=== alu_seq_exec_flat ===
alu_seq_exec_flat/metal_stack.png
Drawn at 2 px/um.
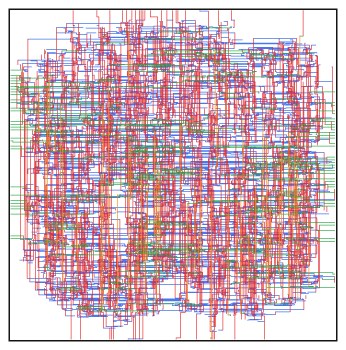

`src/rtl/alu_seq_exec_if.sv`:
```
// rtl/alu_seq_exec_if.sv - handshake bundle between issue logic and the sequential ALU
//
// Purpose: groups the request side (in_valid/in_ready, opcode, operands) and the
// response side (out_valid/out_ready, result, zero, busy) of alu_seq_exec.
// Modports:
//   master - issuing/consuming side: drives in_valid, alu_control, src_a, src_b, out_ready
//   slave  - the ALU: drives in_ready, out_valid, result, zero, busy
interface alu_seq_exec_if #(
  parameter int WIDTH = 32
) ();
  logic             in_valid;
  logic             in_ready;
  logic [3:0]       alu_control;
  logic [WIDTH-1:0] src_a;
  logic [WIDTH-1:0] src_b;
  logic             out_valid;
  logic             out_ready;
  logic [WIDTH-1:0] result;
  logic             zero;
  logic             busy;

  modport master (
    output in_valid, alu_control, src_a, src_b, out_ready,
    input  in_ready, out_valid, result, zero, busy
  );

  modport slave (
    input  in_valid, alu_control, src_a, src_b, out_ready,
    output in_ready, out_valid, result, zero, busy
  );
endinterface

```
`src/rtl/alu_seq_exec.sv`:
```
// rtl/alu_seq_exec.sv - execute-stage ALU with single-cycle arithmetic and serial shifts
//
// Purpose: ADD/SUB/XOR/OR/AND/SLT/SLTU/pass-through finish in the accept cycle;
// SLL/SRL/SRA iterate one bit per cycle. Result is held in DONE until taken.
// Ports:
//   clk    - rising-edge clock
//   rst_n  - synchronous active-low reset
//   bus    - alu_seq_exec_if.slave: in_valid/in_ready, alu_control, src_a, src_b,
//            out_valid/out_ready, result, zero, busy
module alu_seq_exec #(
  parameter int WIDTH   = 32,
  parameter int SHAMT_W = 5
) (
  input  logic          clk,
  input  logic          rst_n,
  alu_seq_exec_if.slave bus
);

  localparam logic [3:0] ALU_NONE             = 4'd0;
  localparam logic [3:0] ALU_SHIFTL           = 4'd1;
  localparam logic [3:0] ALU_ADD              = 4'd2;
  localparam logic [3:0] ALU_SUB              = 4'd3;
  localparam logic [3:0] ALU_XOR              = 4'd4;
  localparam logic [3:0] ALU_OR               = 4'd5;
  localparam logic [3:0] ALU_AND              = 4'd6;
  localparam logic [3:0] ALU_LESS_THAN_SIGNED = 4'd7;
  localparam logic [3:0] ALU_SHIFTR           = 4'd8;
  localparam logic [3:0] ALU_SHIFTR_ARITH     = 4'd9;
  localparam logic [3:0] ALU_LESS_THAN        = 4'd10;

  localparam logic [SHAMT_W-1:0] CNT_ONE = SHAMT_W'(1);

  typedef enum logic [1:0] {
    ST_IDLE  = 2'd0,
    ST_SHIFT = 2'd1,
    ST_DONE  = 2'd2
  } state_t;

  typedef enum logic [1:0] {
    SK_LL = 2'd0,
    SK_RL = 2'd1,
    SK_RA = 2'd2
  } shift_kind_t;

  state_t             state_q, state_d;
  shift_kind_t        shk_q, shk_d;
  logic [WIDTH-1:0]   acc_q, acc_d;
  logic [SHAMT_W-1:0] count_q, count_d;
  logic [WIDTH-1:0]   result_q, result_d;
  logic               zero_q, zero_d;

  logic [WIDTH-1:0]   alu_out;
  logic [WIDTH-1:0]   shifted;
  logic               is_shift;
  shift_kind_t        new_shk;
  logic [SHAMT_W-1:0] shamt;

  assign shamt = bus.src_b[SHAMT_W-1:0];

  // Single-cycle datapath; unknown codes fall through to src_b pass-through.
  always_comb begin
    alu_out = bus.src_b;
    case (bus.alu_control)
      ALU_ADD:              alu_out = bus.src_a + bus.src_b;
      ALU_SUB:              alu_out = bus.src_a - bus.src_b;
      ALU_XOR:              alu_out = bus.src_a ^ bus.src_b;
      ALU_OR:               alu_out = bus.src_a | bus.src_b;
      ALU_AND:              alu_out = bus.src_a & bus.src_b;
      ALU_LESS_THAN_SIGNED: alu_out = {{(WIDTH-1){1'b0}}, ($signed(bus.src_a) < $signed(bus.src_b))};
      ALU_LESS_THAN:        alu_out = {{(WIDTH-1){1'b0}}, (bus.src_a < bus.src_b)};
      ALU_NONE:             alu_out = bus.src_b;
      default:              alu_out = bus.src_b;
    endcase
  end

  always_comb begin
    is_shift = 1'b1;
    new_shk  = SK_LL;
    case (bus.alu_control)
      ALU_SHIFTL:       new_shk = SK_LL;
      ALU_SHIFTR:       new_shk = SK_RL;
      ALU_SHIFTR_ARITH: new_shk = SK_RA;
      default:          is_shift = 1'b0;
    endcase
  end

  // One-bit step of the serial shifter, using the kind latched at accept.
  always_comb begin
    shifted = acc_q;
    case (shk_q)
      SK_LL:   shifted = {acc_q[WIDTH-2:0], 1'b0};
      SK_RL:   shifted = {1'b0, acc_q[WIDTH-1:1]};
      SK_RA:   shifted = {acc_q[WIDTH-1], acc_q[WIDTH-1:1]};
      default: shifted = acc_q;
    endcase
  end

  always_comb begin
    state_d  = state_q;
    shk_d    = shk_q;
    acc_d    = acc_q;
    count_d  = count_q;
    result_d = result_q;
    zero_d   = zero_q;
    case (state_q)
      ST_IDLE: begin
        if (bus.in_valid) begin
          if (is_shift) begin
            shk_d   = new_shk;
            acc_d   = bus.src_a;
            count_d = shamt;
            if (shamt == '0) begin
              result_d = bus.src_a;
              zero_d   = (bus.src_a == '0);
              state_d  = ST_DONE;
            end else begin
              state_d = ST_SHIFT;
            end
          end else begin
            // Single-cycle ops resolve in the accept cycle and go straight to DONE.
            result_d = alu_out;
            zero_d   = (alu_out == '0);
            state_d  = ST_DONE;
          end
        end
      end
      ST_SHIFT: begin
        acc_d   = shifted;
        count_d = count_q - CNT_ONE;
        if (count_q == CNT_ONE) begin
          result_d = shifted;
          zero_d   = (shifted == '0);
          state_d  = ST_DONE;
        end
      end
      ST_DONE: begin
        if (bus.out_ready) begin
          state_d = ST_IDLE;
        end
      end
      default: state_d = ST_IDLE;
    endcase
  end

  always_ff @(posedge clk) begin
    if (!rst_n) begin
      state_q  <= ST_IDLE;
      shk_q    <= SK_LL;
      acc_q    <= '0;
      count_q  <= '0;
      result_q <= '0;
      zero_q   <= 1'b1;
    end else begin
      state_q  <= state_d;
      shk_q    <= shk_d;
      acc_q    <= acc_d;
      count_q  <= count_d;
      result_q <= result_d;
      zero_q   <= zero_d;
    end
  end

  // in_ready also gated by rst_n so nothing is accepted while reset is held.
  assign bus.in_ready  = (state_q == ST_IDLE) && rst_n;
  assign bus.out_valid = (state_q == ST_DONE);
  assign bus.busy      = (state_q != ST_IDLE);
  assign bus.result    = result_q;
  assign bus.zero      = zero_q;

endmodule

```
`src/flat_wrapper.sv`:
```
// flat-port wrapper written by rule: the top's interface ports become plain ports
module alu_seq_exec_flat 
#(
  parameter int WIDTH   = 32,
  parameter int SHAMT_W = 5
)
  (clk, rst_n, bus_in_valid, bus_alu_control, bus_src_a, bus_src_b, bus_out_ready, bus_in_ready, bus_out_valid, bus_result, bus_zero, bus_busy);
  alu_seq_exec_if #(.WIDTH(WIDTH)) bus_i ();
  input  logic clk;
  input  logic rst_n;
  input wire logic [$bits(bus_i.in_valid)-1:0] bus_in_valid;
  input wire logic [$bits(bus_i.alu_control)-1:0] bus_alu_control;
  input wire logic [$bits(bus_i.src_a)-1:0] bus_src_a;
  input wire logic [$bits(bus_i.src_b)-1:0] bus_src_b;
  input wire logic [$bits(bus_i.out_ready)-1:0] bus_out_ready;
  output wire logic [$bits(bus_i.in_ready)-1:0] bus_in_ready;
  output wire logic [$bits(bus_i.out_valid)-1:0] bus_out_valid;
  output wire logic [$bits(bus_i.result)-1:0] bus_result;
  output wire logic [$bits(bus_i.zero)-1:0] bus_zero;
  output wire logic [$bits(bus_i.busy)-1:0] bus_busy;
  assign bus_i.in_valid = bus_in_valid;
  assign bus_i.alu_control = bus_alu_control;
  assign bus_i.src_a = bus_src_a;
  assign bus_i.src_b = bus_src_b;
  assign bus_i.out_ready = bus_out_ready;
  assign bus_in_ready = bus_i.in_ready;
  assign bus_out_valid = bus_i.out_valid;
  assign bus_result = bus_i.result;
  assign bus_zero = bus_i.zero;
  assign bus_busy = bus_i.busy;
  alu_seq_exec #(.WIDTH(WIDTH), .SHAMT_W(SHAMT_W)) u_core (.clk(clk), .rst_n(rst_n), .bus(bus_i));
endmodule
```
`config.mk`:
```
export PLATFORM = sky130hd
export DESIGN_NAME = alu_seq_exec_flat
export DESIGN_NICKNAME = d
export VERILOG_FILES = /design/src/rtl/alu_seq_exec_if.sv /design/src/rtl/alu_seq_exec.sv /design/src/flat_wrapper.sv
export SDC_FILE = /design/constraint.sdc
export NUM_CORES = 1
export LEC_CHECK = 0
export CAP_MARGIN = 10
export CORE_AREA = 2 2 161 163
export CTS_BUF_LIST = sky130_fd_sc_hd__clkbuf_4
export CTS_CLUSTER_SIZE = 24
export DETAILED_ROUTE_END_ITERATION = 7
export DIE_AREA = 0 0 163 165
export DONT_BUFFER_PORTS = 1
export SLEW_MARGIN = 20
export SYNTH_ARGS = -nofsm -noshare
export SYNTH_HDL_FRONTEND = slang
export SYNTH_SLANG_ARGS = --single-unit
```
`constraint.sdc`:
```
create_clock -name clk -period 9.75 [get_ports clk]
set_clock_uncertainty 0.05 [all_clocks]
set_input_delay 0.975 -clock clk [delete_from_list [all_inputs] [get_ports clk]]
set_output_delay 0.975 -clock clk [all_outputs]
set_load 0.01 [all_outputs]
```
=== mem_access_unit ===
### config.mk
export PLATFORM = sky130hd
export DESIGN_NAME = mem_access_unit
export DESIGN_NICKNAME = d
export VERILOG_FILES = /design/src/rtl/mem_access_unit.sv
export SDC_FILE = /design/constraint.sdc
export NUM_CORES = 1
export LEC_CHECK = 0
export CORE_AREA = 2 2 157 159
export CTS_CLUSTER_DIAMETER = 30
export CTS_CLUSTER_SIZE = 14
export DETAILED_ROUTE_END_ITERATION = 7
export DIE_AREA = 0 0 159 161
export PLACE_DENSITY = 0.75
export SLEW_MARGIN = 20
export SYNTH_ARGS = -nofsm -noshare
export SYNTH_HDL_FRONTEND = slang
export SYNTH_SLANG_ARGS = --single-unit
### constraint.sdc
create_clock -name clk -period 2.2 [get_ports clk]
set_input_delay 0.22 -clock clk [delete_from_list [all_inputs] [get_ports clk]]
set_output_delay 0.22 -clock clk [all_outputs]
set_load 0.02 [all_outputs]
### src/rtl/mem_access_unit.sv
// Dual-lane load/store initiator for the data memory.
// Accepts one two-lane request bundle, issues it to the memory through
// active-low strobes, captures load data and returns one response pulse.
// Same-address hazards involving a store are split into two issue cycles,
// lane 1 first, so the memory observes the lanes in program order.
//
// state  | meaning
// IDLE   | ready for a new bundle; req_ready high outside reset
// ISSUE  | lane 1 (and lane 2 when there is no hazard) driven to memory
// ISSUE2 | hazard only: lane 2 driven alone
// RESP   | one-cycle response pulse for each accepted lane
module mem_access_unit #(
  parameter int                DATA_W    = 32,
  parameter int                ADDR_W    = 32,
  parameter logic [ADDR_W-1:0] BASE_ADDR = 32'h10000000,
  parameter int                NUM_WORDS = 4
) (
  input  logic              clk,
  input  logic              rst,
  input  logic              req_valid_1,
  input  logic              req_valid_2,
  input  logic              req_we_1,
  input  logic              req_we_2,
  input  logic [ADDR_W-1:0] req_addr_1,
  input  logic [ADDR_W-1:0] req_addr_2,
  input  logic [DATA_W-1:0] req_wdata_1,
  input  logic [DATA_W-1:0] req_wdata_2,
  output logic              req_ready,
  output logic              resp_valid_1,
  output logic              resp_valid_2,
  output logic [DATA_W-1:0] resp_rdata_1,
  output logic [DATA_W-1:0] resp_rdata_2,
  output logic              err_1,
  output logic              err_2,
  output logic              Mem_rd_1,
  output logic              Mem_rd_2,
  output logic              Mem_wr_1,
  output logic              Mem_wr_2,
  output logic [ADDR_W-1:0] Dir_Mem_1,
  output logic [ADDR_W-1:0] Dir_Mem_2,
  output logic [DATA_W-1:0] Dato_Mem_in_1,
  output logic [DATA_W-1:0] Dato_Mem_in_2,
  input  logic [DATA_W-1:0] Dato_Mem_out_1,
  input  logic [DATA_W-1:0] Dato_Mem_out_2
);

  typedef enum logic [1:0] {IDLE, ISSUE, ISSUE2, RESP} state_t;

  state_t            state, state_nxt;
  logic              v1, v2, we1, we2, ok1, ok2, conflict;
  logic [ADDR_W-1:0] a1, a2;
  logic [DATA_W-1:0] d1, d2;
  logic [DATA_W-1:0] rdata1, rdata2;
  logic              accept, drv1, drv2;

  // Unsigned offset wraps for addresses below the base, so one compare covers both bounds.
  function automatic logic in_window(input logic [ADDR_W-1:0] addr);
    logic [ADDR_W-1:0] off;
    off = addr - BASE_ADDR;
    return off < ADDR_W'(NUM_WORDS);
  endfunction

  // State register, bundle latch and load-data capture.
  always_ff @(posedge clk) begin
    if (rst) begin
      state    <= IDLE;
      v1       <= 1'b0;
      v2       <= 1'b0;
      we1      <= 1'b0;
      we2      <= 1'b0;
      ok1      <= 1'b0;
      ok2      <= 1'b0;
      conflict <= 1'b0;
      a1       <= '0;
      a2       <= '0;
      d1       <= '0;
      d2       <= '0;
      rdata1   <= '0;
      rdata2   <= '0;
    end else begin
      state <= state_nxt;
      if (accept) begin
        v1       <= req_valid_1;
        v2       <= req_valid_2;
        we1      <= req_we_1;
        we2      <= req_we_2;
        ok1      <= in_window(req_addr_1);
        ok2      <= in_window(req_addr_2);
        conflict <= req_valid_1 & req_valid_2 & (req_addr_1 == req_addr_2) &
                    (req_we_1 | req_we_2);
        a1       <= req_addr_1;
        a2       <= req_addr_2;
        d1       <= req_wdata_1;
        d2       <= req_wdata_2;
        rdata1   <= '0;
        rdata2   <= '0;
      end
      if (drv1 && !we1) rdata1 <= Dato_Mem_out_1;
      if (drv2 && !we2) rdata2 <= Dato_Mem_out_2;
    end
  end

  // Next-state decode and memory/response outputs.
  always_comb begin
    state_nxt     = state;
    req_ready     = 1'b0;
    accept        = 1'b0;
    drv1          = 1'b0;
    drv2          = 1'b0;
    resp_valid_1  = 1'b0;
    resp_valid_2  = 1'b0;
    err_1         = 1'b0;
    err_2         = 1'b0;
    case (state)
      IDLE: begin
        req_ready = !rst;
        accept    = req_valid_1 | req_valid_2;
        if (accept) state_nxt = ISSUE;
      end
      ISSUE: begin
        drv1      = v1 & ok1;
        drv2      = v2 & ok2 & !conflict;
        state_nxt = conflict ? ISSUE2 : RESP;
      end
      ISSUE2: begin
        drv2      = v2 & ok2;
        state_nxt = RESP;
      end
      RESP: begin
        resp_valid_1 = v1;
        resp_valid_2 = v2;
        err_1        = v1 & !ok1;
        err_2        = v2 & !ok2;
        state_nxt    = IDLE;
      end
      default: state_nxt = IDLE;
    endcase
    Mem_rd_1      = !(drv1 & !we1);
    Mem_wr_1      = !(drv1 & we1);
    Mem_rd_2      = !(drv2 & !we2);
    Mem_wr_2      = !(drv2 & we2);
    Dir_Mem_1     = drv1 ? a1 : '0;
    Dir_Mem_2     = drv2 ? a2 : '0;
    Dato_Mem_in_1 = drv1 ? d1 : '0;
    Dato_Mem_in_2 = drv2 ? d2 : '0;
    resp_rdata_1  = rdata1;
    resp_rdata_2  = rdata2;
  end

endmodule
=== store_narrow ===
File: config.mk
export PLATFORM = sky130hd
export DESIGN_NAME = store_narrow
export DESIGN_NICKNAME = d
export VERILOG_FILES = /design/src/rtl/store_narrow.sv
export SDC_FILE = /design/constraint.sdc
export NUM_CORES = 1
export LEC_CHECK = 0
export CAP_MARGIN = 0
export CORE_AREA = 10 10 124 126
export CTS_CLUSTER_SIZE = 20
export DETAILED_ROUTE_END_ITERATION = 6
export DIE_AREA = 0 0 134 136
export HOLD_SLACK_MARGIN = 0.05
export PLACE_DENSITY = 0.86
export SLEW_MARGIN = 20
export SYNTH_ARGS = -nofsm -noshare
export SYNTH_HDL_FRONTEND = slang
export SYNTH_SLANG_ARGS = --single-unit
File: constraint.sdc
create_clock -name clk -period 2.3 [get_ports clk]
set_input_delay 0.345 -clock clk [delete_from_list [all_inputs] [get_ports clk]]
set_output_delay 0.345 -clock clk [all_outputs]
set_load 0.02 [all_outputs]
File: src/rtl/store_narrow.sv
// Store-data narrowing with two-entry skid buffer toward data memory.
// Optional trap on misaligned stores: define STORE_MISALIGN_TRAP_EN.
module store_narrow #(
  parameter int ADDR_W = 32
) (
  input  logic              clk,
  input  logic              rst,
  input  logic              req_valid,
  output logic              req_ready,
  input  logic [1:0]        req_size,
  input  logic [ADDR_W-1:0] req_addr,
  input  logic [31:0]       req_data,
  output logic              mem_valid,
  input  logic              mem_ready,
  output logic [ADDR_W-1:0] mem_addr,
  output logic [31:0]       mem_wdata,
  output logic [3:0]        mem_be,
  output logic              misalign,
  output logic [ADDR_W-1:0] misalign_addr
);

  typedef enum logic [1:0] {
    EMPTY,
    ONE,
    FULL
  } state_t;

  typedef struct packed {
    logic [ADDR_W-1:0] addr;
    logic [31:0]       wdata;
    logic [3:0]        be;
  } beat_t;

  state_t state;
  beat_t  beat;
  beat_t  out_q;
  beat_t  skid_q;
  logic   out_v;
  logic   skid_v;
  logic   sz_b;
  logic   sz_h;
  logic   sz_w;
  logic   rsv;
  logic   acc;
  logic   drain;
  logic   enq;

  assign sz_b = req_size == 2'b00;
  assign sz_h = req_size == 2'b01;
  assign sz_w = req_size == 2'b10;

  // Low address bits only steer lanes; the beat is always word-aligned.
  always_comb begin
    beat       = '0;
    rsv        = 1'b0;
    beat.addr  = {req_addr[ADDR_W-1:2], 2'b00};
    unique case (1'b1)
      sz_b: begin
        beat.wdata = {4{req_data[7:0]}};
        beat.be    = 4'b0001 << req_addr[1:0];
      end
      sz_h: begin
        beat.wdata = {2{req_data[15:0]}};
        beat.be    = req_addr[1] ? 4'b1100 : 4'b0011;
      end
      sz_w: begin
        beat.wdata = req_data;
        beat.be    = 4'b1111;
      end
      default: rsv = 1'b1;
    endcase
  end

  assign req_ready = !skid_v && !rst;
  assign acc       = req_valid && req_ready;
  assign drain     = out_v && mem_ready;

`ifdef STORE_MISALIGN_TRAP_EN
  logic bad;
  logic mis_q;
  logic [ADDR_W-1:0] mis_addr_q;

  assign bad = rsv
             || (sz_h && req_addr[0])
             || (sz_w && (req_addr[1:0] != 2'b00));
  assign enq = acc && !bad;

  always_ff @(posedge clk) begin
    if (rst) begin
      mis_q      <= 1'b0;
      mis_addr_q <= '0;
    end else begin
      mis_q <= acc && bad;
      if (acc && bad) mis_addr_q <= req_addr;
    end
  end

  assign misalign      = mis_q;
  assign misalign_addr = mis_addr_q;
`else
  assign enq           = acc && !rsv;
  assign misalign      = 1'b0;
  assign misalign_addr = '0;
`endif

  always_ff @(posedge clk) begin
    if (rst) begin
      state  <= EMPTY;
      out_q  <= '0;
      skid_q <= '0;
      out_v  <= 1'b0;
      skid_v <= 1'b0;
    end else begin
      unique case (state)
        EMPTY: begin
          if (enq) begin
            out_q <= beat;
            out_v <= 1'b1;
            state <= ONE;
          end
        end
        ONE: begin
          if (drain && enq) begin
            out_q <= beat;
          end else if (drain) begin
            out_v <= 1'b0;
            state <= EMPTY;
          end else if (enq) begin
            skid_q <= beat;
            skid_v <= 1'b1;
            state  <= FULL;
          end
        end
        FULL: begin
          if (drain) begin
            out_q  <= skid_q;
            skid_v <= 1'b0;
            state  <= ONE;
          end
        end
        default: begin
          out_v  <= 1'b0;
          skid_v <= 1'b0;
          state  <= EMPTY;
        end
      endcase
    end
  end

  assign mem_valid = out_v;
  assign mem_addr  = out_q.addr;
  assign mem_wdata = out_q.wdata;
  assign mem_be    = out_q.be;

endmodule

=== lsu_mem_ctrl ===
[config.mk]
export PLATFORM = sky130hd
export DESIGN_NAME = lsu_mem_ctrl
export DESIGN_NICKNAME = d
export VERILOG_FILES = /design/src/rtl/lsu_mem_ctrl.sv
export SDC_FILE = /design/constraint.sdc
export NUM_CORES = 1
export LEC_CHECK = 0
export CAP_MARGIN = 20
export CORE_MARGIN = 2
export CORE_UTILIZATION = 40
export CTS_BUF_LIST = sky130_fd_sc_hd__clkbuf_4
export DETAILED_ROUTE_END_ITERATION = 12
export PLACE_DENSITY = 0.79
export SLEW_MARGIN = 20
export SYNTH_ARGS = -nofsm -noshare
export SYNTH_HDL_FRONTEND = slang
export SYNTH_SLANG_ARGS = --single-unit
[constraint.sdc]
create_clock -name clk -period 1.9 [get_ports clk]
set_input_delay 0.285 -clock clk [delete_from_list [all_inputs] [get_ports clk]]
set_output_delay 0.285 -clock clk [all_outputs]
set_load 0.01 [all_outputs]
[src/rtl/lsu_mem_ctrl.sv]
// lsu_mem_ctrl: MEM-stage load/store sequencer. It checks alignment, runs one
// req/ack data-bus transaction per request and drives the load data extender.
module lsu_mem_ctrl #(
  parameter int unsigned TIMEOUT = 255
) (
  input  logic        clk,
  input  logic        reset,
  input  logic        lsu_valid,
  input  logic        lsu_we,
  input  logic [1:0]  lsu_size,
  input  logic        lsu_signed,
  input  logic [31:0] lsu_addr,
  input  logic [31:0] lsu_wdata,
  output logic        lsu_stall,
  output logic        lsu_done,
  output logic [31:0] lsu_rdata,
  output logic        exc_adel,
  output logic        exc_ades,
  output logic        exc_bus,
  output logic        mem_req,
  output logic        mem_we,
  output logic [31:0] mem_addr,
  output logic [3:0]  mem_be,
  output logic [31:0] mem_wdata,
  input  logic        mem_ack,
  input  logic [31:0] mem_rdata,
  output logic [1:0]  ext_a,
  output logic [2:0]  ext_op,
  output logic [31:0] ext_din,
  input  logic [31:0] ext_dout
);

  typedef enum logic [1:0] {IDLE, ACCESS, DONE} state_t;

  localparam bit          TO_EN  = (TIMEOUT != 0);
  localparam logic [31:0] TO_LIM = TO_EN ? 32'(TIMEOUT - 1) : 32'd0;

  state_t      state;
  logic [31:0] tcnt;
  logic        ld_ok;
  logic        expired;

  logic        misaligned;
  logic [3:0]  be_n;
  logic [31:0] wdata_n;
  logic [2:0]  op_n;

  // Request decode: alignment check, byte lanes and extender op.
  always_comb begin
    misaligned = 1'b0;
    be_n       = 4'b1111;
    wdata_n    = lsu_wdata;
    op_n       = 3'b000;
    case (lsu_size)
      2'd0: begin
        be_n    = 4'b0001 << lsu_addr[1:0];
        wdata_n = {4{lsu_wdata[7:0]}};
        op_n    = lsu_signed ? 3'b010 : 3'b001;
      end
      2'd1: begin
        misaligned = lsu_addr[0];
        be_n       = lsu_addr[1] ? 4'b1100 : 4'b0011;
        wdata_n    = {2{lsu_wdata[15:0]}};
        op_n       = lsu_signed ? 3'b100 : 3'b011;
      end
      default: begin
        misaligned = |lsu_addr[1:0];
      end
    endcase
  end

  assign expired   = TO_EN && (tcnt == TO_LIM);
  assign lsu_stall = lsu_valid & ~lsu_done;
  assign lsu_rdata = (lsu_done && ld_ok) ? ext_dout : '0;

  always_ff @(posedge clk) begin
    if (reset) begin
      state     <= IDLE;
      tcnt      <= '0;
      ld_ok     <= 1'b0;
      lsu_done  <= 1'b0;
      exc_adel  <= 1'b0;
      exc_ades  <= 1'b0;
      exc_bus   <= 1'b0;
      mem_req   <= 1'b0;
      mem_we    <= 1'b0;
      mem_addr  <= '0;
      mem_be    <= '0;
      mem_wdata <= '0;
      ext_a     <= '0;
      ext_op    <= '0;
      ext_din   <= '0;
    end else begin
      case (state)
        IDLE: begin
          if (lsu_valid) begin
            if (misaligned) begin
              exc_adel <= ~lsu_we;
              exc_ades <= lsu_we;
              lsu_done <= 1'b1;
              state    <= DONE;
            end else begin
              mem_req   <= 1'b1;
              mem_we    <= lsu_we;
              mem_addr  <= {lsu_addr[31:2], 2'b00};
              mem_be    <= be_n;
              mem_wdata <= wdata_n;
              ext_a     <= lsu_addr[1:0];
              ext_op    <= op_n;
              tcnt      <= '0;
              state     <= ACCESS;
            end
          end
        end
        ACCESS: begin
          // An ack in the expiry cycle takes priority over the timeout.
          if (mem_ack) begin
            mem_req  <= 1'b0;
            lsu_done <= 1'b1;
            if (!mem_we) begin
              ext_din <= mem_rdata;
              ld_ok   <= 1'b1;
            end
            state <= DONE;
          end else if (expired) begin
            mem_req  <= 1'b0;
            exc_bus  <= 1'b1;
            lsu_done <= 1'b1;
            state    <= DONE;
          end else begin
            tcnt <= tcnt + 32'd1;
          end
        end
        DONE: begin
          lsu_done <= 1'b0;
          exc_adel <= 1'b0;
          exc_ades <= 1'b0;
          exc_bus  <= 1'b0;
          ld_ok    <= 1'b0;
          state    <= IDLE;
        end
        default: state <= IDLE;
      endcase
    end
  end

endmodule
=== sliding_window_source ===
**src/rtl/sliding_window_source.sv**
```systemverilog
// Serial-to-window adapter for the 1-D CNN datapath: collects a sample stream into
// KERNEL_SIZE-long windows stepping by STRIDE, with valid/ready on both sides.
package cnn1d_pkg;
    parameter int unsigned DATA_WIDTH = 16;
endpackage

module sliding_window_source #(
    parameter int unsigned DATA_WIDTH  = cnn1d_pkg::DATA_WIDTH,
    parameter int unsigned KERNEL_SIZE = 3,
    parameter int unsigned STRIDE      = 1
) (
    input  logic                  clk,
    input  logic                  rst,
    output logic                  window_ready_in,
    input  logic                  window_valid_in,
    input  logic [DATA_WIDTH-1:0] window_data_in,
    input  logic                  window_last_in,
    input  logic                  window_ready_out,
    output logic                  window_valid_out,
    output logic [DATA_WIDTH-1:0] window_data_out [0:KERNEL_SIZE-1]
);

    localparam int unsigned FillW = $clog2(KERNEL_SIZE + 1);
    localparam int unsigned StrW  = (STRIDE > 1) ? $clog2(STRIDE) : 1;
    localparam logic [FillW-1:0] FillFull = FillW'(KERNEL_SIZE);
    localparam logic [StrW-1:0]  StrLast  = StrW'(STRIDE - 1);

    logic [DATA_WIDTH-1:0] hist_q [0:KERNEL_SIZE-1];
    logic [DATA_WIDTH-1:0] hist_d [0:KERNEL_SIZE-1];
    logic [DATA_WIDTH-1:0] win_q  [0:KERNEL_SIZE-1];
    logic [DATA_WIDTH-1:0] win_d  [0:KERNEL_SIZE-1];
    logic [FillW-1:0]      fill_q, fill_d;
    logic [StrW-1:0]       stride_q, stride_d;
    logic                  valid_q, valid_d;
    logic                  accept;
    logic                  emit;

    // An emission can only occur on an accept, and accepts only happen when the output
    // register is empty or draining, so a pending window is never overwritten.
    assign window_ready_in  = !valid_q || window_ready_out;
    assign accept           = window_valid_in && window_ready_in;
    assign window_valid_out = valid_q;
    assign window_data_out  = win_q;

    always_comb begin
        hist_d   = hist_q;
        fill_d   = fill_q;
        stride_d = stride_q;
        emit     = 1'b0;
        if (accept) begin
            for (int i = 0; i < KERNEL_SIZE - 1; i++) begin
                hist_d[i] = hist_q[i+1];
            end
            hist_d[KERNEL_SIZE-1] = window_data_in;
            if (fill_q == FillFull) begin
                if (stride_q == StrLast) begin
                    emit     = 1'b1;
                    stride_d = '0;
                end else begin
                    stride_d = stride_q + 1'b1;
                end
            end else begin
                fill_d   = fill_q + 1'b1;
                emit     = (fill_q == FillFull - 1'b1);
                stride_d = '0;
            end
            // Emission above is evaluated first; the sequence then restarts from empty.
            if (window_last_in) begin
                fill_d   = '0;
                stride_d = '0;
            end
        end
    end

    always_comb begin
        valid_d = valid_q;
        win_d   = win_q;
        if (emit) begin
            valid_d = 1'b1;
            win_d   = hist_d;
        end else if (valid_q && window_ready_out) begin
            valid_d = 1'b0;
        end
    end

    always_ff @(posedge clk or negedge rst) begin
        if (!rst) begin
            hist_q   <= '{default: '0};
            win_q    <= '{default: '0};
            fill_q   <= '0;
            stride_q <= '0;
            valid_q  <= 1'b0;
        end else begin
            hist_q   <= hist_d;
            win_q    <= win_d;
            fill_q   <= fill_d;
            stride_q <= stride_d;
            valid_q  <= valid_d;
        end
    end

endmodule

```
**config.mk**
```make
export PLATFORM = sky130hd
export DESIGN_NAME = sliding_window_source
export DESIGN_NICKNAME = d
export VERILOG_FILES = /design/src/rtl/sliding_window_source.sv
export SDC_FILE = /design/constraint.sdc
export NUM_CORES = 1
export LEC_CHECK = 0
export ABC_CLOCK_PERIOD_IN_PS = 2800
export CORE_MARGIN = 2
export CORE_UTILIZATION = 53
export DETAILED_ROUTE_END_ITERATION = 16
export GPL_TIMING_DRIVEN = 0
export HOLD_SLACK_MARGIN = 0.1
export PLACE_DENSITY = 0.9
export SYNTH_ARGS = -nofsm -noshare
export SYNTH_HDL_FRONTEND = slang
export SYNTH_SLANG_ARGS = --single-unit
```
**constraint.sdc**
```tcl
create_clock -name clk -period 2.8 [get_ports clk]
set_input_delay 0.56 -clock clk [delete_from_list [all_inputs] [get_ports clk]]
set_output_delay 0.56 -clock clk [all_outputs]
set_load 0.01 [all_outputs]
```
sliding_window_source/pdn.png
Drawn at 4 px/um. Pins as bars on the die edge. Tap cells in grey.
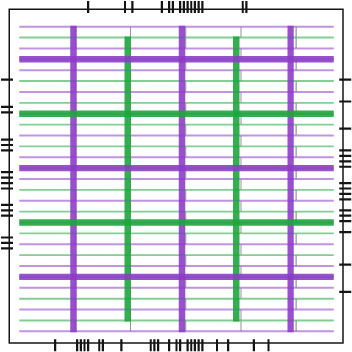
legend:
  VDD:
    colour: green
  VSS:
    colour: purple
signal pins: 71
met5 straps: 5
met4 straps: 5
Core Region: 0.00599 mm^2
Die Ht: 83.1 um
die width: 83.1 um
worst ir drop on vdd: 629 uV

==> notes.md, sliding_window_source <==
yosys + openroad results -> setup ws final=about 440 ps, grt peak-use layer=met2, registers=83, Comb pwr share=38.6%, max cap viols=0, floorplan utilization=55.3%, Final Cell Area=0.00438 mm^2, family with the most delay on the worst path=buffers and inverters, first-pass GRT wire length=10.2 mm, sequential share of power=40.5%, area leader, netlist=dfrtp_1, met3 wire length=278 um, Main logic family=multiplexers, H-tree levels=3, status=completed, pwr dens=1140 mW/mm^2, DR vias=1809, # rows=28, # DRC=0, Crit. End Element=output port, post-route ant nets=0
[sliding_window_source: cells by family after synthesis]
family / Yosys count
adder cells (fa/ha/maj): 2
AND-OR/OR-AND: 3
buffers and inverters: 12
flip-flops: 83
multiplexers: 80
AND/OR/NAND/NOR: 11
[sliding_window_source: cell usage in the layout (no fill, tap or decap), types with 3 or more instances in the layout]
cell / instances
clkbuf_8: 10
bufinv_16: 3
clkdlybuf4s50_1: 69
mux2_1: 3
mux2_2: 49
dfrtp_1: 83
buf_2: 3
mux2_4: 28
nand2_1: 3
buf_6: 7
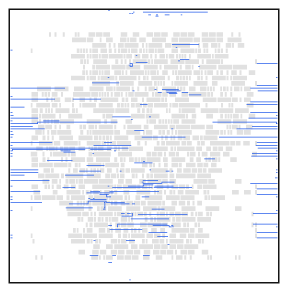
store_narrow/met3.png
Drawn at 2 px/um. Cells faint in the background.
main direction: horizontal
nets with wire on the layer: 117
wire length on this layer: 1330 um
share of all routed wire: 7.4%

==> notes.md, store_narrow <==
yosys + openroad results -> Synth Seq Share=between 40 and 50%, Top power group=the clock network, Worst slew margin=between 40% and 50%, status=completed, mapped cell area=0.00604 mm^2, Non-clk bufs=between 150 and 200, IO Count=about 170, Biggest register=skid_q, DPL Wire Length=approximately 12 mm, hold buffers post-CTS=0, CTS tree=yes, minimum clock period=2100 ps, DRT met1 WL=7.33 mm, Post-Place Cells=between 1k and 1.5k, cell count in the Yosys report=between 700 and 800
## store_narrow: through the flow
step | TNS (ps) | util [%] | hold WS [ps]
after detailed placement | -1430 | 58.1 | 446
final | 0 | 63.0 | 428
after global placement | -52.3 | 58.1 | 439
after floorplan | 0 | - | 436
after CTS | 0 | 62.8 | 415
after global routing | 0 | 63.0 | 473
## store_narrow: layout by cell type, fill, tap and decap left out, types with 17 or more instances in the layout
cell type          n
clkdlybuf4s50_1  136
a221oi_1          18
clkbuf_16         17
dfxtp_1          136
nand2_1          179
a311oi_1          37
a21oi_1           67
nor2_1            82
nor3_1            35
buf_4             22
conb_1            35
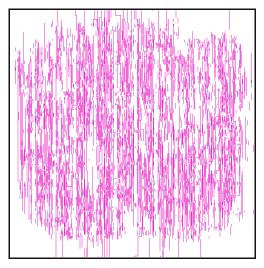
alu_seq_exec_flat/met2.png
Drawn at 1.5 px/um.
main direction: vertical
longest straight run: 79.2 um
wire length on this layer: 20.4 mm

Notes on alu_seq_exec_flat/metal_stack.png above:
legend:
  met2:
    colour: red
    wire_length: 20.4 mm
  met1:
    colour: blue
    wire_length: 19000 um
  met3:
    colour: green
    wire_length: 4420 um
  met4:
    colour: orange
    wire_length: 2340 um
Total GRT Usage: 33.4%
drt wl/cell: 25.0 um
final wirelength: 46.2 mm

==> notes.md, alu_seq_exec_flat <==
yosys + openroad results -> status=completed, H-tree levels=3, Latency at later pin=between 400 and 500 ps, final hold slack=426 ps, DR vias=~13k, Crit Path Max Fanout=14, Clock Power=roughly 230 uW, met3 wire length=4.42 mm, worst ir drop on vdd=about 77 uV, leakage=4.47 nW, GR Util met3=about 5.7%, Hold Path Depth=2, CTS Sinks=about 74, hold buffers post-CTS=0, Top cells by area=dfxtp_1, ha_1, a21oi_1
## alu_seq_exec_flat: final cells by class
cell class              count  area share, %
clock buffers               9          0.596
diodes                      3         0.0663
well taps                 330           3.64
multi-input cells        1302           76.8
clock inverters             7          0.883
inverters                 108           3.58
repair buffers             20           1.33
flip-flops and latches     74           13.1
## alu_seq_exec_flat: critical path: stages
cell	delay, ps
inv_1	80
ha_1	620
nor3_1	120
o31a_1	320
nor4_1	450
a2bb2oi_1	670
a21boi_0	270
xnor2_1	180
a21oi_1	170
a22oi_1	110
nor4_1	420
nand3_1	160
o311ai_2	270
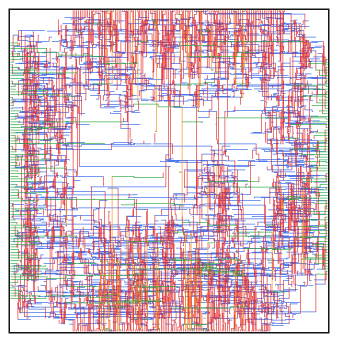
mem_access_unit/metal_stack.png
Drawn at 2 px/um.
legend:
  met1:
    colour: blue
    wire_length: 13300 um
  met3:
    colour: green
    wire_length: 2500 um
  met4:
    colour: orange
    wire_length: 1490 um
  met2:
    colour: red
    wire_length: 15800 um
final wirelength: 33.0 mm
DR vias: 9250

==> notes.md, mem_access_unit <==
yosys + openroad results -> H-tree levels=2, Top Layout Cells=nand2_1, clkdlybuf4s50_1, dfxtp_1, a21oi_1, and2_1, setup ws final=-272 ps, CP Data Arrival Time=between 2000 and 2500 ps, clock share of power=47.5%, Finish-stage setup viols=around 67, minimum clock period=approximately 2500 ps, CTS Buf Count=around 50, largest net degree at the start of global routing=114, CP Launch Point=state[1], clock slew at reported path FFs=50 ps, Top Metal Used=met4, CLK BUF=roughly 65, status=finished with violations, Crit. End Element=output port, failing checks=setup timing, most instantiated cells after synthesis=nand2_1, dfxtp_1, a21oi_1, inverters=6
-- mem_access_unit: critical path, delay by kind of cell (launching register included) --
family | cells | cell delay (ps)
AND-OR/OR-AND | 1 | 280
adder cells (fa/ha/maj) | 1 | 150
buffers and inverters | 6 | 680
flip-flops | 1 | 340
AND/OR/NAND/NOR | 2 | 270
-- mem_access_unit: worst min-delay path by stage --
stage	from	endpoint	slack, ps	cells after the start
finish	rst	a1[6]	30	2
global route	rst	a1[5]	30	2
CTS	rst	a1[9]	10	2
detailed placement	d1[10]	d1[10]	440	2
global placement	d1[5]	d1[5]	440	2
floorplan	req_addr_1[0]	a1[0]	360	2
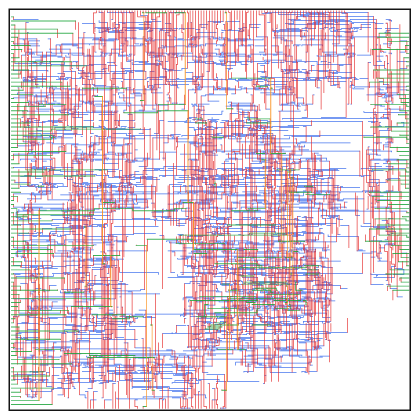
lsu_mem_ctrl/metal_stack.png
Drawn at 3 px/um.
legend:
  met3:
    colour: green
    wire_length: 2050 um
  met1:
    colour: blue
    wire_length: 9810 um
  met2:
    colour: red
    wire_length: 12100 um
  met4:
    colour: orange
    wire_length: 636 um

==> notes.md, lsu_mem_ctrl <==
yosys + openroad results -> status=finished with violations, failing checks=setup timing, IO Count=280, Core Region=approximately 0.016 mm^2, crit-path cells=nor4_4, nand3_2, buf_6, nor4_4, buf_6, o31ai_1, o41ai_1, Finish-stage setup viols=1, Crit Path Max Fanout=7, CP Data Arrival Time=around 2400 ps, simple share=~25%, setup ws final=-4.83 ps, post_cts resized=about 62, 1st-iter DRT viols=501, drt wl/cell=approximately 18 um, RR Endpoint=tcnt[25], Non-clk bufs=approximately 390
[lsu_mem_ctrl: worst reg2reg max path: stages (launching register included)]
cell	delay, ps
dfxtp_2	360
nor4_4	310
nand3_2	140
buf_6	160
nor4_4	430
buf_6	230
o31ai_1	100
o41ai_1	70
[lsu_mem_ctrl: registers in the layout, indices dropped and copies added, names as in the netlist]
register,cells
mem_addr,30
mem_req,1
ext_din,32
lsu_done,1
mem_be,4
exc_bus,1
ld_ok,1
ext_a,2
state,2
exc_adel,1
mem_wdata,32
mem_we,1
tcnt,32
ext_op,3
exc_ades,1

=== atm_keypad_entry_flat ===
$ cat src/rtl/atm_keypad_entry_if.sv
// Signal bundle between the keypad source, the keypad entry front-end and the
// authentication stage. The entry block is the slave, and its environment is the master.
interface atm_keypad_entry_if;
    logic        key_valid;
    logic [3:0]  key_code;
    logic        out_ready;
    logic        auth_done;
    logic        auth_ok;
    logic [11:0] accNumber;
    logic [3:0]  pin;
    logic        out_valid;
    logic        key_err;
    logic        timeout;
    logic        locked;
    logic [1:0]  fail_cnt;

    modport master (
        output key_valid, key_code, out_ready, auth_done, auth_ok,
        input  accNumber, pin, out_valid, key_err, timeout, locked, fail_cnt
    );

    modport slave (
        input  key_valid, key_code, out_ready, auth_done, auth_ok,
        output accNumber, pin, out_valid, key_err, timeout, locked, fail_cnt
    );
endinterface

$ cat src/rtl/atm_keypad_entry.sv
// ATM keypad front-end: assembles an account number and a PIN from key events,
// presents the credential and tracks auth failures, lockout and inactivity.
//
// state    | meaning
// ---------+------------------------------------------------------------
// ST_ACC   | collecting account digits
// ST_PIN   | collecting the single PIN digit
// ST_PRES  | credential presented, waiting for out_ready
// ST_WAIT  | credential handed off, waiting for the auth verdict
// ST_LOCK  | too many consecutive failures; only reset leaves this state
module atm_keypad_entry #(
    parameter int TIMEOUT_CYCLES = 1000,
    parameter int MAX_FAILS      = 3,
    parameter int ACC_DIGITS     = 4
) (
    input logic               clk,
    input logic               reset_n,
    atm_keypad_entry_if.slave bus
);
    localparam int CNT_W  = $clog2(ACC_DIGITS + 1);
    localparam int IDLE_W = (TIMEOUT_CYCLES > 1) ? $clog2(TIMEOUT_CYCLES) : 1;
    localparam logic [IDLE_W-1:0] IDLE_LOAD  = IDLE_W'(TIMEOUT_CYCLES - 1);
    localparam logic [CNT_W-1:0]  CNT_MAX    = CNT_W'(ACC_DIGITS);
    localparam logic [2:0]        FAIL_LIMIT = 3'(MAX_FAILS);

    localparam logic [3:0] KEY_CLEAR  = 4'hA;
    localparam logic [3:0] KEY_ENTER  = 4'hB;
    localparam logic [3:0] KEY_CANCEL = 4'hC;

    typedef enum logic [2:0] {
        ST_ACC  = 3'd0,
        ST_PIN  = 3'd1,
        ST_PRES = 3'd2,
        ST_WAIT = 3'd3,
        ST_LOCK = 3'd4
    } state_t;

    state_t            state;
    logic [11:0]       acc_r;
    logic [3:0]        pin_r;
    logic              pin_set;
    logic [CNT_W-1:0]  digit_cnt;
    logic [IDLE_W-1:0] idle_cnt;
    logic              out_valid_r;
    logic              key_err_r;
    logic              timeout_r;
    logic              locked_r;
    logic [1:0]        fail_cnt_r;

    logic        key_digit;
    logic        key_legal;
    logic [15:0] acc_next;
    logic        acc_fits;
    logic [2:0]  fail_next;
    logic        idle_run;
    logic        idle_expire;

    assign key_digit   = (bus.key_code <= 4'd9);
    assign key_legal   = (bus.key_code <= KEY_CANCEL);
    // Widened so an overflowing fifth digit or 4096 is caught by the compare.
    assign acc_next    = ({4'd0, acc_r} * 16'd10) + {12'd0, bus.key_code};
    assign acc_fits    = (acc_next <= 16'd4095);
    assign fail_next   = {1'b0, fail_cnt_r} + 3'd1;
    assign idle_run    = ((state == ST_ACC) && (digit_cnt != '0)) || (state == ST_PIN);
    assign idle_expire = idle_run && !bus.key_valid && (idle_cnt == '0);

    always_ff @(posedge clk) begin
        if (!reset_n) begin
            state       <= ST_ACC;
            acc_r       <= '0;
            pin_r       <= '0;
            pin_set     <= 1'b0;
            digit_cnt   <= '0;
            idle_cnt    <= IDLE_LOAD;
            out_valid_r <= 1'b0;
            key_err_r   <= 1'b0;
            timeout_r   <= 1'b0;
            locked_r    <= 1'b0;
            fail_cnt_r  <= '0;
        end else begin
            key_err_r <= 1'b0;
            timeout_r <= 1'b0;

            // Down-counter reloads whenever it is not running or a key arrives.
            if (!idle_run || bus.key_valid)
                idle_cnt <= IDLE_LOAD;
            else if (idle_cnt != '0)
                idle_cnt <= idle_cnt - 1'b1;

            if (idle_expire) begin
                timeout_r <= 1'b1;
                acc_r     <= '0;
                pin_r     <= '0;
                pin_set   <= 1'b0;
                digit_cnt <= '0;
                state     <= ST_ACC;
            end else if (bus.key_valid) begin
                if (!key_legal) begin
                    key_err_r <= 1'b1;
                end else begin
                    case (state)
                        ST_ACC: begin
                            if (key_digit) begin
                                if ((digit_cnt < CNT_MAX) && acc_fits) begin
                                    acc_r     <= acc_next[11:0];
                                    digit_cnt <= digit_cnt + 1'b1;
                                end else begin
                                    key_err_r <= 1'b1;
                                end
                            end else if (bus.key_code == KEY_ENTER) begin
                                if (digit_cnt == '0)
                                    key_err_r <= 1'b1;
                                else
                                    state <= ST_PIN;
                            end else begin
                                acc_r     <= '0;
                                digit_cnt <= '0;
                            end
                        end
                        ST_PIN: begin
                            if (key_digit) begin
                                if (pin_set) begin
                                    key_err_r <= 1'b1;
                                end else begin
                                    pin_r   <= bus.key_code;
                                    pin_set <= 1'b1;
                                end
                            end else if (bus.key_code == KEY_CLEAR) begin
                                pin_r   <= '0;
                                pin_set <= 1'b0;
                            end else if (bus.key_code == KEY_ENTER) begin
                                if (!pin_set) begin
                                    key_err_r <= 1'b1;
                                end else begin
                                    out_valid_r <= 1'b1;
                                    state       <= ST_PRES;
                                end
                            end else begin
                                acc_r     <= '0;
                                pin_r     <= '0;
                                pin_set   <= 1'b0;
                                digit_cnt <= '0;
                                state     <= ST_ACC;
                            end
                        end
                        default: key_err_r <= 1'b1;
                    endcase
                end
            end

            // Handshake and verdict are independent of key handling; keys in
            // these states only raise key_err.
            if ((state == ST_PRES) && out_valid_r && bus.out_ready) begin
                out_valid_r <= 1'b0;
                state       <= ST_WAIT;
            end

            if ((state == ST_WAIT) && bus.auth_done) begin
                if (bus.auth_ok) begin
                    fail_cnt_r <= '0;
                    acc_r      <= '0;
                    pin_r      <= '0;
                    pin_set    <= 1'b0;
                    digit_cnt  <= '0;
                    state      <= ST_ACC;
                end else if (fail_next < FAIL_LIMIT) begin
                    fail_cnt_r <= fail_next[1:0];
                    pin_r      <= '0;
                    pin_set    <= 1'b0;
                    state      <= ST_PIN;
                end else begin
                    fail_cnt_r <= fail_next[1:0];
                    locked_r   <= 1'b1;
                    state      <= ST_LOCK;
                end
            end
        end
    end

    assign bus.accNumber = acc_r;
    assign bus.pin       = pin_r;
    assign bus.out_valid = out_valid_r;
    assign bus.key_err   = key_err_r;
    assign bus.timeout   = timeout_r;
    assign bus.locked    = locked_r;
    assign bus.fail_cnt  = fail_cnt_r;
endmodule

$ cat src/flat_wrapper.sv
// flat-port wrapper written by rule: the top's interface ports become plain ports
module atm_keypad_entry_flat 
#(
    parameter int TIMEOUT_CYCLES = 1000,
    parameter int MAX_FAILS      = 3,
    parameter int ACC_DIGITS     = 4
)
  (clk, reset_n, bus_key_valid, bus_key_code, bus_out_ready, bus_auth_done, bus_auth_ok, bus_accNumber, bus_pin, bus_out_valid, bus_key_err, bus_timeout, bus_locked, bus_fail_cnt);
  atm_keypad_entry_if bus_i ();
  input logic clk;
  input logic reset_n;
  input wire logic [$bits(bus_i.key_valid)-1:0] bus_key_valid;
  input wire logic [$bits(bus_i.key_code)-1:0] bus_key_code;
  input wire logic [$bits(bus_i.out_ready)-1:0] bus_out_ready;
  input wire logic [$bits(bus_i.auth_done)-1:0] bus_auth_done;
  input wire logic [$bits(bus_i.auth_ok)-1:0] bus_auth_ok;
  output wire logic [$bits(bus_i.accNumber)-1:0] bus_accNumber;
  output wire logic [$bits(bus_i.pin)-1:0] bus_pin;
  output wire logic [$bits(bus_i.out_valid)-1:0] bus_out_valid;
  output wire logic [$bits(bus_i.key_err)-1:0] bus_key_err;
  output wire logic [$bits(bus_i.timeout)-1:0] bus_timeout;
  output wire logic [$bits(bus_i.locked)-1:0] bus_locked;
  output wire logic [$bits(bus_i.fail_cnt)-1:0] bus_fail_cnt;
  assign bus_i.key_valid = bus_key_valid;
  assign bus_i.key_code = bus_key_code;
  assign bus_i.out_ready = bus_out_ready;
  assign bus_i.auth_done = bus_auth_done;
  assign bus_i.auth_ok = bus_auth_ok;
  assign bus_accNumber = bus_i.accNumber;
  assign bus_pin = bus_i.pin;
  assign bus_out_valid = bus_i.out_valid;
  assign bus_key_err = bus_i.key_err;
  assign bus_timeout = bus_i.timeout;
  assign bus_locked = bus_i.locked;
  assign bus_fail_cnt = bus_i.fail_cnt;
  atm_keypad_entry #(.TIMEOUT_CYCLES(TIMEOUT_CYCLES), .MAX_FAILS(MAX_FAILS), .ACC_DIGITS(ACC_DIGITS)) u_core (.clk(clk), .reset_n(reset_n), .bus(bus_i));
endmodule
$ cat config.mk
export PLATFORM = sky130hd
export DESIGN_NAME = atm_keypad_entry_flat
export DESIGN_NICKNAME = d
export VERILOG_FILES = /design/src/rtl/atm_keypad_entry_if.sv /design/src/rtl/atm_keypad_entry.sv /design/src/flat_wrapper.sv
export SDC_FILE = /design/constraint.sdc
export NUM_CORES = 1
export LEC_CHECK = 0
export CORE_ASPECT_RATIO = 1.75
export CORE_MARGIN = 1.5
export CORE_UTILIZATION = 40
export CTS_CLUSTER_SIZE = 14
export DETAILED_ROUTE_END_ITERATION = 6
export PLACE_DENSITY = 0.65
export SLEW_MARGIN = 10
export SYNTH_ARGS = -nofsm -noshare
export SYNTH_HDL_FRONTEND = slang
export SYNTH_SLANG_ARGS = --single-unit
$ cat constraint.sdc
create_clock -name clk -period 4.6 [get_ports clk]
set_input_delay 0.92 -clock clk [delete_from_list [all_inputs] [get_ports clk]]
set_output_delay 0.92 -clock clk [all_outputs]
set_load 0.005 [all_outputs]
=== serial_adder ===
--- src/rtl/serial_adder.sv ---
// Bit-serial ripple adder: one operand bit per cycle, LSB first; Done pulses WIDTH+1 cycles after the accepted Start.
// No backpressure: Start is ignored outside IDLE, so the minimum issue interval is WIDTH+2 cycles.
module serial_adder #(
  parameter int WIDTH = 8
) (
  input  logic             Clk,
  input  logic             Rst,
  input  logic             Start,
  input  logic [WIDTH-1:0] A,
  input  logic [WIDTH-1:0] B,
  input  logic             Cin,
  output logic             Busy,
  output logic             Done,
  output logic [WIDTH-1:0] Sum,
  output logic             Cout
);

  localparam int CW = $clog2(WIDTH);

  typedef enum logic [1:0] {
    IDLE  = 2'd0,
    SHIFT = 2'd1,
    DONE  = 2'd2
  } state_t;

  state_t           state, state_nxt;
  logic [WIDTH-1:0] a_q, b_q, acc_q;
  logic [CW-1:0]    cnt_q;
  logic             c_q;

  logic             s_bit, c_nxt, last_bit;
  logic [WIDTH-1:0] acc_nxt;

  assign s_bit    = a_q[0] ^ b_q[0] ^ c_q;
  assign c_nxt    = (a_q[0] & b_q[0]) | (a_q[0] & c_q) | (b_q[0] & c_q);
  assign acc_nxt  = {s_bit, acc_q[WIDTH-1:1]};
  assign last_bit = (cnt_q == CW'(WIDTH - 1));

  always_ff @(posedge Clk) begin
    if (Rst) begin
      state <= IDLE;
    end else begin
      state <= state_nxt;
    end
  end

  always_comb begin
    state_nxt = state;
    case (state)
      IDLE:    if (Start) state_nxt = SHIFT;
      SHIFT:   if (last_bit) state_nxt = DONE;
      DONE:    state_nxt = IDLE;
      default: state_nxt = IDLE;
    endcase
  end

  always_comb begin
    Busy = (state == SHIFT);
    Done = (state == DONE);
  end

  // Sum/Cout load only on the final shift edge, so an aborted run never touches them.
  always_ff @(posedge Clk) begin
    if (Rst) begin
      a_q   <= '0;
      b_q   <= '0;
      acc_q <= '0;
      cnt_q <= '0;
      c_q   <= 1'b0;
      Sum   <= '0;
      Cout  <= 1'b0;
    end else begin
      case (state)
        IDLE: begin
          if (Start) begin
            a_q   <= A;
            b_q   <= B;
            c_q   <= Cin;
            cnt_q <= '0;
            acc_q <= '0;
          end
        end
        SHIFT: begin
          a_q   <= a_q >> 1;
          b_q   <= b_q >> 1;
          acc_q <= acc_nxt;
          c_q   <= c_nxt;
          cnt_q <= cnt_q + CW'(1);
          if (last_bit) begin
            Sum  <= acc_nxt;
            Cout <= c_nxt;
          end
        end
        default: ;
      endcase
    end
  end

endmodule

--- config.mk ---
export PLATFORM = sky130hd
export DESIGN_NAME = serial_adder
export DESIGN_NICKNAME = d
export VERILOG_FILES = /design/src/rtl/serial_adder.sv
export SDC_FILE = /design/constraint.sdc
export NUM_CORES = 1
export LEC_CHECK = 0
export ABC_AREA = 0
export CELL_PAD_IN_SITES_DETAIL_PLACEMENT = 1
export CELL_PAD_IN_SITES_GLOBAL_PLACEMENT = 2
export CORE_ASPECT_RATIO = 0.8
export CORE_UTILIZATION = 31
export CTS_CLUSTER_DIAMETER = 200
export DETAILED_ROUTE_END_ITERATION = 8
export PLACE_DENSITY = 0.77
export REMOVE_ABC_BUFFERS = 1
export SETUP_SLACK_MARGIN = 0.02
export SLEW_MARGIN = 15
export SYNTH_ARGS = -nofsm -noshare
export SYNTH_HDL_FRONTEND = slang
export SYNTH_SLANG_ARGS = --single-unit
--- constraint.sdc ---
create_clock -name Clk -period 1.59 [get_ports Clk]
set_input_delay 0.318 -clock Clk [delete_from_list [all_inputs] [get_ports Clk]]
set_output_delay 0.318 -clock Clk [all_outputs]
set_load 0.02 [all_outputs]
=== nd_2to1_flat ===
==> src/rtl/nd_2to1_pkg.sv <==
// Shared sizes, link levels, FSM state codes and arbitration helper for the 2-to-1 merge node.
// Pure declarations: no latency, no backpressure.
package nd_2to1_pkg;

  localparam int NS_ADDRESS_SIZE = 6;
  localparam int NS_DATA_SIZE    = 4;

  localparam logic NS_ON  = 1'b1;
  localparam logic NS_OFF = 1'b0;

  localparam logic [1:0] NS_2TO1_ST_IDLE = 2'd0;
  localparam logic [1:0] NS_2TO1_ST_RACK = 2'd1;
  localparam logic [1:0] NS_2TO1_ST_SREQ = 2'd2;
  localparam logic [1:0] NS_2TO1_ST_SACK = 2'd3;

  // Round-robin pick: on a tie the input that did not win last time goes next.
  function automatic logic rr_pick(input logic req0, input logic req1, input logic last);
    logic idx;
    if (req0 && req1) begin
      idx = ~last;
    end else if (req0) begin
      idx = 1'b0;
    end else begin
      idx = 1'b1;
    end
    return idx;
  endfunction

endpackage

==> src/rtl/nd_2to1_if.sv <==
// NS link bundle: addr/dat qualified by a 4-phase req/ack level handshake.
// Wires only: no latency; the slave holds the master off by withholding ack.
interface nd_2to1_if
  import nd_2to1_pkg::*;
#(
  parameter int ASZ = NS_ADDRESS_SIZE,
  parameter int DSZ = NS_DATA_SIZE
) ();

  logic [ASZ-1:0] addr;
  logic [DSZ-1:0] dat;
  logic           req;
  logic           ack;

  modport master (
    output addr,
    output dat,
    output req,
    input  ack
  );

  modport slave (
    input  addr,
    input  dat,
    input  req,
    output ack
  );

endinterface

==> src/rtl/nd_2to1_rr_arb2.sv <==
// Two-way combinational arbiter; round-robin by default, fixed rcv0 priority with NS_ND_2TO1_FIXED_PRIO_EN.
// Zero latency; only grants while i_en is high.
module nd_rr_arb2
  import nd_2to1_pkg::*;
(
  input  logic i_req0,
  input  logic i_req1,
  input  logic i_last,
  input  logic i_en,
  output logic o_gnt_vld,
  output logic o_gnt_idx
);

  assign o_gnt_vld = i_en & (i_req0 | i_req1);

`ifdef NS_ND_2TO1_FIXED_PRIO_EN
  // History is still tracked by the node for status, it just does not steer the grant here.
  logic unused_last;
  assign unused_last = i_last;
  assign o_gnt_idx   = i_req0 ? 1'b0 : 1'b1;
`else
  assign o_gnt_idx = rr_pick(i_req0, i_req1, i_last);
`endif

endmodule

==> src/rtl/nd_2to1.sv <==
// Merge node: arbitrates rcv0/rcv1 into a one-message buffer and forwards it unchanged on snd0.
// Ack 1 clk after a granted req; snd req 1 clk after that req falls; holds both inputs off until snd0 completes.
module nd_2to1
  import nd_2to1_pkg::*;
#(
  parameter int ASZ = NS_ADDRESS_SIZE,
  parameter int DSZ = NS_DATA_SIZE
) (
  input  logic         i_clk,
  input  logic         reset,
  nd_2to1_if.slave     rcv0,
  nd_2to1_if.slave     rcv1,
  nd_2to1_if.master    snd0,
  output logic         o_busy,
  output logic         o_last_src
);

  logic [1:0]     state;
  logic [ASZ-1:0] buf_addr;
  logic [DSZ-1:0] buf_dat;
  logic [ASZ-1:0] snd_addr;
  logic [DSZ-1:0] snd_dat;
  logic           snd_req;
  logic           rcv0_ack;
  logic           rcv1_ack;
  logic           last_src;

  logic           gnt_vld;
  logic           gnt_idx;
  logic           gnt_req;
  logic [ASZ-1:0] win_addr;
  logic [DSZ-1:0] win_dat;

  nd_rr_arb2 u_arb (
    .i_req0    (rcv0.req),
    .i_req1    (rcv1.req),
    .i_last    (last_src),
    .i_en      (state == NS_2TO1_ST_IDLE),
    .o_gnt_vld (gnt_vld),
    .o_gnt_idx (gnt_idx)
  );

  assign win_addr = gnt_idx ? rcv1.addr : rcv0.addr;
  assign win_dat  = gnt_idx ? rcv1.dat  : rcv0.dat;

  // last_src doubles as the index of the channel currently being acked.
  assign gnt_req  = last_src ? rcv1.req : rcv0.req;

  always_ff @(posedge i_clk or negedge reset) begin
    if (!reset) begin
      state    <= NS_2TO1_ST_IDLE;
      buf_addr <= '0;
      buf_dat  <= '0;
      snd_addr <= '0;
      snd_dat  <= '0;
      snd_req  <= NS_OFF;
      rcv0_ack <= NS_OFF;
      rcv1_ack <= NS_OFF;
      last_src <= 1'b1;
    end else begin
      case (state)
        NS_2TO1_ST_IDLE: begin
          if (gnt_vld) begin
            buf_addr <= win_addr;
            buf_dat  <= win_dat;
            last_src <= gnt_idx;
            rcv0_ack <= ~gnt_idx;
            rcv1_ack <= gnt_idx;
            state    <= NS_2TO1_ST_RACK;
          end
        end
        NS_2TO1_ST_RACK: begin
          if (!gnt_req) begin
            rcv0_ack <= NS_OFF;
            rcv1_ack <= NS_OFF;
            snd_addr <= buf_addr;
            snd_dat  <= buf_dat;
            snd_req  <= NS_ON;
            state    <= NS_2TO1_ST_SREQ;
          end
        end
        NS_2TO1_ST_SREQ: begin
          if (snd0.ack) begin
            snd_req <= NS_OFF;
            state   <= NS_2TO1_ST_SACK;
          end
        end
        NS_2TO1_ST_SACK: begin
          if (!snd0.ack) begin
            state <= NS_2TO1_ST_IDLE;
          end
        end
        default: state <= NS_2TO1_ST_IDLE;
      endcase
    end
  end

  assign rcv0.ack   = rcv0_ack;
  assign rcv1.ack   = rcv1_ack;
  assign snd0.addr  = snd_addr;
  assign snd0.dat   = snd_dat;
  assign snd0.req   = snd_req;
  assign o_busy     = (state != NS_2TO1_ST_IDLE);
  assign o_last_src = last_src;

endmodule

==> src/flat_wrapper.sv <==
// flat-port wrapper written by rule: the top's interface ports become plain ports
module nd_2to1_flat import nd_2to1_pkg::*;
#(
  parameter int ASZ = NS_ADDRESS_SIZE,
  parameter int DSZ = NS_DATA_SIZE
)
  (i_clk, reset, o_busy, o_last_src, rcv0_addr, rcv0_dat, rcv0_req, rcv0_ack, rcv1_addr, rcv1_dat, rcv1_req, rcv1_ack, snd0_addr, snd0_dat, snd0_req, snd0_ack);
  nd_2to1_if #(.ASZ(ASZ), .DSZ(DSZ)) rcv0_i ();
  nd_2to1_if #(.ASZ(ASZ), .DSZ(DSZ)) rcv1_i ();
  nd_2to1_if #(.ASZ(ASZ), .DSZ(DSZ)) snd0_i ();
  input  logic i_clk;
  input  logic reset;
  output logic o_busy;
  output logic o_last_src;
  input wire logic [$bits(rcv0_i.addr)-1:0] rcv0_addr;
  input wire logic [$bits(rcv0_i.dat)-1:0] rcv0_dat;
  input wire logic [$bits(rcv0_i.req)-1:0] rcv0_req;
  output wire logic [$bits(rcv0_i.ack)-1:0] rcv0_ack;
  input wire logic [$bits(rcv1_i.addr)-1:0] rcv1_addr;
  input wire logic [$bits(rcv1_i.dat)-1:0] rcv1_dat;
  input wire logic [$bits(rcv1_i.req)-1:0] rcv1_req;
  output wire logic [$bits(rcv1_i.ack)-1:0] rcv1_ack;
  output wire logic [$bits(snd0_i.addr)-1:0] snd0_addr;
  output wire logic [$bits(snd0_i.dat)-1:0] snd0_dat;
  output wire logic [$bits(snd0_i.req)-1:0] snd0_req;
  input wire logic [$bits(snd0_i.ack)-1:0] snd0_ack;
  assign rcv0_i.addr = rcv0_addr;
  assign rcv0_i.dat = rcv0_dat;
  assign rcv0_i.req = rcv0_req;
  assign rcv0_ack = rcv0_i.ack;
  assign rcv1_i.addr = rcv1_addr;
  assign rcv1_i.dat = rcv1_dat;
  assign rcv1_i.req = rcv1_req;
  assign rcv1_ack = rcv1_i.ack;
  assign snd0_addr = snd0_i.addr;
  assign snd0_dat = snd0_i.dat;
  assign snd0_req = snd0_i.req;
  assign snd0_i.ack = snd0_ack;
  nd_2to1 #(.ASZ(ASZ), .DSZ(DSZ)) u_core (.i_clk(i_clk), .reset(reset), .rcv0(rcv0_i), .rcv1(rcv1_i), .snd0(snd0_i), .o_busy(o_busy), .o_last_src(o_last_src));
endmodule
==> config.mk <==
export PLATFORM = sky130hd
export DESIGN_NAME = nd_2to1_flat
export DESIGN_NICKNAME = d
export VERILOG_FILES = /design/src/rtl/nd_2to1_pkg.sv /design/src/rtl/nd_2to1_if.sv /design/src/rtl/nd_2to1_rr_arb2.sv /design/src/rtl/nd_2to1.sv /design/src/flat_wrapper.sv
export SDC_FILE = /design/constraint.sdc
export NUM_CORES = 1
export LEC_CHECK = 0
export CAP_MARGIN = 30
export CORE_ASPECT_RATIO = 1.2
export CORE_MARGIN = 3
export CORE_UTILIZATION = 46
export DETAILED_ROUTE_END_ITERATION = 10
export PLACE_DENSITY_LB_ADDON = 0.1
export RECOVER_POWER = 25
export REMOVE_ABC_BUFFERS = 1
export SLEW_MARGIN = 20
export SYNTH_ARGS = -nofsm -noshare
export SYNTH_HDL_FRONTEND = slang
export SYNTH_SLANG_ARGS = --single-unit
export TNS_END_PERCENT = 100
==> constraint.sdc <==
create_clock -name i_clk -period 2.6 [get_ports i_clk]
set_clock_uncertainty 0.2 [all_clocks]
set_input_delay 0.26 -clock i_clk [delete_from_list [all_inputs] [get_ports i_clk]]
set_output_delay 0.26 -clock i_clk [all_outputs]
set_load 0.02 [all_outputs]
=== pwm_generator ===
File: src/rtl/pwm_gen_pkg.sv
// Shared constants and types for the PWM generator.
// Build option: PWM_GEN_CENTER_ALIGN_EN selects center-aligned counting.
package pwm_gen_pkg;

    localparam int DEFAULT_WIDTH = 8;
    localparam int MAX_COUNT     = (1 << DEFAULT_WIDTH) - 1;
    localparam int PRESCALE_W    = 16;

    typedef enum logic {
        UP   = 1'b0,
        DOWN = 1'b1
    } count_dir_e;

endpackage

File: src/rtl/pwm_prescaler.sv
// Tick strobe generator: one tick per PRESCALE enabled clocks.
// The phase only advances while enabled, so a pause resumes exactly where it stopped.
module pwm_prescaler
    import pwm_gen_pkg::*;
#(
    parameter int PRESCALE = 1
) (
    input  logic clk,
    input  logic reset,
    input  logic enable,
    output logic tick
);

    localparam logic [PRESCALE_W-1:0] RELOAD = PRESCALE_W'(PRESCALE - 1);

    logic [PRESCALE_W-1:0] phase_q;
    logic [PRESCALE_W-1:0] phase_d;

    // Down-counter with terminal count at zero; reload on each tick.
    always_comb begin
        phase_d = phase_q;
        if (enable) begin
            if (phase_q == '0) begin
                phase_d = RELOAD;
            end else begin
                phase_d = phase_q - 1'b1;
            end
        end
    end

    always_ff @(posedge clk) begin
        if (reset) begin
            phase_q <= '0;
        end else begin
            phase_q <= phase_d;
        end
    end

    assign tick = enable && (phase_q == '0);

endmodule

File: src/rtl/pwm_generator.sv
// PWM generator with shadowed duty register loaded at period boundaries.
// Build option: PWM_GEN_CENTER_ALIGN_EN enables center-aligned (up/down) counting.
//
// Count direction (center-aligned build only):
//   state | meaning
//   UP    | counting 0 .. max, turn around at max
//   DOWN  | counting max-1 .. 1, period boundary at 1
module pwm_generator
    import pwm_gen_pkg::*;
#(
    parameter int WIDTH    = DEFAULT_WIDTH,
    parameter int PRESCALE = 1
) (
    input  logic             clk,
    input  logic             reset,
    input  logic             enable,
    input  logic [WIDTH-1:0] duty_in,
    input  logic             duty_valid,
    output logic             duty_ready,
    output logic             pwm_out,
    output logic             period_done
);

    localparam logic [WIDTH-1:0] CNT_MAX =
        (WIDTH == DEFAULT_WIDTH) ? WIDTH'(MAX_COUNT) : {WIDTH{1'b1}};

    logic             tick;
    logic             boundary;
    logic             accept;
    logic [WIDTH-1:0] cnt_q,         cnt_d;
    logic [WIDTH-1:0] duty_active_q, duty_active_d;
    logic [WIDTH-1:0] shadow_q,      shadow_d;
    logic             shadow_full_q, shadow_full_d;
    logic             pwm_q,         pwm_d;

    pwm_prescaler #(
        .PRESCALE (PRESCALE)
    ) u_prescaler (
        .clk    (clk),
        .reset  (reset),
        .enable (enable),
        .tick   (tick)
    );

`ifdef PWM_GEN_CENTER_ALIGN_EN
    localparam logic [WIDTH-1:0] CNT_ONE = WIDTH'(1);

    count_dir_e dir_q, dir_d;

    always_comb begin
        cnt_d    = cnt_q;
        dir_d    = dir_q;
        boundary = 1'b0;
        if (tick) begin
            case (dir_q)
                UP: begin
                    if (cnt_q == CNT_MAX) begin
                        dir_d = DOWN;
                        cnt_d = cnt_q - 1'b1;
                    end else begin
                        cnt_d = cnt_q + 1'b1;
                    end
                end
                DOWN: begin
                    if (cnt_q == CNT_ONE) begin
                        dir_d    = UP;
                        cnt_d    = '0;
                        boundary = 1'b1;
                    end else begin
                        cnt_d = cnt_q - 1'b1;
                    end
                end
                default: begin
                    dir_d = UP;
                end
            endcase
        end
    end

    always_ff @(posedge clk) begin
        if (reset) begin
            dir_q <= UP;
        end else begin
            dir_q <= dir_d;
        end
    end
`else
    always_comb begin
        cnt_d    = cnt_q;
        boundary = 1'b0;
        if (tick) begin
            cnt_d    = cnt_q + 1'b1;
            boundary = (cnt_q == CNT_MAX);
        end
    end
`endif

    // Accept and load are mutually exclusive: accept needs an empty shadow,
    // load needs a full one, so a value taken at a boundary waits one period.
    always_comb begin
        accept        = duty_valid && !shadow_full_q;
        shadow_d      = shadow_q;
        shadow_full_d = shadow_full_q;
        duty_active_d = duty_active_q;
        if (boundary && shadow_full_q) begin
            duty_active_d = shadow_q;
            shadow_full_d = 1'b0;
        end
        if (accept) begin
            shadow_d      = duty_in;
            shadow_full_d = 1'b1;
        end
        pwm_d = (cnt_d < duty_active_d);
    end

    always_ff @(posedge clk) begin
        if (reset) begin
            cnt_q         <= '0;
            duty_active_q <= '0;
            shadow_q      <= '0;
            shadow_full_q <= 1'b0;
            pwm_q         <= 1'b0;
        end else begin
            cnt_q         <= cnt_d;
            duty_active_q <= duty_active_d;
            shadow_q      <= shadow_d;
            shadow_full_q <= shadow_full_d;
            pwm_q         <= pwm_d;
        end
    end

    // Compare result is registered; enable only gates it so a pause takes
    // effect and releases in the same cycle.
    assign pwm_out     = pwm_q && enable;
    assign duty_ready  = !shadow_full_q;
    assign period_done = boundary;

endmodule

File: config.mk
export PLATFORM = sky130hd
export DESIGN_NAME = pwm_generator
export DESIGN_NICKNAME = d
export VERILOG_FILES = /design/src/rtl/pwm_gen_pkg.sv /design/src/rtl/pwm_prescaler.sv /design/src/rtl/pwm_generator.sv
export SDC_FILE = /design/constraint.sdc
export NUM_CORES = 1
export LEC_CHECK = 0
export CAP_MARGIN = 10
export CORE_MARGIN = 5
export CORE_UTILIZATION = 30
export CTS_CLUSTER_DIAMETER = 80
export DETAILED_ROUTE_END_ITERATION = 16
export PLACE_DENSITY_LB_ADDON = 0.3
export SLEW_MARGIN = 10
export SYNTH_ARGS = -nofsm -noshare
export SYNTH_HDL_FRONTEND = slang
export SYNTH_SLANG_ARGS = --single-unit
File: constraint.sdc
create_clock -name clk -period 2.7 [get_ports clk]
set_input_delay 0.675 -clock clk [delete_from_list [all_inputs] [get_ports clk]]
set_output_delay 0.675 -clock clk [all_outputs]
set_load 0.03 [all_outputs]
pwm_generator/met3.png
Drawn at 3 px/um. Cells faint in the background.
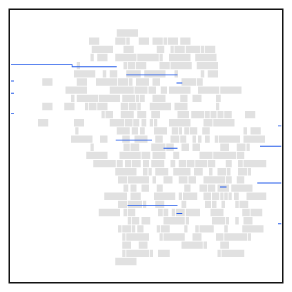
wire length on this layer: 108 um
longest straight run: 20.2 um

==> notes.md, pwm_generator <==
yosys + openroad results -> Largest type area fraction=43.1%, WHS Endpoint=shadow_q[0], Floorplan Nets=234, largest class=combinational gates, Hold Startpoint=shadow_q[0], setup ws final=between 50 and 60 ps, tap cells=just under 80, Max Fclk=~380 MHz, clock slew at reported path FFs=around 70 ps, RR Endpoint=pwm_q, post_cts resized=10, Commonest flop=dfxtp_1, RSZ-0062 raised after global routing=yes, Top Layout Cells=nor2_1, dfxtp_1, buf_4, mux2i_1, xnor2_1, mapped cell area=0.00195 mm^2, status=completed, floorplan utilization=between 30% and 40%, Longest Clk Path Bufs=2, Worst Skew=11.7 ps, Setup WS pre-CTS=-579 ps, DP Area=~0.0023 mm^2, postcts setup bufs=5, Comb pwr share=45.7%, Non-clk bufs=47
==> pwm_generator: critical path, cell delays in order (launching register included) <==
cell      delay, ps
dfxtp_2         340
nor4_4          360
nand4b_1        200
buf_4           170
or2_4           240
nor3_4          210
buf_6           160
==> pwm_generator: power by group through the flow <==
stage | Sequential [mW] | Clock, mW | Combinational [mW]
floorplan | 0.889 | 0 | 0.645
global placement | 0.898 | 0 | 0.900
detailed placement | 0.900 | 0 | 0.906
CTS | 0.900 | 0.430 | 0.969
global route | 0.932 | 0.469 | 1.21
finish | 0.914 | 0.418 | 1.12
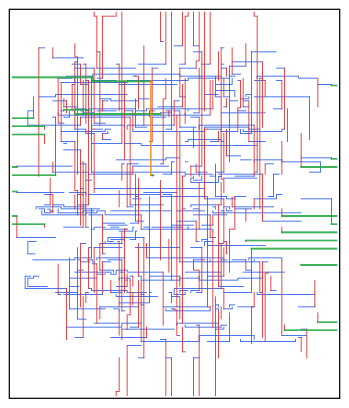
nd_2to1_flat/metal_stack.png
Drawn at 6 px/um.
legend:
  met1:
    colour: blue
    wire_length: 1250 um
  met2:
    colour: red
    wire_length: 1500 um
  met3:
    colour: green
    wire_length: 145 um
  met4:
    colour: orange
    wire_length: 15.6 um
Total GRT Usage: 17.7%
drt wl/cell: 15.3 um

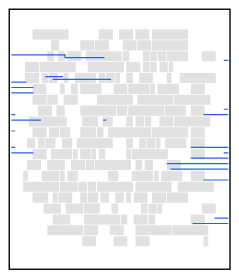
nd_2to1_flat/met3.png
Drawn at 4 px/um. Cells faint in the background.
main direction: horizontal
share of all routed wire: 5.0%
nets with wire on the layer: 22
longest straight run: 15.1 um
wire length on this layer: 145 um
final wirelength: 2.91 mm
GR Util met3: 2.76%
DR vias: 993

==> notes.md, nd_2to1_flat <==
yosys + openroad results -> DRT Pass-1 Iters=4, status=completed, post_cts resized=0, RePlAce Congestion=0.818, power in sequential cells=749 uW, CP Data Arrival Time=about 1800 ps, Die Ht=between 60 and 70 um, pwr dens=approximately 1200 mW/mm^2, minimum clock period=between 2000 and 2500 ps, die width=approximately 55 um, cell count in the Yosys report=between 100 and 150, met3 wire length=roughly 140 um, IO Count=around 40, Largest type area fraction=approximately 48%, Hold Crit Class=primary input to flop, CTS Root Cell=clkbuf_4, Crit. End Element=output port, post-route ant nets=0, Comb pwr share=between 50% and 60%, Finish-stage setup viols=0, H-tree levels=1, multiplexer share of the synthesized area=about 16%
[nd_2to1_flat: state kept, by name, indices dropped and copies added (netlist names)]
signal,flops
u_core.buf_addr,6
u_core.snd0.addr,6
u_core.buf_dat,4
u_core.snd0.dat,4
u_core.state,2
u_core.o_last_src,1
u_core.rcv0.ack,1
u_core.rcv1.ack,1
u_core.snd0.req,1
[nd_2to1_flat: area by class of cell]
type                       count  area (um^2)
inverter                       5         18.8
timing repair buffer          42          409
tap                           33         41.3
sequential                    26          652
clock buffer                   3         22.5
fill                         229          842
clock inverter                 1         30.0
multi-input combinational     80          612
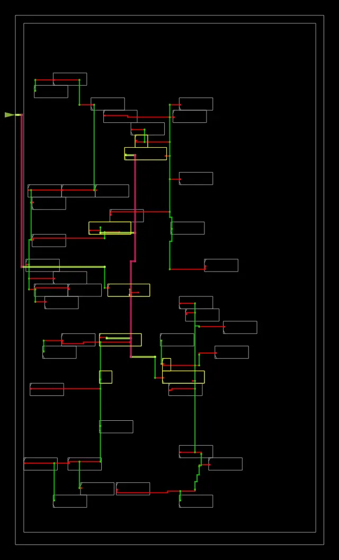
atm_keypad_entry_flat/final_clocks.png
CLK BUF: 5
CTS Sinks: 39
Clock Power: 343 uW
registers: 39

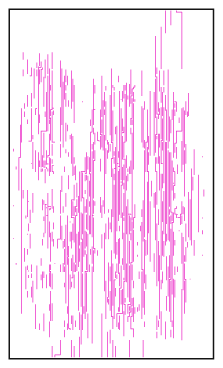
atm_keypad_entry_flat/met2.png
Drawn at 3 px/um.
longest straight run: 48.3 um
share of all routed wire: 57%
main direction: vertical
nets with wire on the layer: 362
wire length on this layer: 4160 um
met2 GRT Util: 39.7%
DR vias: 2672

==> notes.md, atm_keypad_entry_flat <==
yosys + openroad results -> status=completed, CP peak stage delay=580 ps, CTS Root Cell=clkbuf_16, area leader, netlist=dfxtp_1, largest class=combinational gates, Hold Crit Class=flop to flop, Top power group=registers, Comb area=around 0.0020 mm^2, DPL Wire Length=between 5 and 6 mm, vias in the first global route=~2.7k, Sw Share=between 20% and 30%, Hold Startpoint=u_core.bus.locked, Comb power=157 uW, Finished Layout Cells=about 460, final hold violation count=0, Yosys warnings=0, die area=just under 0.008 mm^2, most common logic cell in the routed design=nand2_1, first-pass GRT wire length=approximately 12 mm, synthesis-to-finish area growth=17.8%, die width=approximately 68 um
-- atm_keypad_entry_flat: sequential cells by signal (all words and copies together), names as in the netlist --
name and count:
u_core.bus.accNumber 12, u_core.bus.fail_cnt 2, u_core.bus.key_err 1, u_core.bus.locked 1, u_core.bus.out_valid 1, u_core.bus.pin 4
u_core.bus.timeout 1, u_core.digit_cnt 3, u_core.idle_cnt 10, u_core.pin_set 1, u_core.state 3
-- atm_keypad_entry_flat: metal layers --
layer / routed length (um) / track usage [%]
met1: 2810 / 21.4
met2: 4160 / 39.7
met3: 179 / 1.65
met4: 205 / 8.03
met5: 0 / 0
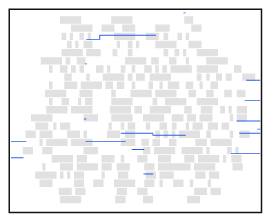
serial_adder/met3.png
Drawn at 3 px/um. Cells faint in the background.
nets with wire on the layer: 10
longest straight run: 18.6 um
GR Util met3: 4.28%
final wirelength: 3.87 mm
DR vias: 1330

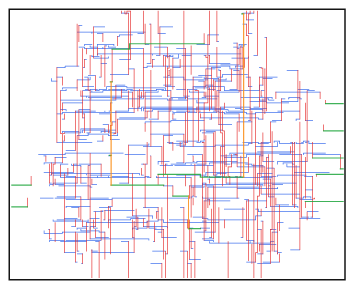
serial_adder/metal_stack.png
Drawn at 4 px/um.
legend:
  met1:
    colour: blue
    wire_length: 1800 um
  met2:
    colour: red
    wire_length: 1880 um
  met4:
    colour: orange
    wire_length: 74.8 um
  met3:
    colour: green
    wire_length: 110 um

==> notes.md, serial_adder <==
yosys + openroad results -> worst setup path class=flop to output port, die width=about 84 um, vias in the first global route=around 1.3k, Worst-Margin Slew=377 ps, Top cells by area=dfxtp_1, a211oi_2, mux2i_1, initial antenna violation count=0, largest net degree at the start of global routing=27, worst ir drop on vdd=between 300 and 400 uV, critical path buffer and inverter count=1, Layout non-clock buf frac=19.8%, post_cts resized=6, tap cells=62, status=completed, Worst Skew=a little under 8 ps, Crit Path Max Fanout=4, DPL Wire Length=about 2.8 mm, Chip Area, Yosys=about 0.0017 mm^2, syn_area_per_cell=9.71 um^2, Hold Startpoint=Sum[2]
==> serial_adder: worst max-delay path by stage <==
stage / startpoint / depth (start not counted) / slack, ps / end
2_1_floorplan: state[0] / 3 / -430 / a_q[0]
3_3_place_gp: Start / 5 / 8 / b_q[0]
3_5_place_dp: Start / 5 / -90 / a_q[2]
4_1_cts: Cout / 1 / 20 / Cout
5_1_grt: state[1] / 2 / 70 / Done
6_report: state[1] / 2 / 150 / Done
==> serial_adder: power breakdown <==
group          switching [mW]  internal [mW]
sequential             0.0287          0.996
clock                   0.329          0.502
combinational           0.138          0.144
total                   0.497           1.64

=== game_board_writer_flat ===
game_board_writer_flat/met3.png
Drawn at 1 px/um. Cells faint in the background.
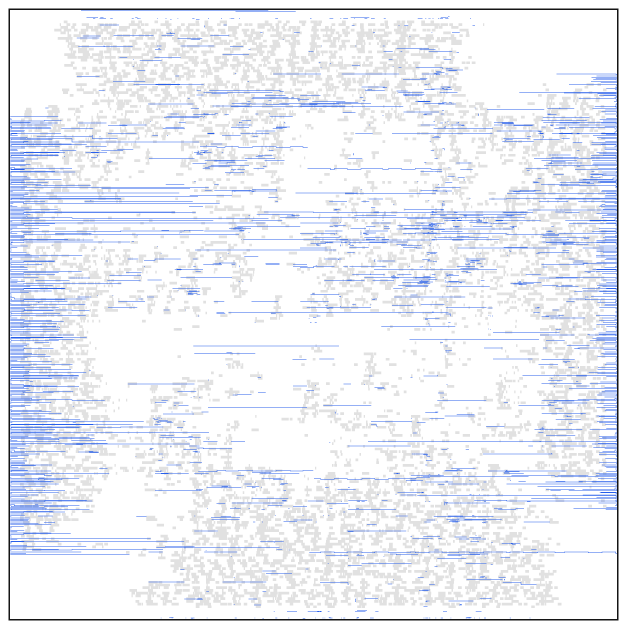

===== config.mk =====
export PLATFORM = sky130hd
export DESIGN_NAME = game_board_writer_flat
export DESIGN_NICKNAME = d
export VERILOG_FILES = /design/src/rtl/game_board_writer_if.sv /design/src/rtl/game_board_writer.sv /design/src/flat_wrapper.sv
export SDC_FILE = /design/constraint.sdc
export NUM_CORES = 2
export LEC_CHECK = 0
export ABC_CLOCK_PERIOD_IN_PS = 4600
export CAP_MARGIN = 25
export CORE_AREA = 10 10 597 599
export DETAILED_ROUTE_END_ITERATION = 16
export DIE_AREA = 0 0 607 609
export PLACE_DENSITY = 0.42
export SLEW_MARGIN = 20
export SYNTH_ARGS = -nofsm -noshare
export SYNTH_HDL_FRONTEND = slang
export SYNTH_SLANG_ARGS = --single-unit

===== constraint.sdc =====
create_clock -name clk -period 4.6 [get_ports clk]
set_clock_uncertainty 0.1 [all_clocks]
set_input_delay 0.92 -clock clk [delete_from_list [all_inputs] [get_ports clk]]
set_output_delay 0.92 -clock clk [all_outputs]
set_load 0.02 [all_outputs]

===== src/rtl/game_board_writer_if.sv =====
// rtl/game_board_writer_if.sv - command handshake bundle between the input decoder and game_board_writer
// Signals:
//   cmd_valid  command present (source)
//   cmd_ready  writer can accept a command (sink)
//   cmd_op     opcode: 0 NOP, 1 UP, 2 DOWN, 3 LEFT, 4 RIGHT, 5 WRITE, 6 ERASE, 7 CLEAR
//   cmd_value  digit for WRITE
//   cmd_fixed  WRITE marks the cell as a puzzle given
// Modports: master = command source, slave = game_board_writer.
interface game_board_writer_if;
  logic       cmd_valid;
  logic       cmd_ready;
  logic [2:0] cmd_op;
  logic [4:0] cmd_value;
  logic       cmd_fixed;

  modport master (output cmd_valid, output cmd_op, output cmd_value, output cmd_fixed,
                  input  cmd_ready);
  modport slave  (input  cmd_valid, input  cmd_op, input  cmd_value, input  cmd_fixed,
                  output cmd_ready);
endinterface


===== src/rtl/game_board_writer.sv =====
// rtl/game_board_writer.sv - 16x16 game board storage with cursor/digit editing commands
// Ports:
//   clk, rst      clock; synchronous active-high reset
//   board_size    sub-grid size N (clamped to 2..4), sampled at reset and CLEAR
//   cmd           command handshake (slave side)
//   board         registered cell values [row][col], 0 = empty
//   fixed         registered fixed-cell mask [row][col]
//   cursor_x/_y   cursor column / row
//   side          latched side length (4, 9 or 16)
//   err           one-cycle pulse after a rejected command
module game_board_writer (
  input  logic                   clk,
  input  logic                   rst,
  input  logic [2:0]             board_size,
  game_board_writer_if.slave     cmd,
  output logic [15:0][15:0][4:0] board,
  output logic [15:0][15:0]      fixed,
  output logic [3:0]             cursor_x,
  output logic [3:0]             cursor_y,
  output logic [4:0]             side,
  output logic                   err
);
  typedef enum logic {S_IDLE, S_CLEAR} state_t;

  localparam logic [2:0] OP_NOP   = 3'd0;
  localparam logic [2:0] OP_UP    = 3'd1;
  localparam logic [2:0] OP_DOWN  = 3'd2;
  localparam logic [2:0] OP_LEFT  = 3'd3;
  localparam logic [2:0] OP_RIGHT = 3'd4;
  localparam logic [2:0] OP_WRITE = 3'd5;
  localparam logic [2:0] OP_ERASE = 3'd6;
  localparam logic [2:0] OP_CLEAR = 3'd7;

  state_t                  state_q, state_d;
  logic [3:0]              row_q, row_d;
  logic [3:0]              cx_q, cx_d;
  logic [3:0]              cy_q, cy_d;
  logic [4:0]              side_q, side_d;
  logic                    err_q, err_d;
  logic [15:0][15:0][4:0]  board_q, board_d;
  logic [15:0][15:0]       fixed_q, fixed_d;

  logic [4:0] side_sel;
  logic       accept;
  logic [4:0] cx5, cy5, cx_inc, cy_inc;
  logic       cell_fixed;

  // Clamped N squared: N<=2 -> 4, N==3 -> 9, N>=4 -> 16.
  always_comb begin
    if (board_size <= 3'd2)      side_sel = 5'd4;
    else if (board_size == 3'd3) side_sel = 5'd9;
    else                         side_sel = 5'd16;
  end

  assign cmd.cmd_ready = (state_q == S_IDLE) && !rst;
  assign accept        = cmd.cmd_valid && cmd.cmd_ready;

  always_comb begin
    state_d = state_q;
    row_d   = row_q;
    cx_d    = cx_q;
    cy_d    = cy_q;
    side_d  = side_q;
    err_d   = 1'b0;
    board_d = board_q;
    fixed_d = fixed_q;

    cx5        = {1'b0, cx_q};
    cy5        = {1'b0, cy_q};
    cx_inc     = cx5 + 5'd1;
    cy_inc     = cy5 + 5'd1;
    cell_fixed = fixed_q[cy_q][cx_q];

    case (state_q)
      S_IDLE: begin
        if (accept) begin
          case (cmd.cmd_op)
            OP_UP:    cy_d = (cy5 == 5'd0) ? 4'(side_q - 5'd1) : 4'(cy5 - 5'd1);
            OP_DOWN:  cy_d = (cy_inc >= side_q) ? 4'd0 : 4'(cy_inc);
            OP_LEFT:  cx_d = (cx5 == 5'd0) ? 4'(side_q - 5'd1) : 4'(cx5 - 5'd1);
            OP_RIGHT: cx_d = (cx_inc >= side_q) ? 4'd0 : 4'(cx_inc);
            OP_WRITE: begin
              if (cmd.cmd_value == 5'd0 || cmd.cmd_value > side_q || cell_fixed) begin
                err_d = 1'b1;
              end else begin
                board_d[cy_q][cx_q] = cmd.cmd_value;
                fixed_d[cy_q][cx_q] = cmd.cmd_fixed;
              end
            end
            OP_ERASE: begin
              if (cell_fixed) err_d = 1'b1;
              else            board_d[cy_q][cx_q] = 5'd0;
            end
            OP_CLEAR: begin
              side_d  = side_sel;
              cx_d    = 4'd0;
              cy_d    = 4'd0;
              row_d   = 4'd0;
              state_d = S_CLEAR;
            end
            default: ; // OP_NOP
          endcase
        end
      end
      S_CLEAR: begin
        // One row per cycle; row counter wraps back to 0 after row 15.
        board_d[row_q] = '0;
        fixed_d[row_q] = '0;
        row_d          = row_q + 4'd1;
        if (row_q == 4'd15) state_d = S_IDLE;
      end
      default: state_d = S_IDLE;
    endcase
  end

  always_ff @(posedge clk) begin
    if (rst) begin
      state_q <= S_IDLE;
      row_q   <= 4'd0;
      cx_q    <= 4'd0;
      cy_q    <= 4'd0;
      side_q  <= side_sel;
      err_q   <= 1'b0;
      board_q <= '0;
      fixed_q <= '0;
    end else begin
      state_q <= state_d;
      row_q   <= row_d;
      cx_q    <= cx_d;
      cy_q    <= cy_d;
      side_q  <= side_d;
      err_q   <= err_d;
      board_q <= board_d;
      fixed_q <= fixed_d;
    end
  end

  assign board    = board_q;
  assign fixed    = fixed_q;
  assign cursor_x = cx_q;
  assign cursor_y = cy_q;
  assign side     = side_q;
  assign err      = err_q;
endmodule


===== src/flat_wrapper.sv =====
// flat-port wrapper written by rule: the top's interface ports become plain ports
module game_board_writer_flat 
  (clk, rst, board_size, board, fixed, cursor_x, cursor_y, side, err, cmd_cmd_valid, cmd_cmd_op, cmd_cmd_value, cmd_cmd_fixed, cmd_cmd_ready);
  game_board_writer_if cmd_i ();
  input  logic clk;
  input  logic rst;
  input  logic [2:0] board_size;
  output logic [15:0][15:0][4:0] board;
  output logic [15:0][15:0] fixed;
  output logic [3:0] cursor_x;
  output logic [3:0] cursor_y;
  output logic [4:0] side;
  output logic err;
  input wire logic [$bits(cmd_i.cmd_valid)-1:0] cmd_cmd_valid;
  input wire logic [$bits(cmd_i.cmd_op)-1:0] cmd_cmd_op;
  input wire logic [$bits(cmd_i.cmd_value)-1:0] cmd_cmd_value;
  input wire logic [$bits(cmd_i.cmd_fixed)-1:0] cmd_cmd_fixed;
  output wire logic [$bits(cmd_i.cmd_ready)-1:0] cmd_cmd_ready;
  assign cmd_i.cmd_valid = cmd_cmd_valid;
  assign cmd_i.cmd_op = cmd_cmd_op;
  assign cmd_i.cmd_value = cmd_cmd_value;
  assign cmd_i.cmd_fixed = cmd_cmd_fixed;
  assign cmd_cmd_ready = cmd_i.cmd_ready;
  game_board_writer u_core (.clk(clk), .rst(rst), .board_size(board_size), .cmd(cmd_i), .board(board), .fixed(fixed), .cursor_x(cursor_x), .cursor_y(cursor_y), .side(side), .err(err));
endmodule

=== bin_to_bcd_seq ===
==> src/rtl/bcd_pkg.sv <==
// Shared definitions for the sequential binary-to-BCD converter.
package bcd_pkg;

    // Digit code that the 7-segment decoder renders as a blank.
    localparam logic [3:0] BCD_BLANK = 4'd10;

    typedef enum logic {
        ST_IDLE = 1'b0,
        ST_CONV = 1'b1
    } state_t;

    // 10**d, used to derive the largest value that fits in d digits.
    function automatic logic [63:0] pow10(input int unsigned d);
        logic [63:0] v;
        v = 64'd1;
        for (int unsigned i = 0; i < d; i++) begin
            v = v * 64'd10;
        end
        return v;
    endfunction

endpackage

==> src/rtl/bcd_adj3.sv <==
// Double-dabble digit correction: add 3 to a BCD digit of 5 or more so that
// the following left shift carries correctly into the next decimal digit.
module bcd_adj3 (
    input  logic [3:0] i_dig,
    output logic [3:0] o_dig
);

    // Conditional +3; wraps within 4 bits, no carry out.
    always_comb begin
        if (i_dig >= 4'd5) begin
            o_dig = i_dig + 4'd3;
        end else begin
            o_dig = i_dig;
        end
    end

endmodule

==> src/rtl/bin_to_bcd_seq.sv <==
// Sequential binary-to-BCD converter (shift-and-add-3, one bit per clock).
// Accepts one operand per start/done handshake and blanks the display
// digits when the operand does not fit in D decimal digits.
module bin_to_bcd_seq
    import bcd_pkg::*;
#(
    parameter int W = 8,
    parameter int D = 3
) (
    input  logic             Clock,
    input  logic             Resetn,
    input  logic             start,
    input  logic [W-1:0]     bin,
    output logic             busy,
    output logic             done,
    output logic [4*D-1:0]   bcd,
    output logic             error
);

    localparam int            CW       = $clog2(W + 1);
    localparam logic [63:0]   THRESH   = pow10(D) - 64'd1;
    localparam logic [CW-1:0] CNT_LAST = CW'(W - 1);

    state_t           r_state, w_state_nxt;
    logic [W-1:0]     r_sr, w_sr_nxt;
    logic [4*D-1:0]   r_dg, w_dg_nxt;
    logic [CW-1:0]    r_cnt, w_cnt_nxt;
    logic             r_ovf, w_ovf_nxt;
    logic             r_busy, w_busy_nxt;
    logic             r_done, w_done_nxt;
    logic [4*D-1:0]   r_bcd, w_bcd_nxt;
    logic             r_error, w_error_nxt;

    logic [4*D-1:0]   w_dg_adj;
    logic [4*D+W-1:0] w_shift;
    logic [63:0]      w_bin_ext;
    logic             w_unused_msb;

    // Per-digit +3 correction ahead of each shift.
    for (genvar k = 0; k < D; k++) begin : g_adj
        bcd_adj3 u_adj (
            .i_dig (r_dg[4*k +: 4]),
            .o_dig (w_dg_adj[4*k +: 4])
        );
    end

    // {dg,sr} shifted left by one; the bit leaving the top digit is dropped
    // (that case is covered by the overflow flag).
    assign w_shift      = {w_dg_adj[4*D-2:0], r_sr, 1'b0};
    assign w_unused_msb = w_dg_adj[4*D-1];
    assign w_bin_ext    = 64'(bin);

    // Next-state and next-register values; defaults hold everything.
    always_comb begin
        w_state_nxt = r_state;
        w_sr_nxt    = r_sr;
        w_dg_nxt    = r_dg;
        w_cnt_nxt   = r_cnt;
        w_ovf_nxt   = r_ovf;
        w_busy_nxt  = r_busy;
        w_done_nxt  = 1'b0;
        w_bcd_nxt   = r_bcd;
        w_error_nxt = r_error;
        case (r_state)
            ST_IDLE: begin
                if (start) begin
                    w_sr_nxt    = bin;
                    w_dg_nxt    = '0;
                    w_cnt_nxt   = '0;
                    w_ovf_nxt   = (w_bin_ext > THRESH);
                    w_busy_nxt  = 1'b1;
                    w_state_nxt = ST_CONV;
                end else begin
                    w_state_nxt = ST_IDLE;
                end
            end
            ST_CONV: begin
                w_sr_nxt  = w_shift[W-1:0];
                w_dg_nxt  = w_shift[4*D+W-1:W];
                w_cnt_nxt = r_cnt + CW'(1);
                if (r_cnt == CNT_LAST) begin
                    if (r_ovf) begin
                        w_bcd_nxt = {D{BCD_BLANK}};
                    end else begin
                        w_bcd_nxt = w_shift[4*D+W-1:W];
                    end
                    w_error_nxt = r_ovf;
                    w_done_nxt  = 1'b1;
                    w_busy_nxt  = 1'b0;
                    w_state_nxt = ST_IDLE;
                end else begin
                    w_state_nxt = ST_CONV;
                end
            end
            default: begin
                w_state_nxt = ST_IDLE;
                w_busy_nxt  = 1'b0;
            end
        endcase
    end

    // State and datapath registers with asynchronous active-low clear.
    always_ff @(posedge Clock or negedge Resetn) begin
        if (!Resetn) begin
            r_state <= ST_IDLE;
            r_sr    <= '0;
            r_dg    <= '0;
            r_cnt   <= '0;
            r_ovf   <= 1'b0;
            r_busy  <= 1'b0;
            r_done  <= 1'b0;
            r_bcd   <= '0;
            r_error <= 1'b0;
        end else begin
            r_state <= w_state_nxt;
            r_sr    <= w_sr_nxt;
            r_dg    <= w_dg_nxt;
            r_cnt   <= w_cnt_nxt;
            r_ovf   <= w_ovf_nxt;
            r_busy  <= w_busy_nxt;
            r_done  <= w_done_nxt;
            r_bcd   <= w_bcd_nxt;
            r_error <= w_error_nxt;
        end
    end

    assign busy  = r_busy;
    assign done  = r_done;
    assign bcd   = r_bcd;
    assign error = r_error;

endmodule

==> config.mk <==
export PLATFORM = sky130hd
export DESIGN_NAME = bin_to_bcd_seq
export DESIGN_NICKNAME = d
export VERILOG_FILES = /design/src/rtl/bcd_pkg.sv /design/src/rtl/bcd_adj3.sv /design/src/rtl/bin_to_bcd_seq.sv
export SDC_FILE = /design/constraint.sdc
export NUM_CORES = 1
export LEC_CHECK = 0
export ABC_AREA = 1
export ABC_CLOCK_PERIOD_IN_PS = 1300
export CELL_PAD_IN_SITES_DETAIL_PLACEMENT = 0
export CELL_PAD_IN_SITES_GLOBAL_PLACEMENT = 2
export CORE_MARGIN = 2
export CORE_UTILIZATION = 29
export DETAILED_ROUTE_END_ITERATION = 10
export GPL_ROUTABILITY_DRIVEN = 0
export HOLD_SLACK_MARGIN = 0.03
export PLACE_DENSITY_LB_ADDON = 0.1
export SYNTH_ARGS = -nofsm -noshare
export SYNTH_HDL_FRONTEND = slang
export SYNTH_SLANG_ARGS = --single-unit
export TNS_END_PERCENT = 20
==> constraint.sdc <==
create_clock -name Clock -period 1.3 [get_ports Clock]
set_input_delay 0.325 -clock Clock [delete_from_list [all_inputs] [get_ports Clock]]
set_output_delay 0.325 -clock Clock [all_outputs]
set_load 0.01 [all_outputs]
bin_to_bcd_seq/final_clocks.png
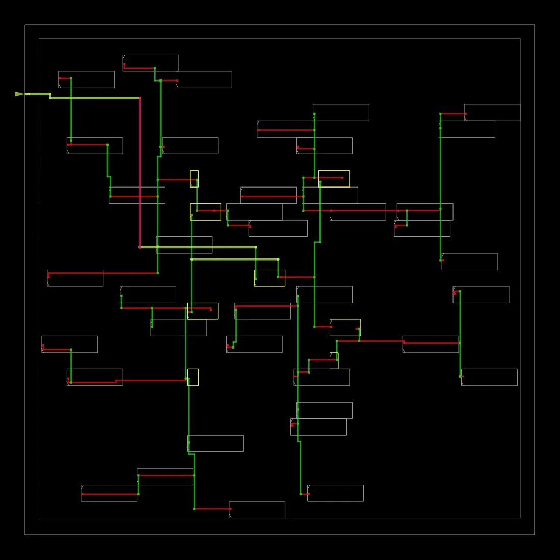
Clock Power: 796 uW
CTS Buf Count: 5
registers: 39
Worst Skew: 6.80 ps

==> notes.md, bin_to_bcd_seq <==
yosys + openroad results -> port buffer count=24, Max Fclk=slightly below 800 MHz, Crit Path Max Fanout=3, Top power group=combinational logic, Synth async-reset ratio=100%, Sw Share=between 40 and 50%, status=completed, DR vias=roughly 1.6k, clock share of power=12.8%, drt wl/cell=roughly 13 um, vias in the first global route=~1.6k, Top cells by area=dfrtp_1, nand2_1, nand3_1, worst ir drop on vdd=roughly 930 uV, clock slew at reported path FFs=80 ps, die area=0.00702 mm^2, NetSw=around 2.6 mW, RR Endpoint=r_dg[5], Internal=roughly 3.6 mW, Antenna Cells=0, DPL Wire Length=around 3 mm, Comb pwr share=between 50% and 60%, aoi/oai-family share of the synthesized area=6.03%, post_cts resized=16, CTS Root Cell=clkbuf_8, DRT Pass-1 Iters=4, total grt overflow=0
bin_to_bcd_seq: area by class of cell:
type	count	area share (%)
multi-input cells	152	33.0
repair inverters	1	0.245
clock inverters	1	0.196
inverters	21	3.29
clock buffers	7	2.99
well taps	77	3.78
repair buffers	50	18.2
flip-flops and latches	39	38.3
bin_to_bcd_seq: layout by cell type (no fill, tap or decap), types with 5 or more instances in the layout:
cell,n
buf_4,20
clkdlybuf4s15_1,13
nand2_2,11
clkbuf_8,5
nand4_1,5
clkdlybuf4s50_1,9
o21ai_0,8
inv_2,8
nand2_1,73
dfrtp_1,38
nor2_1,6
nand3_1,24
inv_1,11
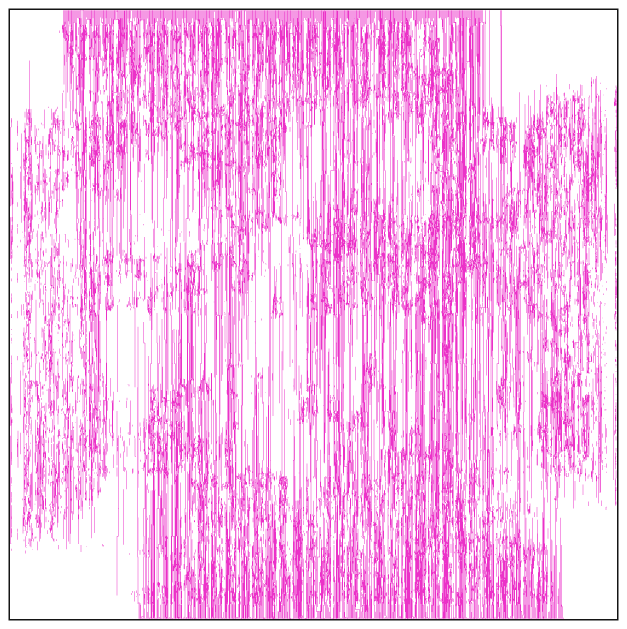
game_board_writer_flat/met2.png
Drawn at 1 px/um.
nets with wire on the layer: 7670
share of all routed wire: 48%
wire length on this layer: 237 mm

## Picture notes: game_board_writer_flat/met3.png
main direction: horizontal
longest straight run: 255 um
share of all routed wire: 7.4%
wire length on this layer: 36.1 mm

==> notes.md, game_board_writer_flat <==
yosys + openroad results -> status=completed, most common logic cell in the routed design=clkdlybuf4s50_1, clock slew at reported path FFs=60 ps, final wirelength=491 mm, CP startpoint kind=flop, setup ws final=129 ps, pwr dens=about 340 mW/mm^2, simple share=between 10% and 20%, crit-path cells=buf_12, buf_4, mux4_2, mux4_2, or3_1, o311ai_2, o31ai_4, a21o_4, buf_12, buf_12, buf_12, nor3_4, o21ai_0, Max Fclk=between 200 and 250 MHz, CP Capture Point=u_core.board[274], R2R Setup Slk=130 ps, Sequential Area=about 0.031 mm^2, Largest type area fraction=46.6%, Hold Path Depth=2, Comb gates=between 5k and 6k, Worst-Margin Slew=about 1100 ps, Power Total=roughly 33 mW, fraction of layout cells with a size suffix above 1=13.4%, largest net degree at the start of global routing=approximately 140, post-route ant nets=0, mapped cell area=0.0666 mm^2, largest class=combinational gates, DP Area=around 0.091 mm^2, H-tree levels=4, vias in the first global route=approximately 64k, Setup TNS=0 ps
## game_board_writer_flat: routing by layer
| layer | share of wire (%) | wire (um) | track usage [%] | vias up |
|---|---|---|---|---|
| met4 | 5.1 | 25100 | 10.6 | 10 |
| met5 | 0.010 | 51 | 0 | - |
| li1 | - | - | - | 28900 |
| met1 | 39 | 192000 | 29.5 | 32900 |
| met3 | 7.4 | 36100 | 6.42 | 602 |
| met2 | 48 | 237000 | 43.5 | 2717 |
## game_board_writer_flat: report_power, final
part	internal [mW]	switching [mW]
combinational	0.742	2.05
sequential	13.6	0.240
clock	9.66	6.98
total	24.0	9.27

=== peak_tracker ===
peak_tracker/metal_stack.png
Drawn at 1.5 px/um.
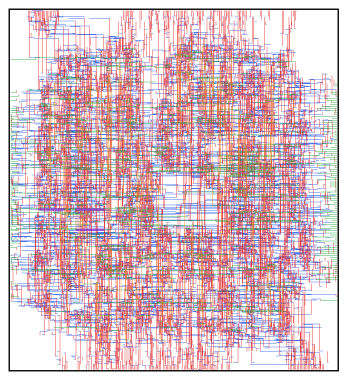

$ cat src/rtl/peak_tracker.sv
// Running-extremum filter: reduces each GROUP-word block to its min or max and
// emits a one-cycle pulse whenever that group result strictly improves the running peak.
module peak_tracker #(
    parameter int DW        = 128,
    parameter int GROUP     = 8,
    parameter int SKIP_ZERO = 1
) (
    input  logic          clk,
    input  logic          rst,
    input  logic          en,
    input  logic          clear,
    input  logic          mode_max,
    input  logic          in_valid,
    input  logic [DW-1:0] in_data,
    output logic          out_valid,
    output logic [DW-1:0] out_data,
    output logic          peak_valid,
    output logic [DW-1:0] peak_data
);

    localparam int CW = $clog2(GROUP);
    localparam logic [CW-1:0] LAST = CW'(GROUP - 1);

    logic [CW-1:0] cnt;
    logic [DW-1:0] grp;
    logic          grp_hit;
    logic          grp_mode;
    logic          peak_mode;

    logic          accept;
    logic          qual;
    logic          first_word;
    logic          close_word;
    logic          word_wins;
    logic [DW-1:0] cand;
    logic          update;

    function automatic logic better(input logic [DW-1:0] a, input logic [DW-1:0] b,
                                    input logic is_max);
        return is_max ? (a > b) : (a < b);
    endfunction

    // Neutral group seed: loses to every qualifying word in the given mode.
    function automatic logic [DW-1:0] sentinel(input logic is_max);
        return is_max ? '0 : '1;
    endfunction

    always_comb begin
        accept     = en && in_valid && !clear;
        qual       = accept && !((SKIP_ZERO != 0) && (in_data == '0));
        first_word = (cnt == '0);
        close_word = (cnt == LAST);
        word_wins  = qual && better(in_data, grp, grp_mode);
        cand       = word_wins ? in_data : grp;
        update     = accept && close_word && (grp_hit || qual) &&
                     (!peak_valid || better(cand, peak_data, grp_mode));
    end

    always_ff @(posedge clk or posedge rst) begin
        if (rst) begin
            cnt        <= '0;
            grp        <= '1;
            grp_hit    <= 1'b0;
            grp_mode   <= 1'b0;
            peak_mode  <= 1'b0;
            peak_valid <= 1'b0;
            peak_data  <= '0;
            out_valid  <= 1'b0;
            out_data   <= '0;
        end else if (clear) begin
            cnt        <= '0;
            grp        <= sentinel(grp_mode);
            grp_hit    <= 1'b0;
            peak_valid <= 1'b0;
            out_valid  <= 1'b0;
        end else begin
            out_valid <= update;
            if (accept) begin
                cnt <= close_word ? '0 : cnt + 1'b1;
                if (first_word) begin
                    grp_mode <= mode_max;
                    grp      <= qual ? in_data : sentinel(mode_max);
                    grp_hit  <= qual;
                    // A peak found under the other mode is not comparable any more.
                    if (peak_valid && (mode_max != peak_mode))
                        peak_valid <= 1'b0;
                end else begin
                    if (word_wins)
                        grp <= in_data;
                    grp_hit <= grp_hit | qual;
                end
            end
            if (update) begin
                peak_data  <= cand;
                peak_valid <= 1'b1;
                peak_mode  <= grp_mode;
                out_data   <= cand;
            end
        end
    end

endmodule
$ cat config.mk
export PLATFORM = sky130hd
export DESIGN_NAME = peak_tracker
export DESIGN_NICKNAME = d
export VERILOG_FILES = /design/src/rtl/peak_tracker.sv
export SDC_FILE = /design/constraint.sdc
export NUM_CORES = 1
export LEC_CHECK = 0
export CAP_MARGIN = 20
export CORE_ASPECT_RATIO = 1.1
export CORE_UTILIZATION = 45
export CTS_CLUSTER_SIZE = 16
export DETAILED_ROUTE_END_ITERATION = 16
export GPL_TIMING_DRIVEN = 0
export PLACE_DENSITY = 0.73
export SYNTH_ARGS = -nofsm -noshare
export SYNTH_HDL_FRONTEND = slang
export SYNTH_SLANG_ARGS = --single-unit
$ cat constraint.sdc
create_clock -name clk -period 11.22 [get_ports clk]
set_input_delay 1.122 -clock clk [delete_from_list [all_inputs] [get_ports clk]]
set_output_delay 1.122 -clock clk [all_outputs]
set_load 0.02 [all_outputs]
=== scp_light_sequencer ===
`config.mk`:
```
export PLATFORM = sky130hd
export DESIGN_NAME = scp_light_sequencer
export DESIGN_NICKNAME = d
export VERILOG_FILES = /design/src/rtl/scp_light_pkg.sv /design/src/rtl/scp_tick_prescaler.sv /design/src/rtl/scp_light_sequencer.sv
export SDC_FILE = /design/constraint.sdc
export NUM_CORES = 1
export LEC_CHECK = 0
export CAP_MARGIN = 20
export CORE_MARGIN = 2
export CORE_UTILIZATION = 53
export CTS_BUF_LIST = sky130_fd_sc_hd__clkbuf_8
export DETAILED_ROUTE_END_ITERATION = 7
export GPL_ROUTABILITY_DRIVEN = 1
export PLACE_DENSITY = 0.81
export SYNTH_ARGS = -nofsm -noshare
export SYNTH_HDL_FRONTEND = slang
export SYNTH_SLANG_ARGS = --single-unit
export TNS_END_PERCENT = 10
```
`constraint.sdc`:
```
create_clock -name clock -period 5.5 [get_ports clock]
set_clock_uncertainty 0.2 [all_clocks]
set_input_delay 1.1 -clock clock [delete_from_list [all_inputs] [get_ports clock]]
set_output_delay 1.1 -clock clock [all_outputs]
set_load 0.02 [all_outputs]
```
`src/rtl/scp_light_pkg.sv`:
```
// Shared types and defaults for the scp traffic-light sequencer stages.
package scp_light_pkg;

  // Colour phase encoding; the fourth code is unused and recovers to green.
  typedef enum logic [1:0] {
    PH_GREEN  = 2'd0,
    PH_YELLOW = 2'd1,
    PH_RED    = 2'd2
  } phase_t;

  localparam int DEF_GREEN_LEN  = 35;
  localparam int DEF_YELLOW_LEN = 5;
  localparam int DEF_RED_LEN    = 20;
  localparam int DEF_TICK_DIV   = 1;
  localparam int DEF_TIMER_W    = 6;
  localparam int PHASE_CNT_W    = 8;

  // Normal colour rotation G -> Y -> R -> G; anything unexpected goes to green.
  function automatic phase_t next_phase(input phase_t ph);
    phase_t nxt;
    case (ph)
      PH_GREEN:  nxt = PH_YELLOW;
      PH_YELLOW: nxt = PH_RED;
      default:   nxt = PH_GREEN;
    endcase
    return nxt;
  endfunction

endpackage

```
`src/rtl/scp_tick_prescaler.sv`:
```
// Tick prescaler: emits a one-cycle tick every TICK_DIV enabled clock cycles.
// clr zeroes the count and suppresses the tick; hold freezes the count.
module scp_tick_prescaler #(
  parameter int TICK_DIV = 1
) (
  input  logic clock,
  input  logic reset_n,
  input  logic hold,
  input  logic clr,
  output logic tick
);

  localparam int CNT_W = (TICK_DIV > 1) ? $clog2(TICK_DIV) : 1;
  localparam logic [CNT_W-1:0] CNT_LAST = CNT_W'(TICK_DIV - 1);

  logic [CNT_W-1:0] cnt_reg;
  logic [CNT_W-1:0] cnt_next;

  // Next count and tick: clr beats hold, tick fires on the wrapping cycle.
  always_comb begin
    cnt_next = cnt_reg;
    tick     = 1'b0;
    if (clr) begin
      cnt_next = '0;
    end else if (!hold) begin
      if (cnt_reg == CNT_LAST) begin
        cnt_next = '0;
        tick     = 1'b1;
      end else begin
        cnt_next = cnt_reg + CNT_W'(1);
      end
    end
  end

  // Count register.
  always_ff @(posedge clock or negedge reset_n) begin
    if (!reset_n) begin
      cnt_reg <= '0;
    end else begin
      cnt_reg <= cnt_next;
    end
  end

endmodule

```
`src/rtl/scp_light_sequencer.sv`:
```
// Traffic-light sequencer feeding scp_079: cycles green/yellow/red with
// per-colour lengths in ticks, a saturating in-colour timer, hold, a
// downstream timer clear and an emergency force-to-red override.
module scp_light_sequencer
  import scp_light_pkg::*;
#(
  parameter int GREEN_LEN  = DEF_GREEN_LEN,
  parameter int YELLOW_LEN = DEF_YELLOW_LEN,
  parameter int RED_LEN    = DEF_RED_LEN,
  parameter int TICK_DIV   = DEF_TICK_DIV,
  parameter int TIMER_W    = DEF_TIMER_W
) (
  input  logic               clock,
  input  logic               reset_n,
  input  logic               timer_clr,
  input  logic               hold,
  input  logic               force_red,
  output logic               green,
  output logic               yellow,
  output logic               red,
  output logic [TIMER_W-1:0] timer,
  output logic               phase_done
);

  localparam logic [PHASE_CNT_W-1:0] GREEN_LAST  = PHASE_CNT_W'(GREEN_LEN - 1);
  localparam logic [PHASE_CNT_W-1:0] YELLOW_LAST = PHASE_CNT_W'(YELLOW_LEN - 1);
  localparam logic [PHASE_CNT_W-1:0] RED_LAST    = PHASE_CNT_W'(RED_LEN - 1);
  localparam logic [TIMER_W-1:0]     TIMER_MAX   = '1;

  phase_t                 phase_reg, phase_next;
  logic [PHASE_CNT_W-1:0] phase_cnt_reg, phase_cnt_next;
  logic [TIMER_W-1:0]     timer_reg, timer_next;
  logic                   phase_done_reg, phase_done_next;
  logic [2:0]             colour_reg, colour_next;  // bit index = phase code
  logic [PHASE_CNT_W-1:0] phase_last;
  logic                   phase_legal;
  logic                   tick;

  // Prescaler is frozen by hold and zeroed by the emergency override.
  scp_tick_prescaler #(
    .TICK_DIV (TICK_DIV)
  ) u_prescaler (
    .clock   (clock),
    .reset_n (reset_n),
    .hold    (hold),
    .clr     (force_red),
    .tick    (tick)
  );

  // Last phase_cnt value of the current colour, and legality of the phase code.
  always_comb begin
    phase_last  = GREEN_LAST;
    phase_legal = 1'b1;
    case (phase_reg)
      PH_GREEN:  phase_last = GREEN_LAST;
      PH_YELLOW: phase_last = YELLOW_LAST;
      PH_RED:    phase_last = RED_LAST;
      default:   phase_legal = 1'b0;
    endcase
  end

  // Next-state: force_red, then hold, then timer_clr, then the tick.
  always_comb begin
    phase_next      = phase_reg;
    phase_cnt_next  = phase_cnt_reg;
    timer_next      = timer_reg;
    phase_done_next = 1'b0;
    if (force_red) begin
      // Red is pinned at its start so a full red phase follows the release.
      phase_cnt_next = '0;
      timer_next     = '0;
      if (phase_reg != PH_RED) begin
        phase_next      = PH_RED;
        phase_done_next = 1'b1;
      end
    end else if (!phase_legal) begin
      phase_next     = PH_GREEN;
      phase_cnt_next = '0;
      timer_next     = '0;
    end else if (!hold) begin
      if (tick) begin
        if (phase_cnt_reg == phase_last) begin
          phase_next      = next_phase(phase_reg);
          phase_cnt_next  = '0;
          timer_next      = '0;
          phase_done_next = 1'b1;
        end else begin
          phase_cnt_next = phase_cnt_reg + PHASE_CNT_W'(1);
          if (timer_reg != TIMER_MAX) begin
            timer_next = timer_reg + TIMER_W'(1);
          end
        end
      end
      // The clear only touches the timer, so phase timing is unaffected.
      if (timer_clr) begin
        timer_next = '0;
      end
    end
  end

  // One-hot colour decode of the next phase, registered below.
  for (genvar gi = 0; gi < 3; gi++) begin : g_colour
    assign colour_next[gi] = (phase_next == phase_t'(gi));
  end

  // State and output registers.
  always_ff @(posedge clock or negedge reset_n) begin
    if (!reset_n) begin
      phase_reg      <= PH_GREEN;
      phase_cnt_reg  <= '0;
      timer_reg      <= '0;
      phase_done_reg <= 1'b0;
      colour_reg     <= 3'b001;
    end else begin
      phase_reg      <= phase_next;
      phase_cnt_reg  <= phase_cnt_next;
      timer_reg      <= timer_next;
      phase_done_reg <= phase_done_next;
      colour_reg     <= colour_next;
    end
  end

  assign green      = colour_reg[PH_GREEN];
  assign yellow     = colour_reg[PH_YELLOW];
  assign red        = colour_reg[PH_RED];
  assign timer      = timer_reg;
  assign phase_done = phase_done_reg;

endmodule

```
scp_light_sequencer/pdn.png
Drawn at 6 px/um. Pins as bars on the die edge. Tap cells in grey.
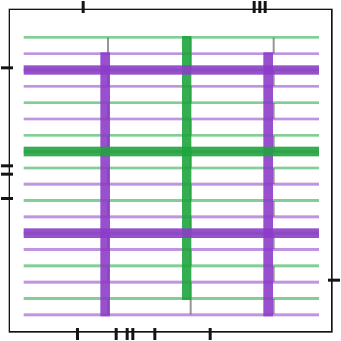
legend:
  VSS:
    colour: purple
  VDD:
    colour: green
rows: 17
met5 straps: 3
tap cells: 28

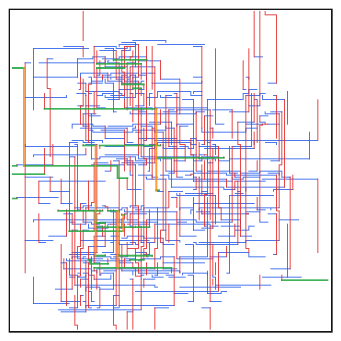
scp_light_sequencer/metal_stack.png
Drawn at 6 px/um.
legend:
  met2:
    colour: red
    wire_length: 1400 um
  met3:
    colour: green
    wire_length: 157 um
  met1:
    colour: blue
    wire_length: 1290 um
  met4:
    colour: orange
    wire_length: 60.5 um
drt wl/cell: 16.0 um
Total GRT Usage: 23.9%
DR vias: 1147
final wirelength: 2.90 mm

==> notes.md, scp_light_sequencer <==
yosys + openroad results -> Max Transition Viols Final=0, R2R cell count=6, Post-synth EDFFs=0, Synth Seq Share=38.6%, met2 routed WL=approximately 1.4 mm, FA/HA/MAJ Cells, Area Fraction=under 10%, Hold Startpoint=phase_cnt_reg[6], Core Region=roughly 0.0023 mm^2, family with the most delay on the worst path=simple AND/OR/NAND/NOR gates, CP startpoint kind=primary input, Top Metal Used=met4, DRT Pass-1 Iters=4, Hold Path Depth=1, GR Util met3=7.34%, Sw Share=21.1%, Comb pwr share=under 10%, Finish-stage setup viols=0, vias in the first global route=about 1.1k, Synth async-reset ratio=100%, Comb area=746 um^2, status=completed, Largest register FFs=8, post-route ant nets=0, Hold Crit Class=flop to flop, Sequential Area=approximately 500 um^2, Tcrit/Tclk final=between 50% and 60%
[scp_light_sequencer: area by class of cell]
class / instances / area share (%)
multi-input cells: 108 / 49.1
flip-flops and latches: 20 / 33.0
repair buffers: 14 / 9.22
clock buffers: 3 / 2.72
well taps: 28 / 2.30
clock inverters: 1 / 1.98
inverters: 7 / 1.73
[scp_light_sequencer: metrics by stage]
stage	hold WS [ps]	util, %	instances
after floorplan	281	-	141
after global placement	323	63.7	177
after detailed placement	326	63.7	177
after CTS	335	66.8	181
after global routing	356	66.8	181
final	345	66.8	181
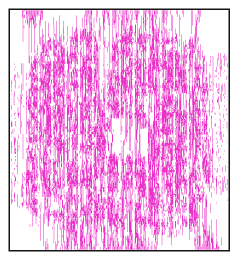
peak_tracker/met2.png
Drawn at 1 px/um.
main direction: vertical
longest straight run: 80.6 um
nets with wire on the layer: 3179
share of all routed wire: 47%
wire length on this layer: 39.4 mm
final wirelength: 84.2 mm
met2 GRT Util: 51.5%
DR vias: 24.3k

## Picture notes: peak_tracker/metal_stack.png
legend:
  met2:
    colour: red
    wire_length: 39.4 mm
  met4:
    colour: orange
    wire_length: 5240 um
  met1:
    colour: blue
    wire_length: 32.7 mm
  met5:
    colour: purple
    wire_length: 49.7 um
  met3:
    colour: green
    wire_length: 6830 um

==> notes.md, peak_tracker <==
yosys + openroad results -> most instantiated cells after synthesis=inv_1, ha_1, a21oi_1, simple share=between 10% and 20%, combinational share of cell area=around 46%, sequential share of power=between 30% and 40%, port buffer count=roughly 400, status=completed, die width=around 220 um, CTS Buf Count=34, Top Metal Used=met5, final hold violation count=0, total grt overflow=0, CP Data Arrival Time=roughly 11000 ps, Floorplan Nets=around 3.2k, CTS tree=yes, DP Area=between 0.02 and 0.03 mm^2, Worst Skew=about 20 ps, R2R cell count=26, most frequent cell after synthesis=inv_1, Finished Layout Cells=a little under 4k, drt wl/cell=21.6 um, Total GRT Usage=between 30% and 40%, cell count in the Yosys report=between 2k and 3k, die area=0.0524 mm^2, Comb gates=1896, Finish-stage setup viols=0, Die Ht=about 240 um, stage-log warning count=33, Comb area=between 0.01 and 0.015 mm^2, R2R Setup Slk=roughly 1400 ps
-- peak_tracker: worst max-delay path by stage --
stage | from | to | slack (ps) | depth (start not counted)
finish | in_data[17] | peak_data[78] | 820 | 26
global route | in_data[19] | peak_data[78] | 580 | 26
CTS | in_data[17] | peak_data[83] | 1150 | 26
detailed placement | in_data[17] | peak_data[80] | 600 | 26
global placement | rst | peak_data[10] | -980 | 2
floorplan | rst | cnt[0] | 3040 | 1
-- peak_tracker: flip-flops by register name (all words and copies together) (netlist names) --
register    cells
cnt             3
grp           128
grp_hit         1
grp_mode        1
out_valid       1
peak_data     128
peak_mode       1
peak_valid      1

==> gallery <==
Clock routing.
Plate I
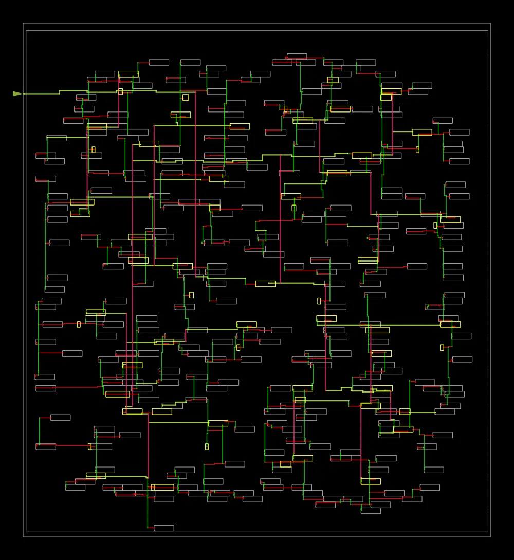
Plate II
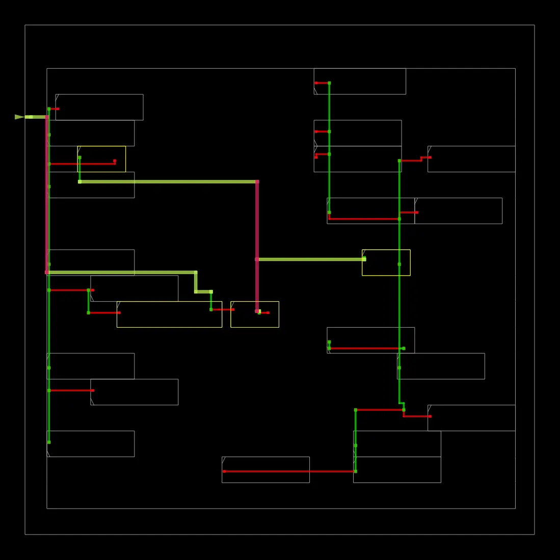
For peak_tracker, see Plate I.
For scp_light_sequencer, see Plate II.



## Gallery

M2 wires.
picture 1
Drawn at 3 px/um.
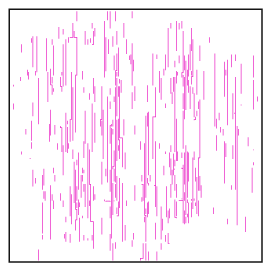
picture 2
Drawn at 4 px/um.
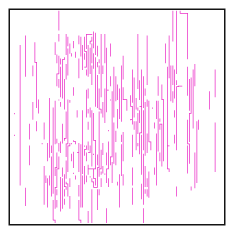
picture 3
Drawn at 4 px/um.
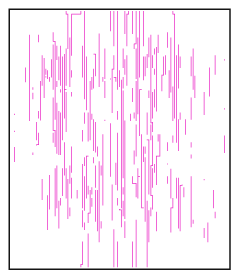
picture 4
Drawn at 3 px/um.
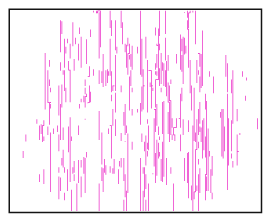
picture 5
Drawn at 3 px/um.
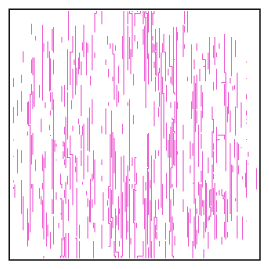
picture 6
Drawn at 2 px/um.
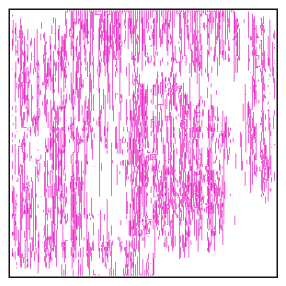
- largest die: picture 6
- smallest die: picture 2
- lsu_mem_ctrl = picture 6
- scp_light_sequencer = picture 2
- serial_adder = picture 4
- bin_to_bcd_seq = picture 1
- sliding_window_source = picture 5
- nd_2to1_flat = picture 3


==> layout pictures side by side <==
Supply network.
(a)
Drawn at 2 px/um. Pins as bars on the die edge. Tap cells in grey.
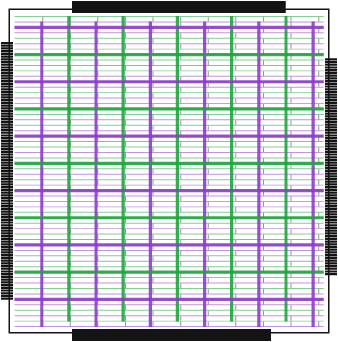
(b)
Drawn at 4 px/um. Pins as bars on the die edge. Tap cells in grey.
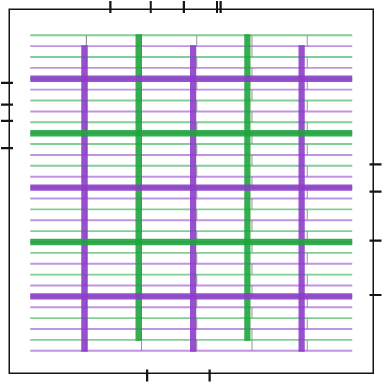
(c)
Drawn at 4 px/um. Pins as bars on the die edge. Tap cells in grey.
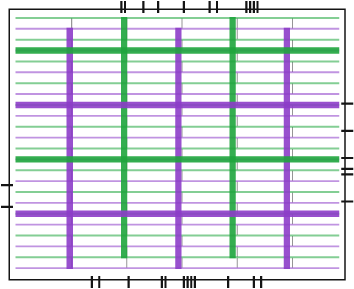
(d)
Drawn at 3 px/um. Pins as bars on the die edge. Tap cells in grey.
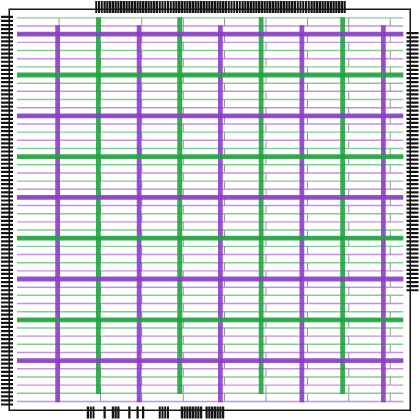
(e)
Drawn at 1.5 px/um. Pins as bars on the die edge. Tap cells in grey.
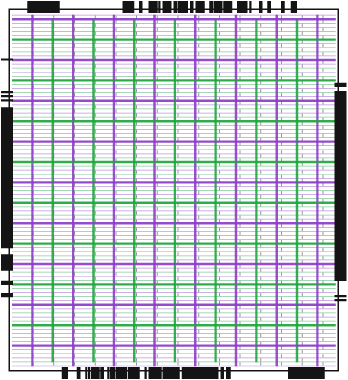
(f)
Drawn at 6 px/um. Pins as bars on the die edge. Tap cells in grey.
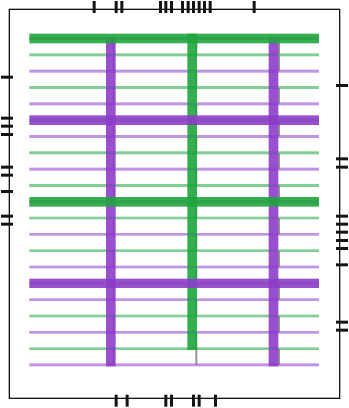
(e) comes from peak_tracker.
(a) comes from mem_access_unit.
(d) comes from lsu_mem_ctrl.
(c) comes from serial_adder.
(b) comes from pwm_generator.
(f) comes from nd_2to1_flat.

Key to (d):
legend:
  VSS:
    colour: purple
  VDD:
    colour: green
signal pins: 280
rows: 47
met5 straps: 9
met4 straps: 9

No activity file was given, so power comes from the tool's default toggle rates.
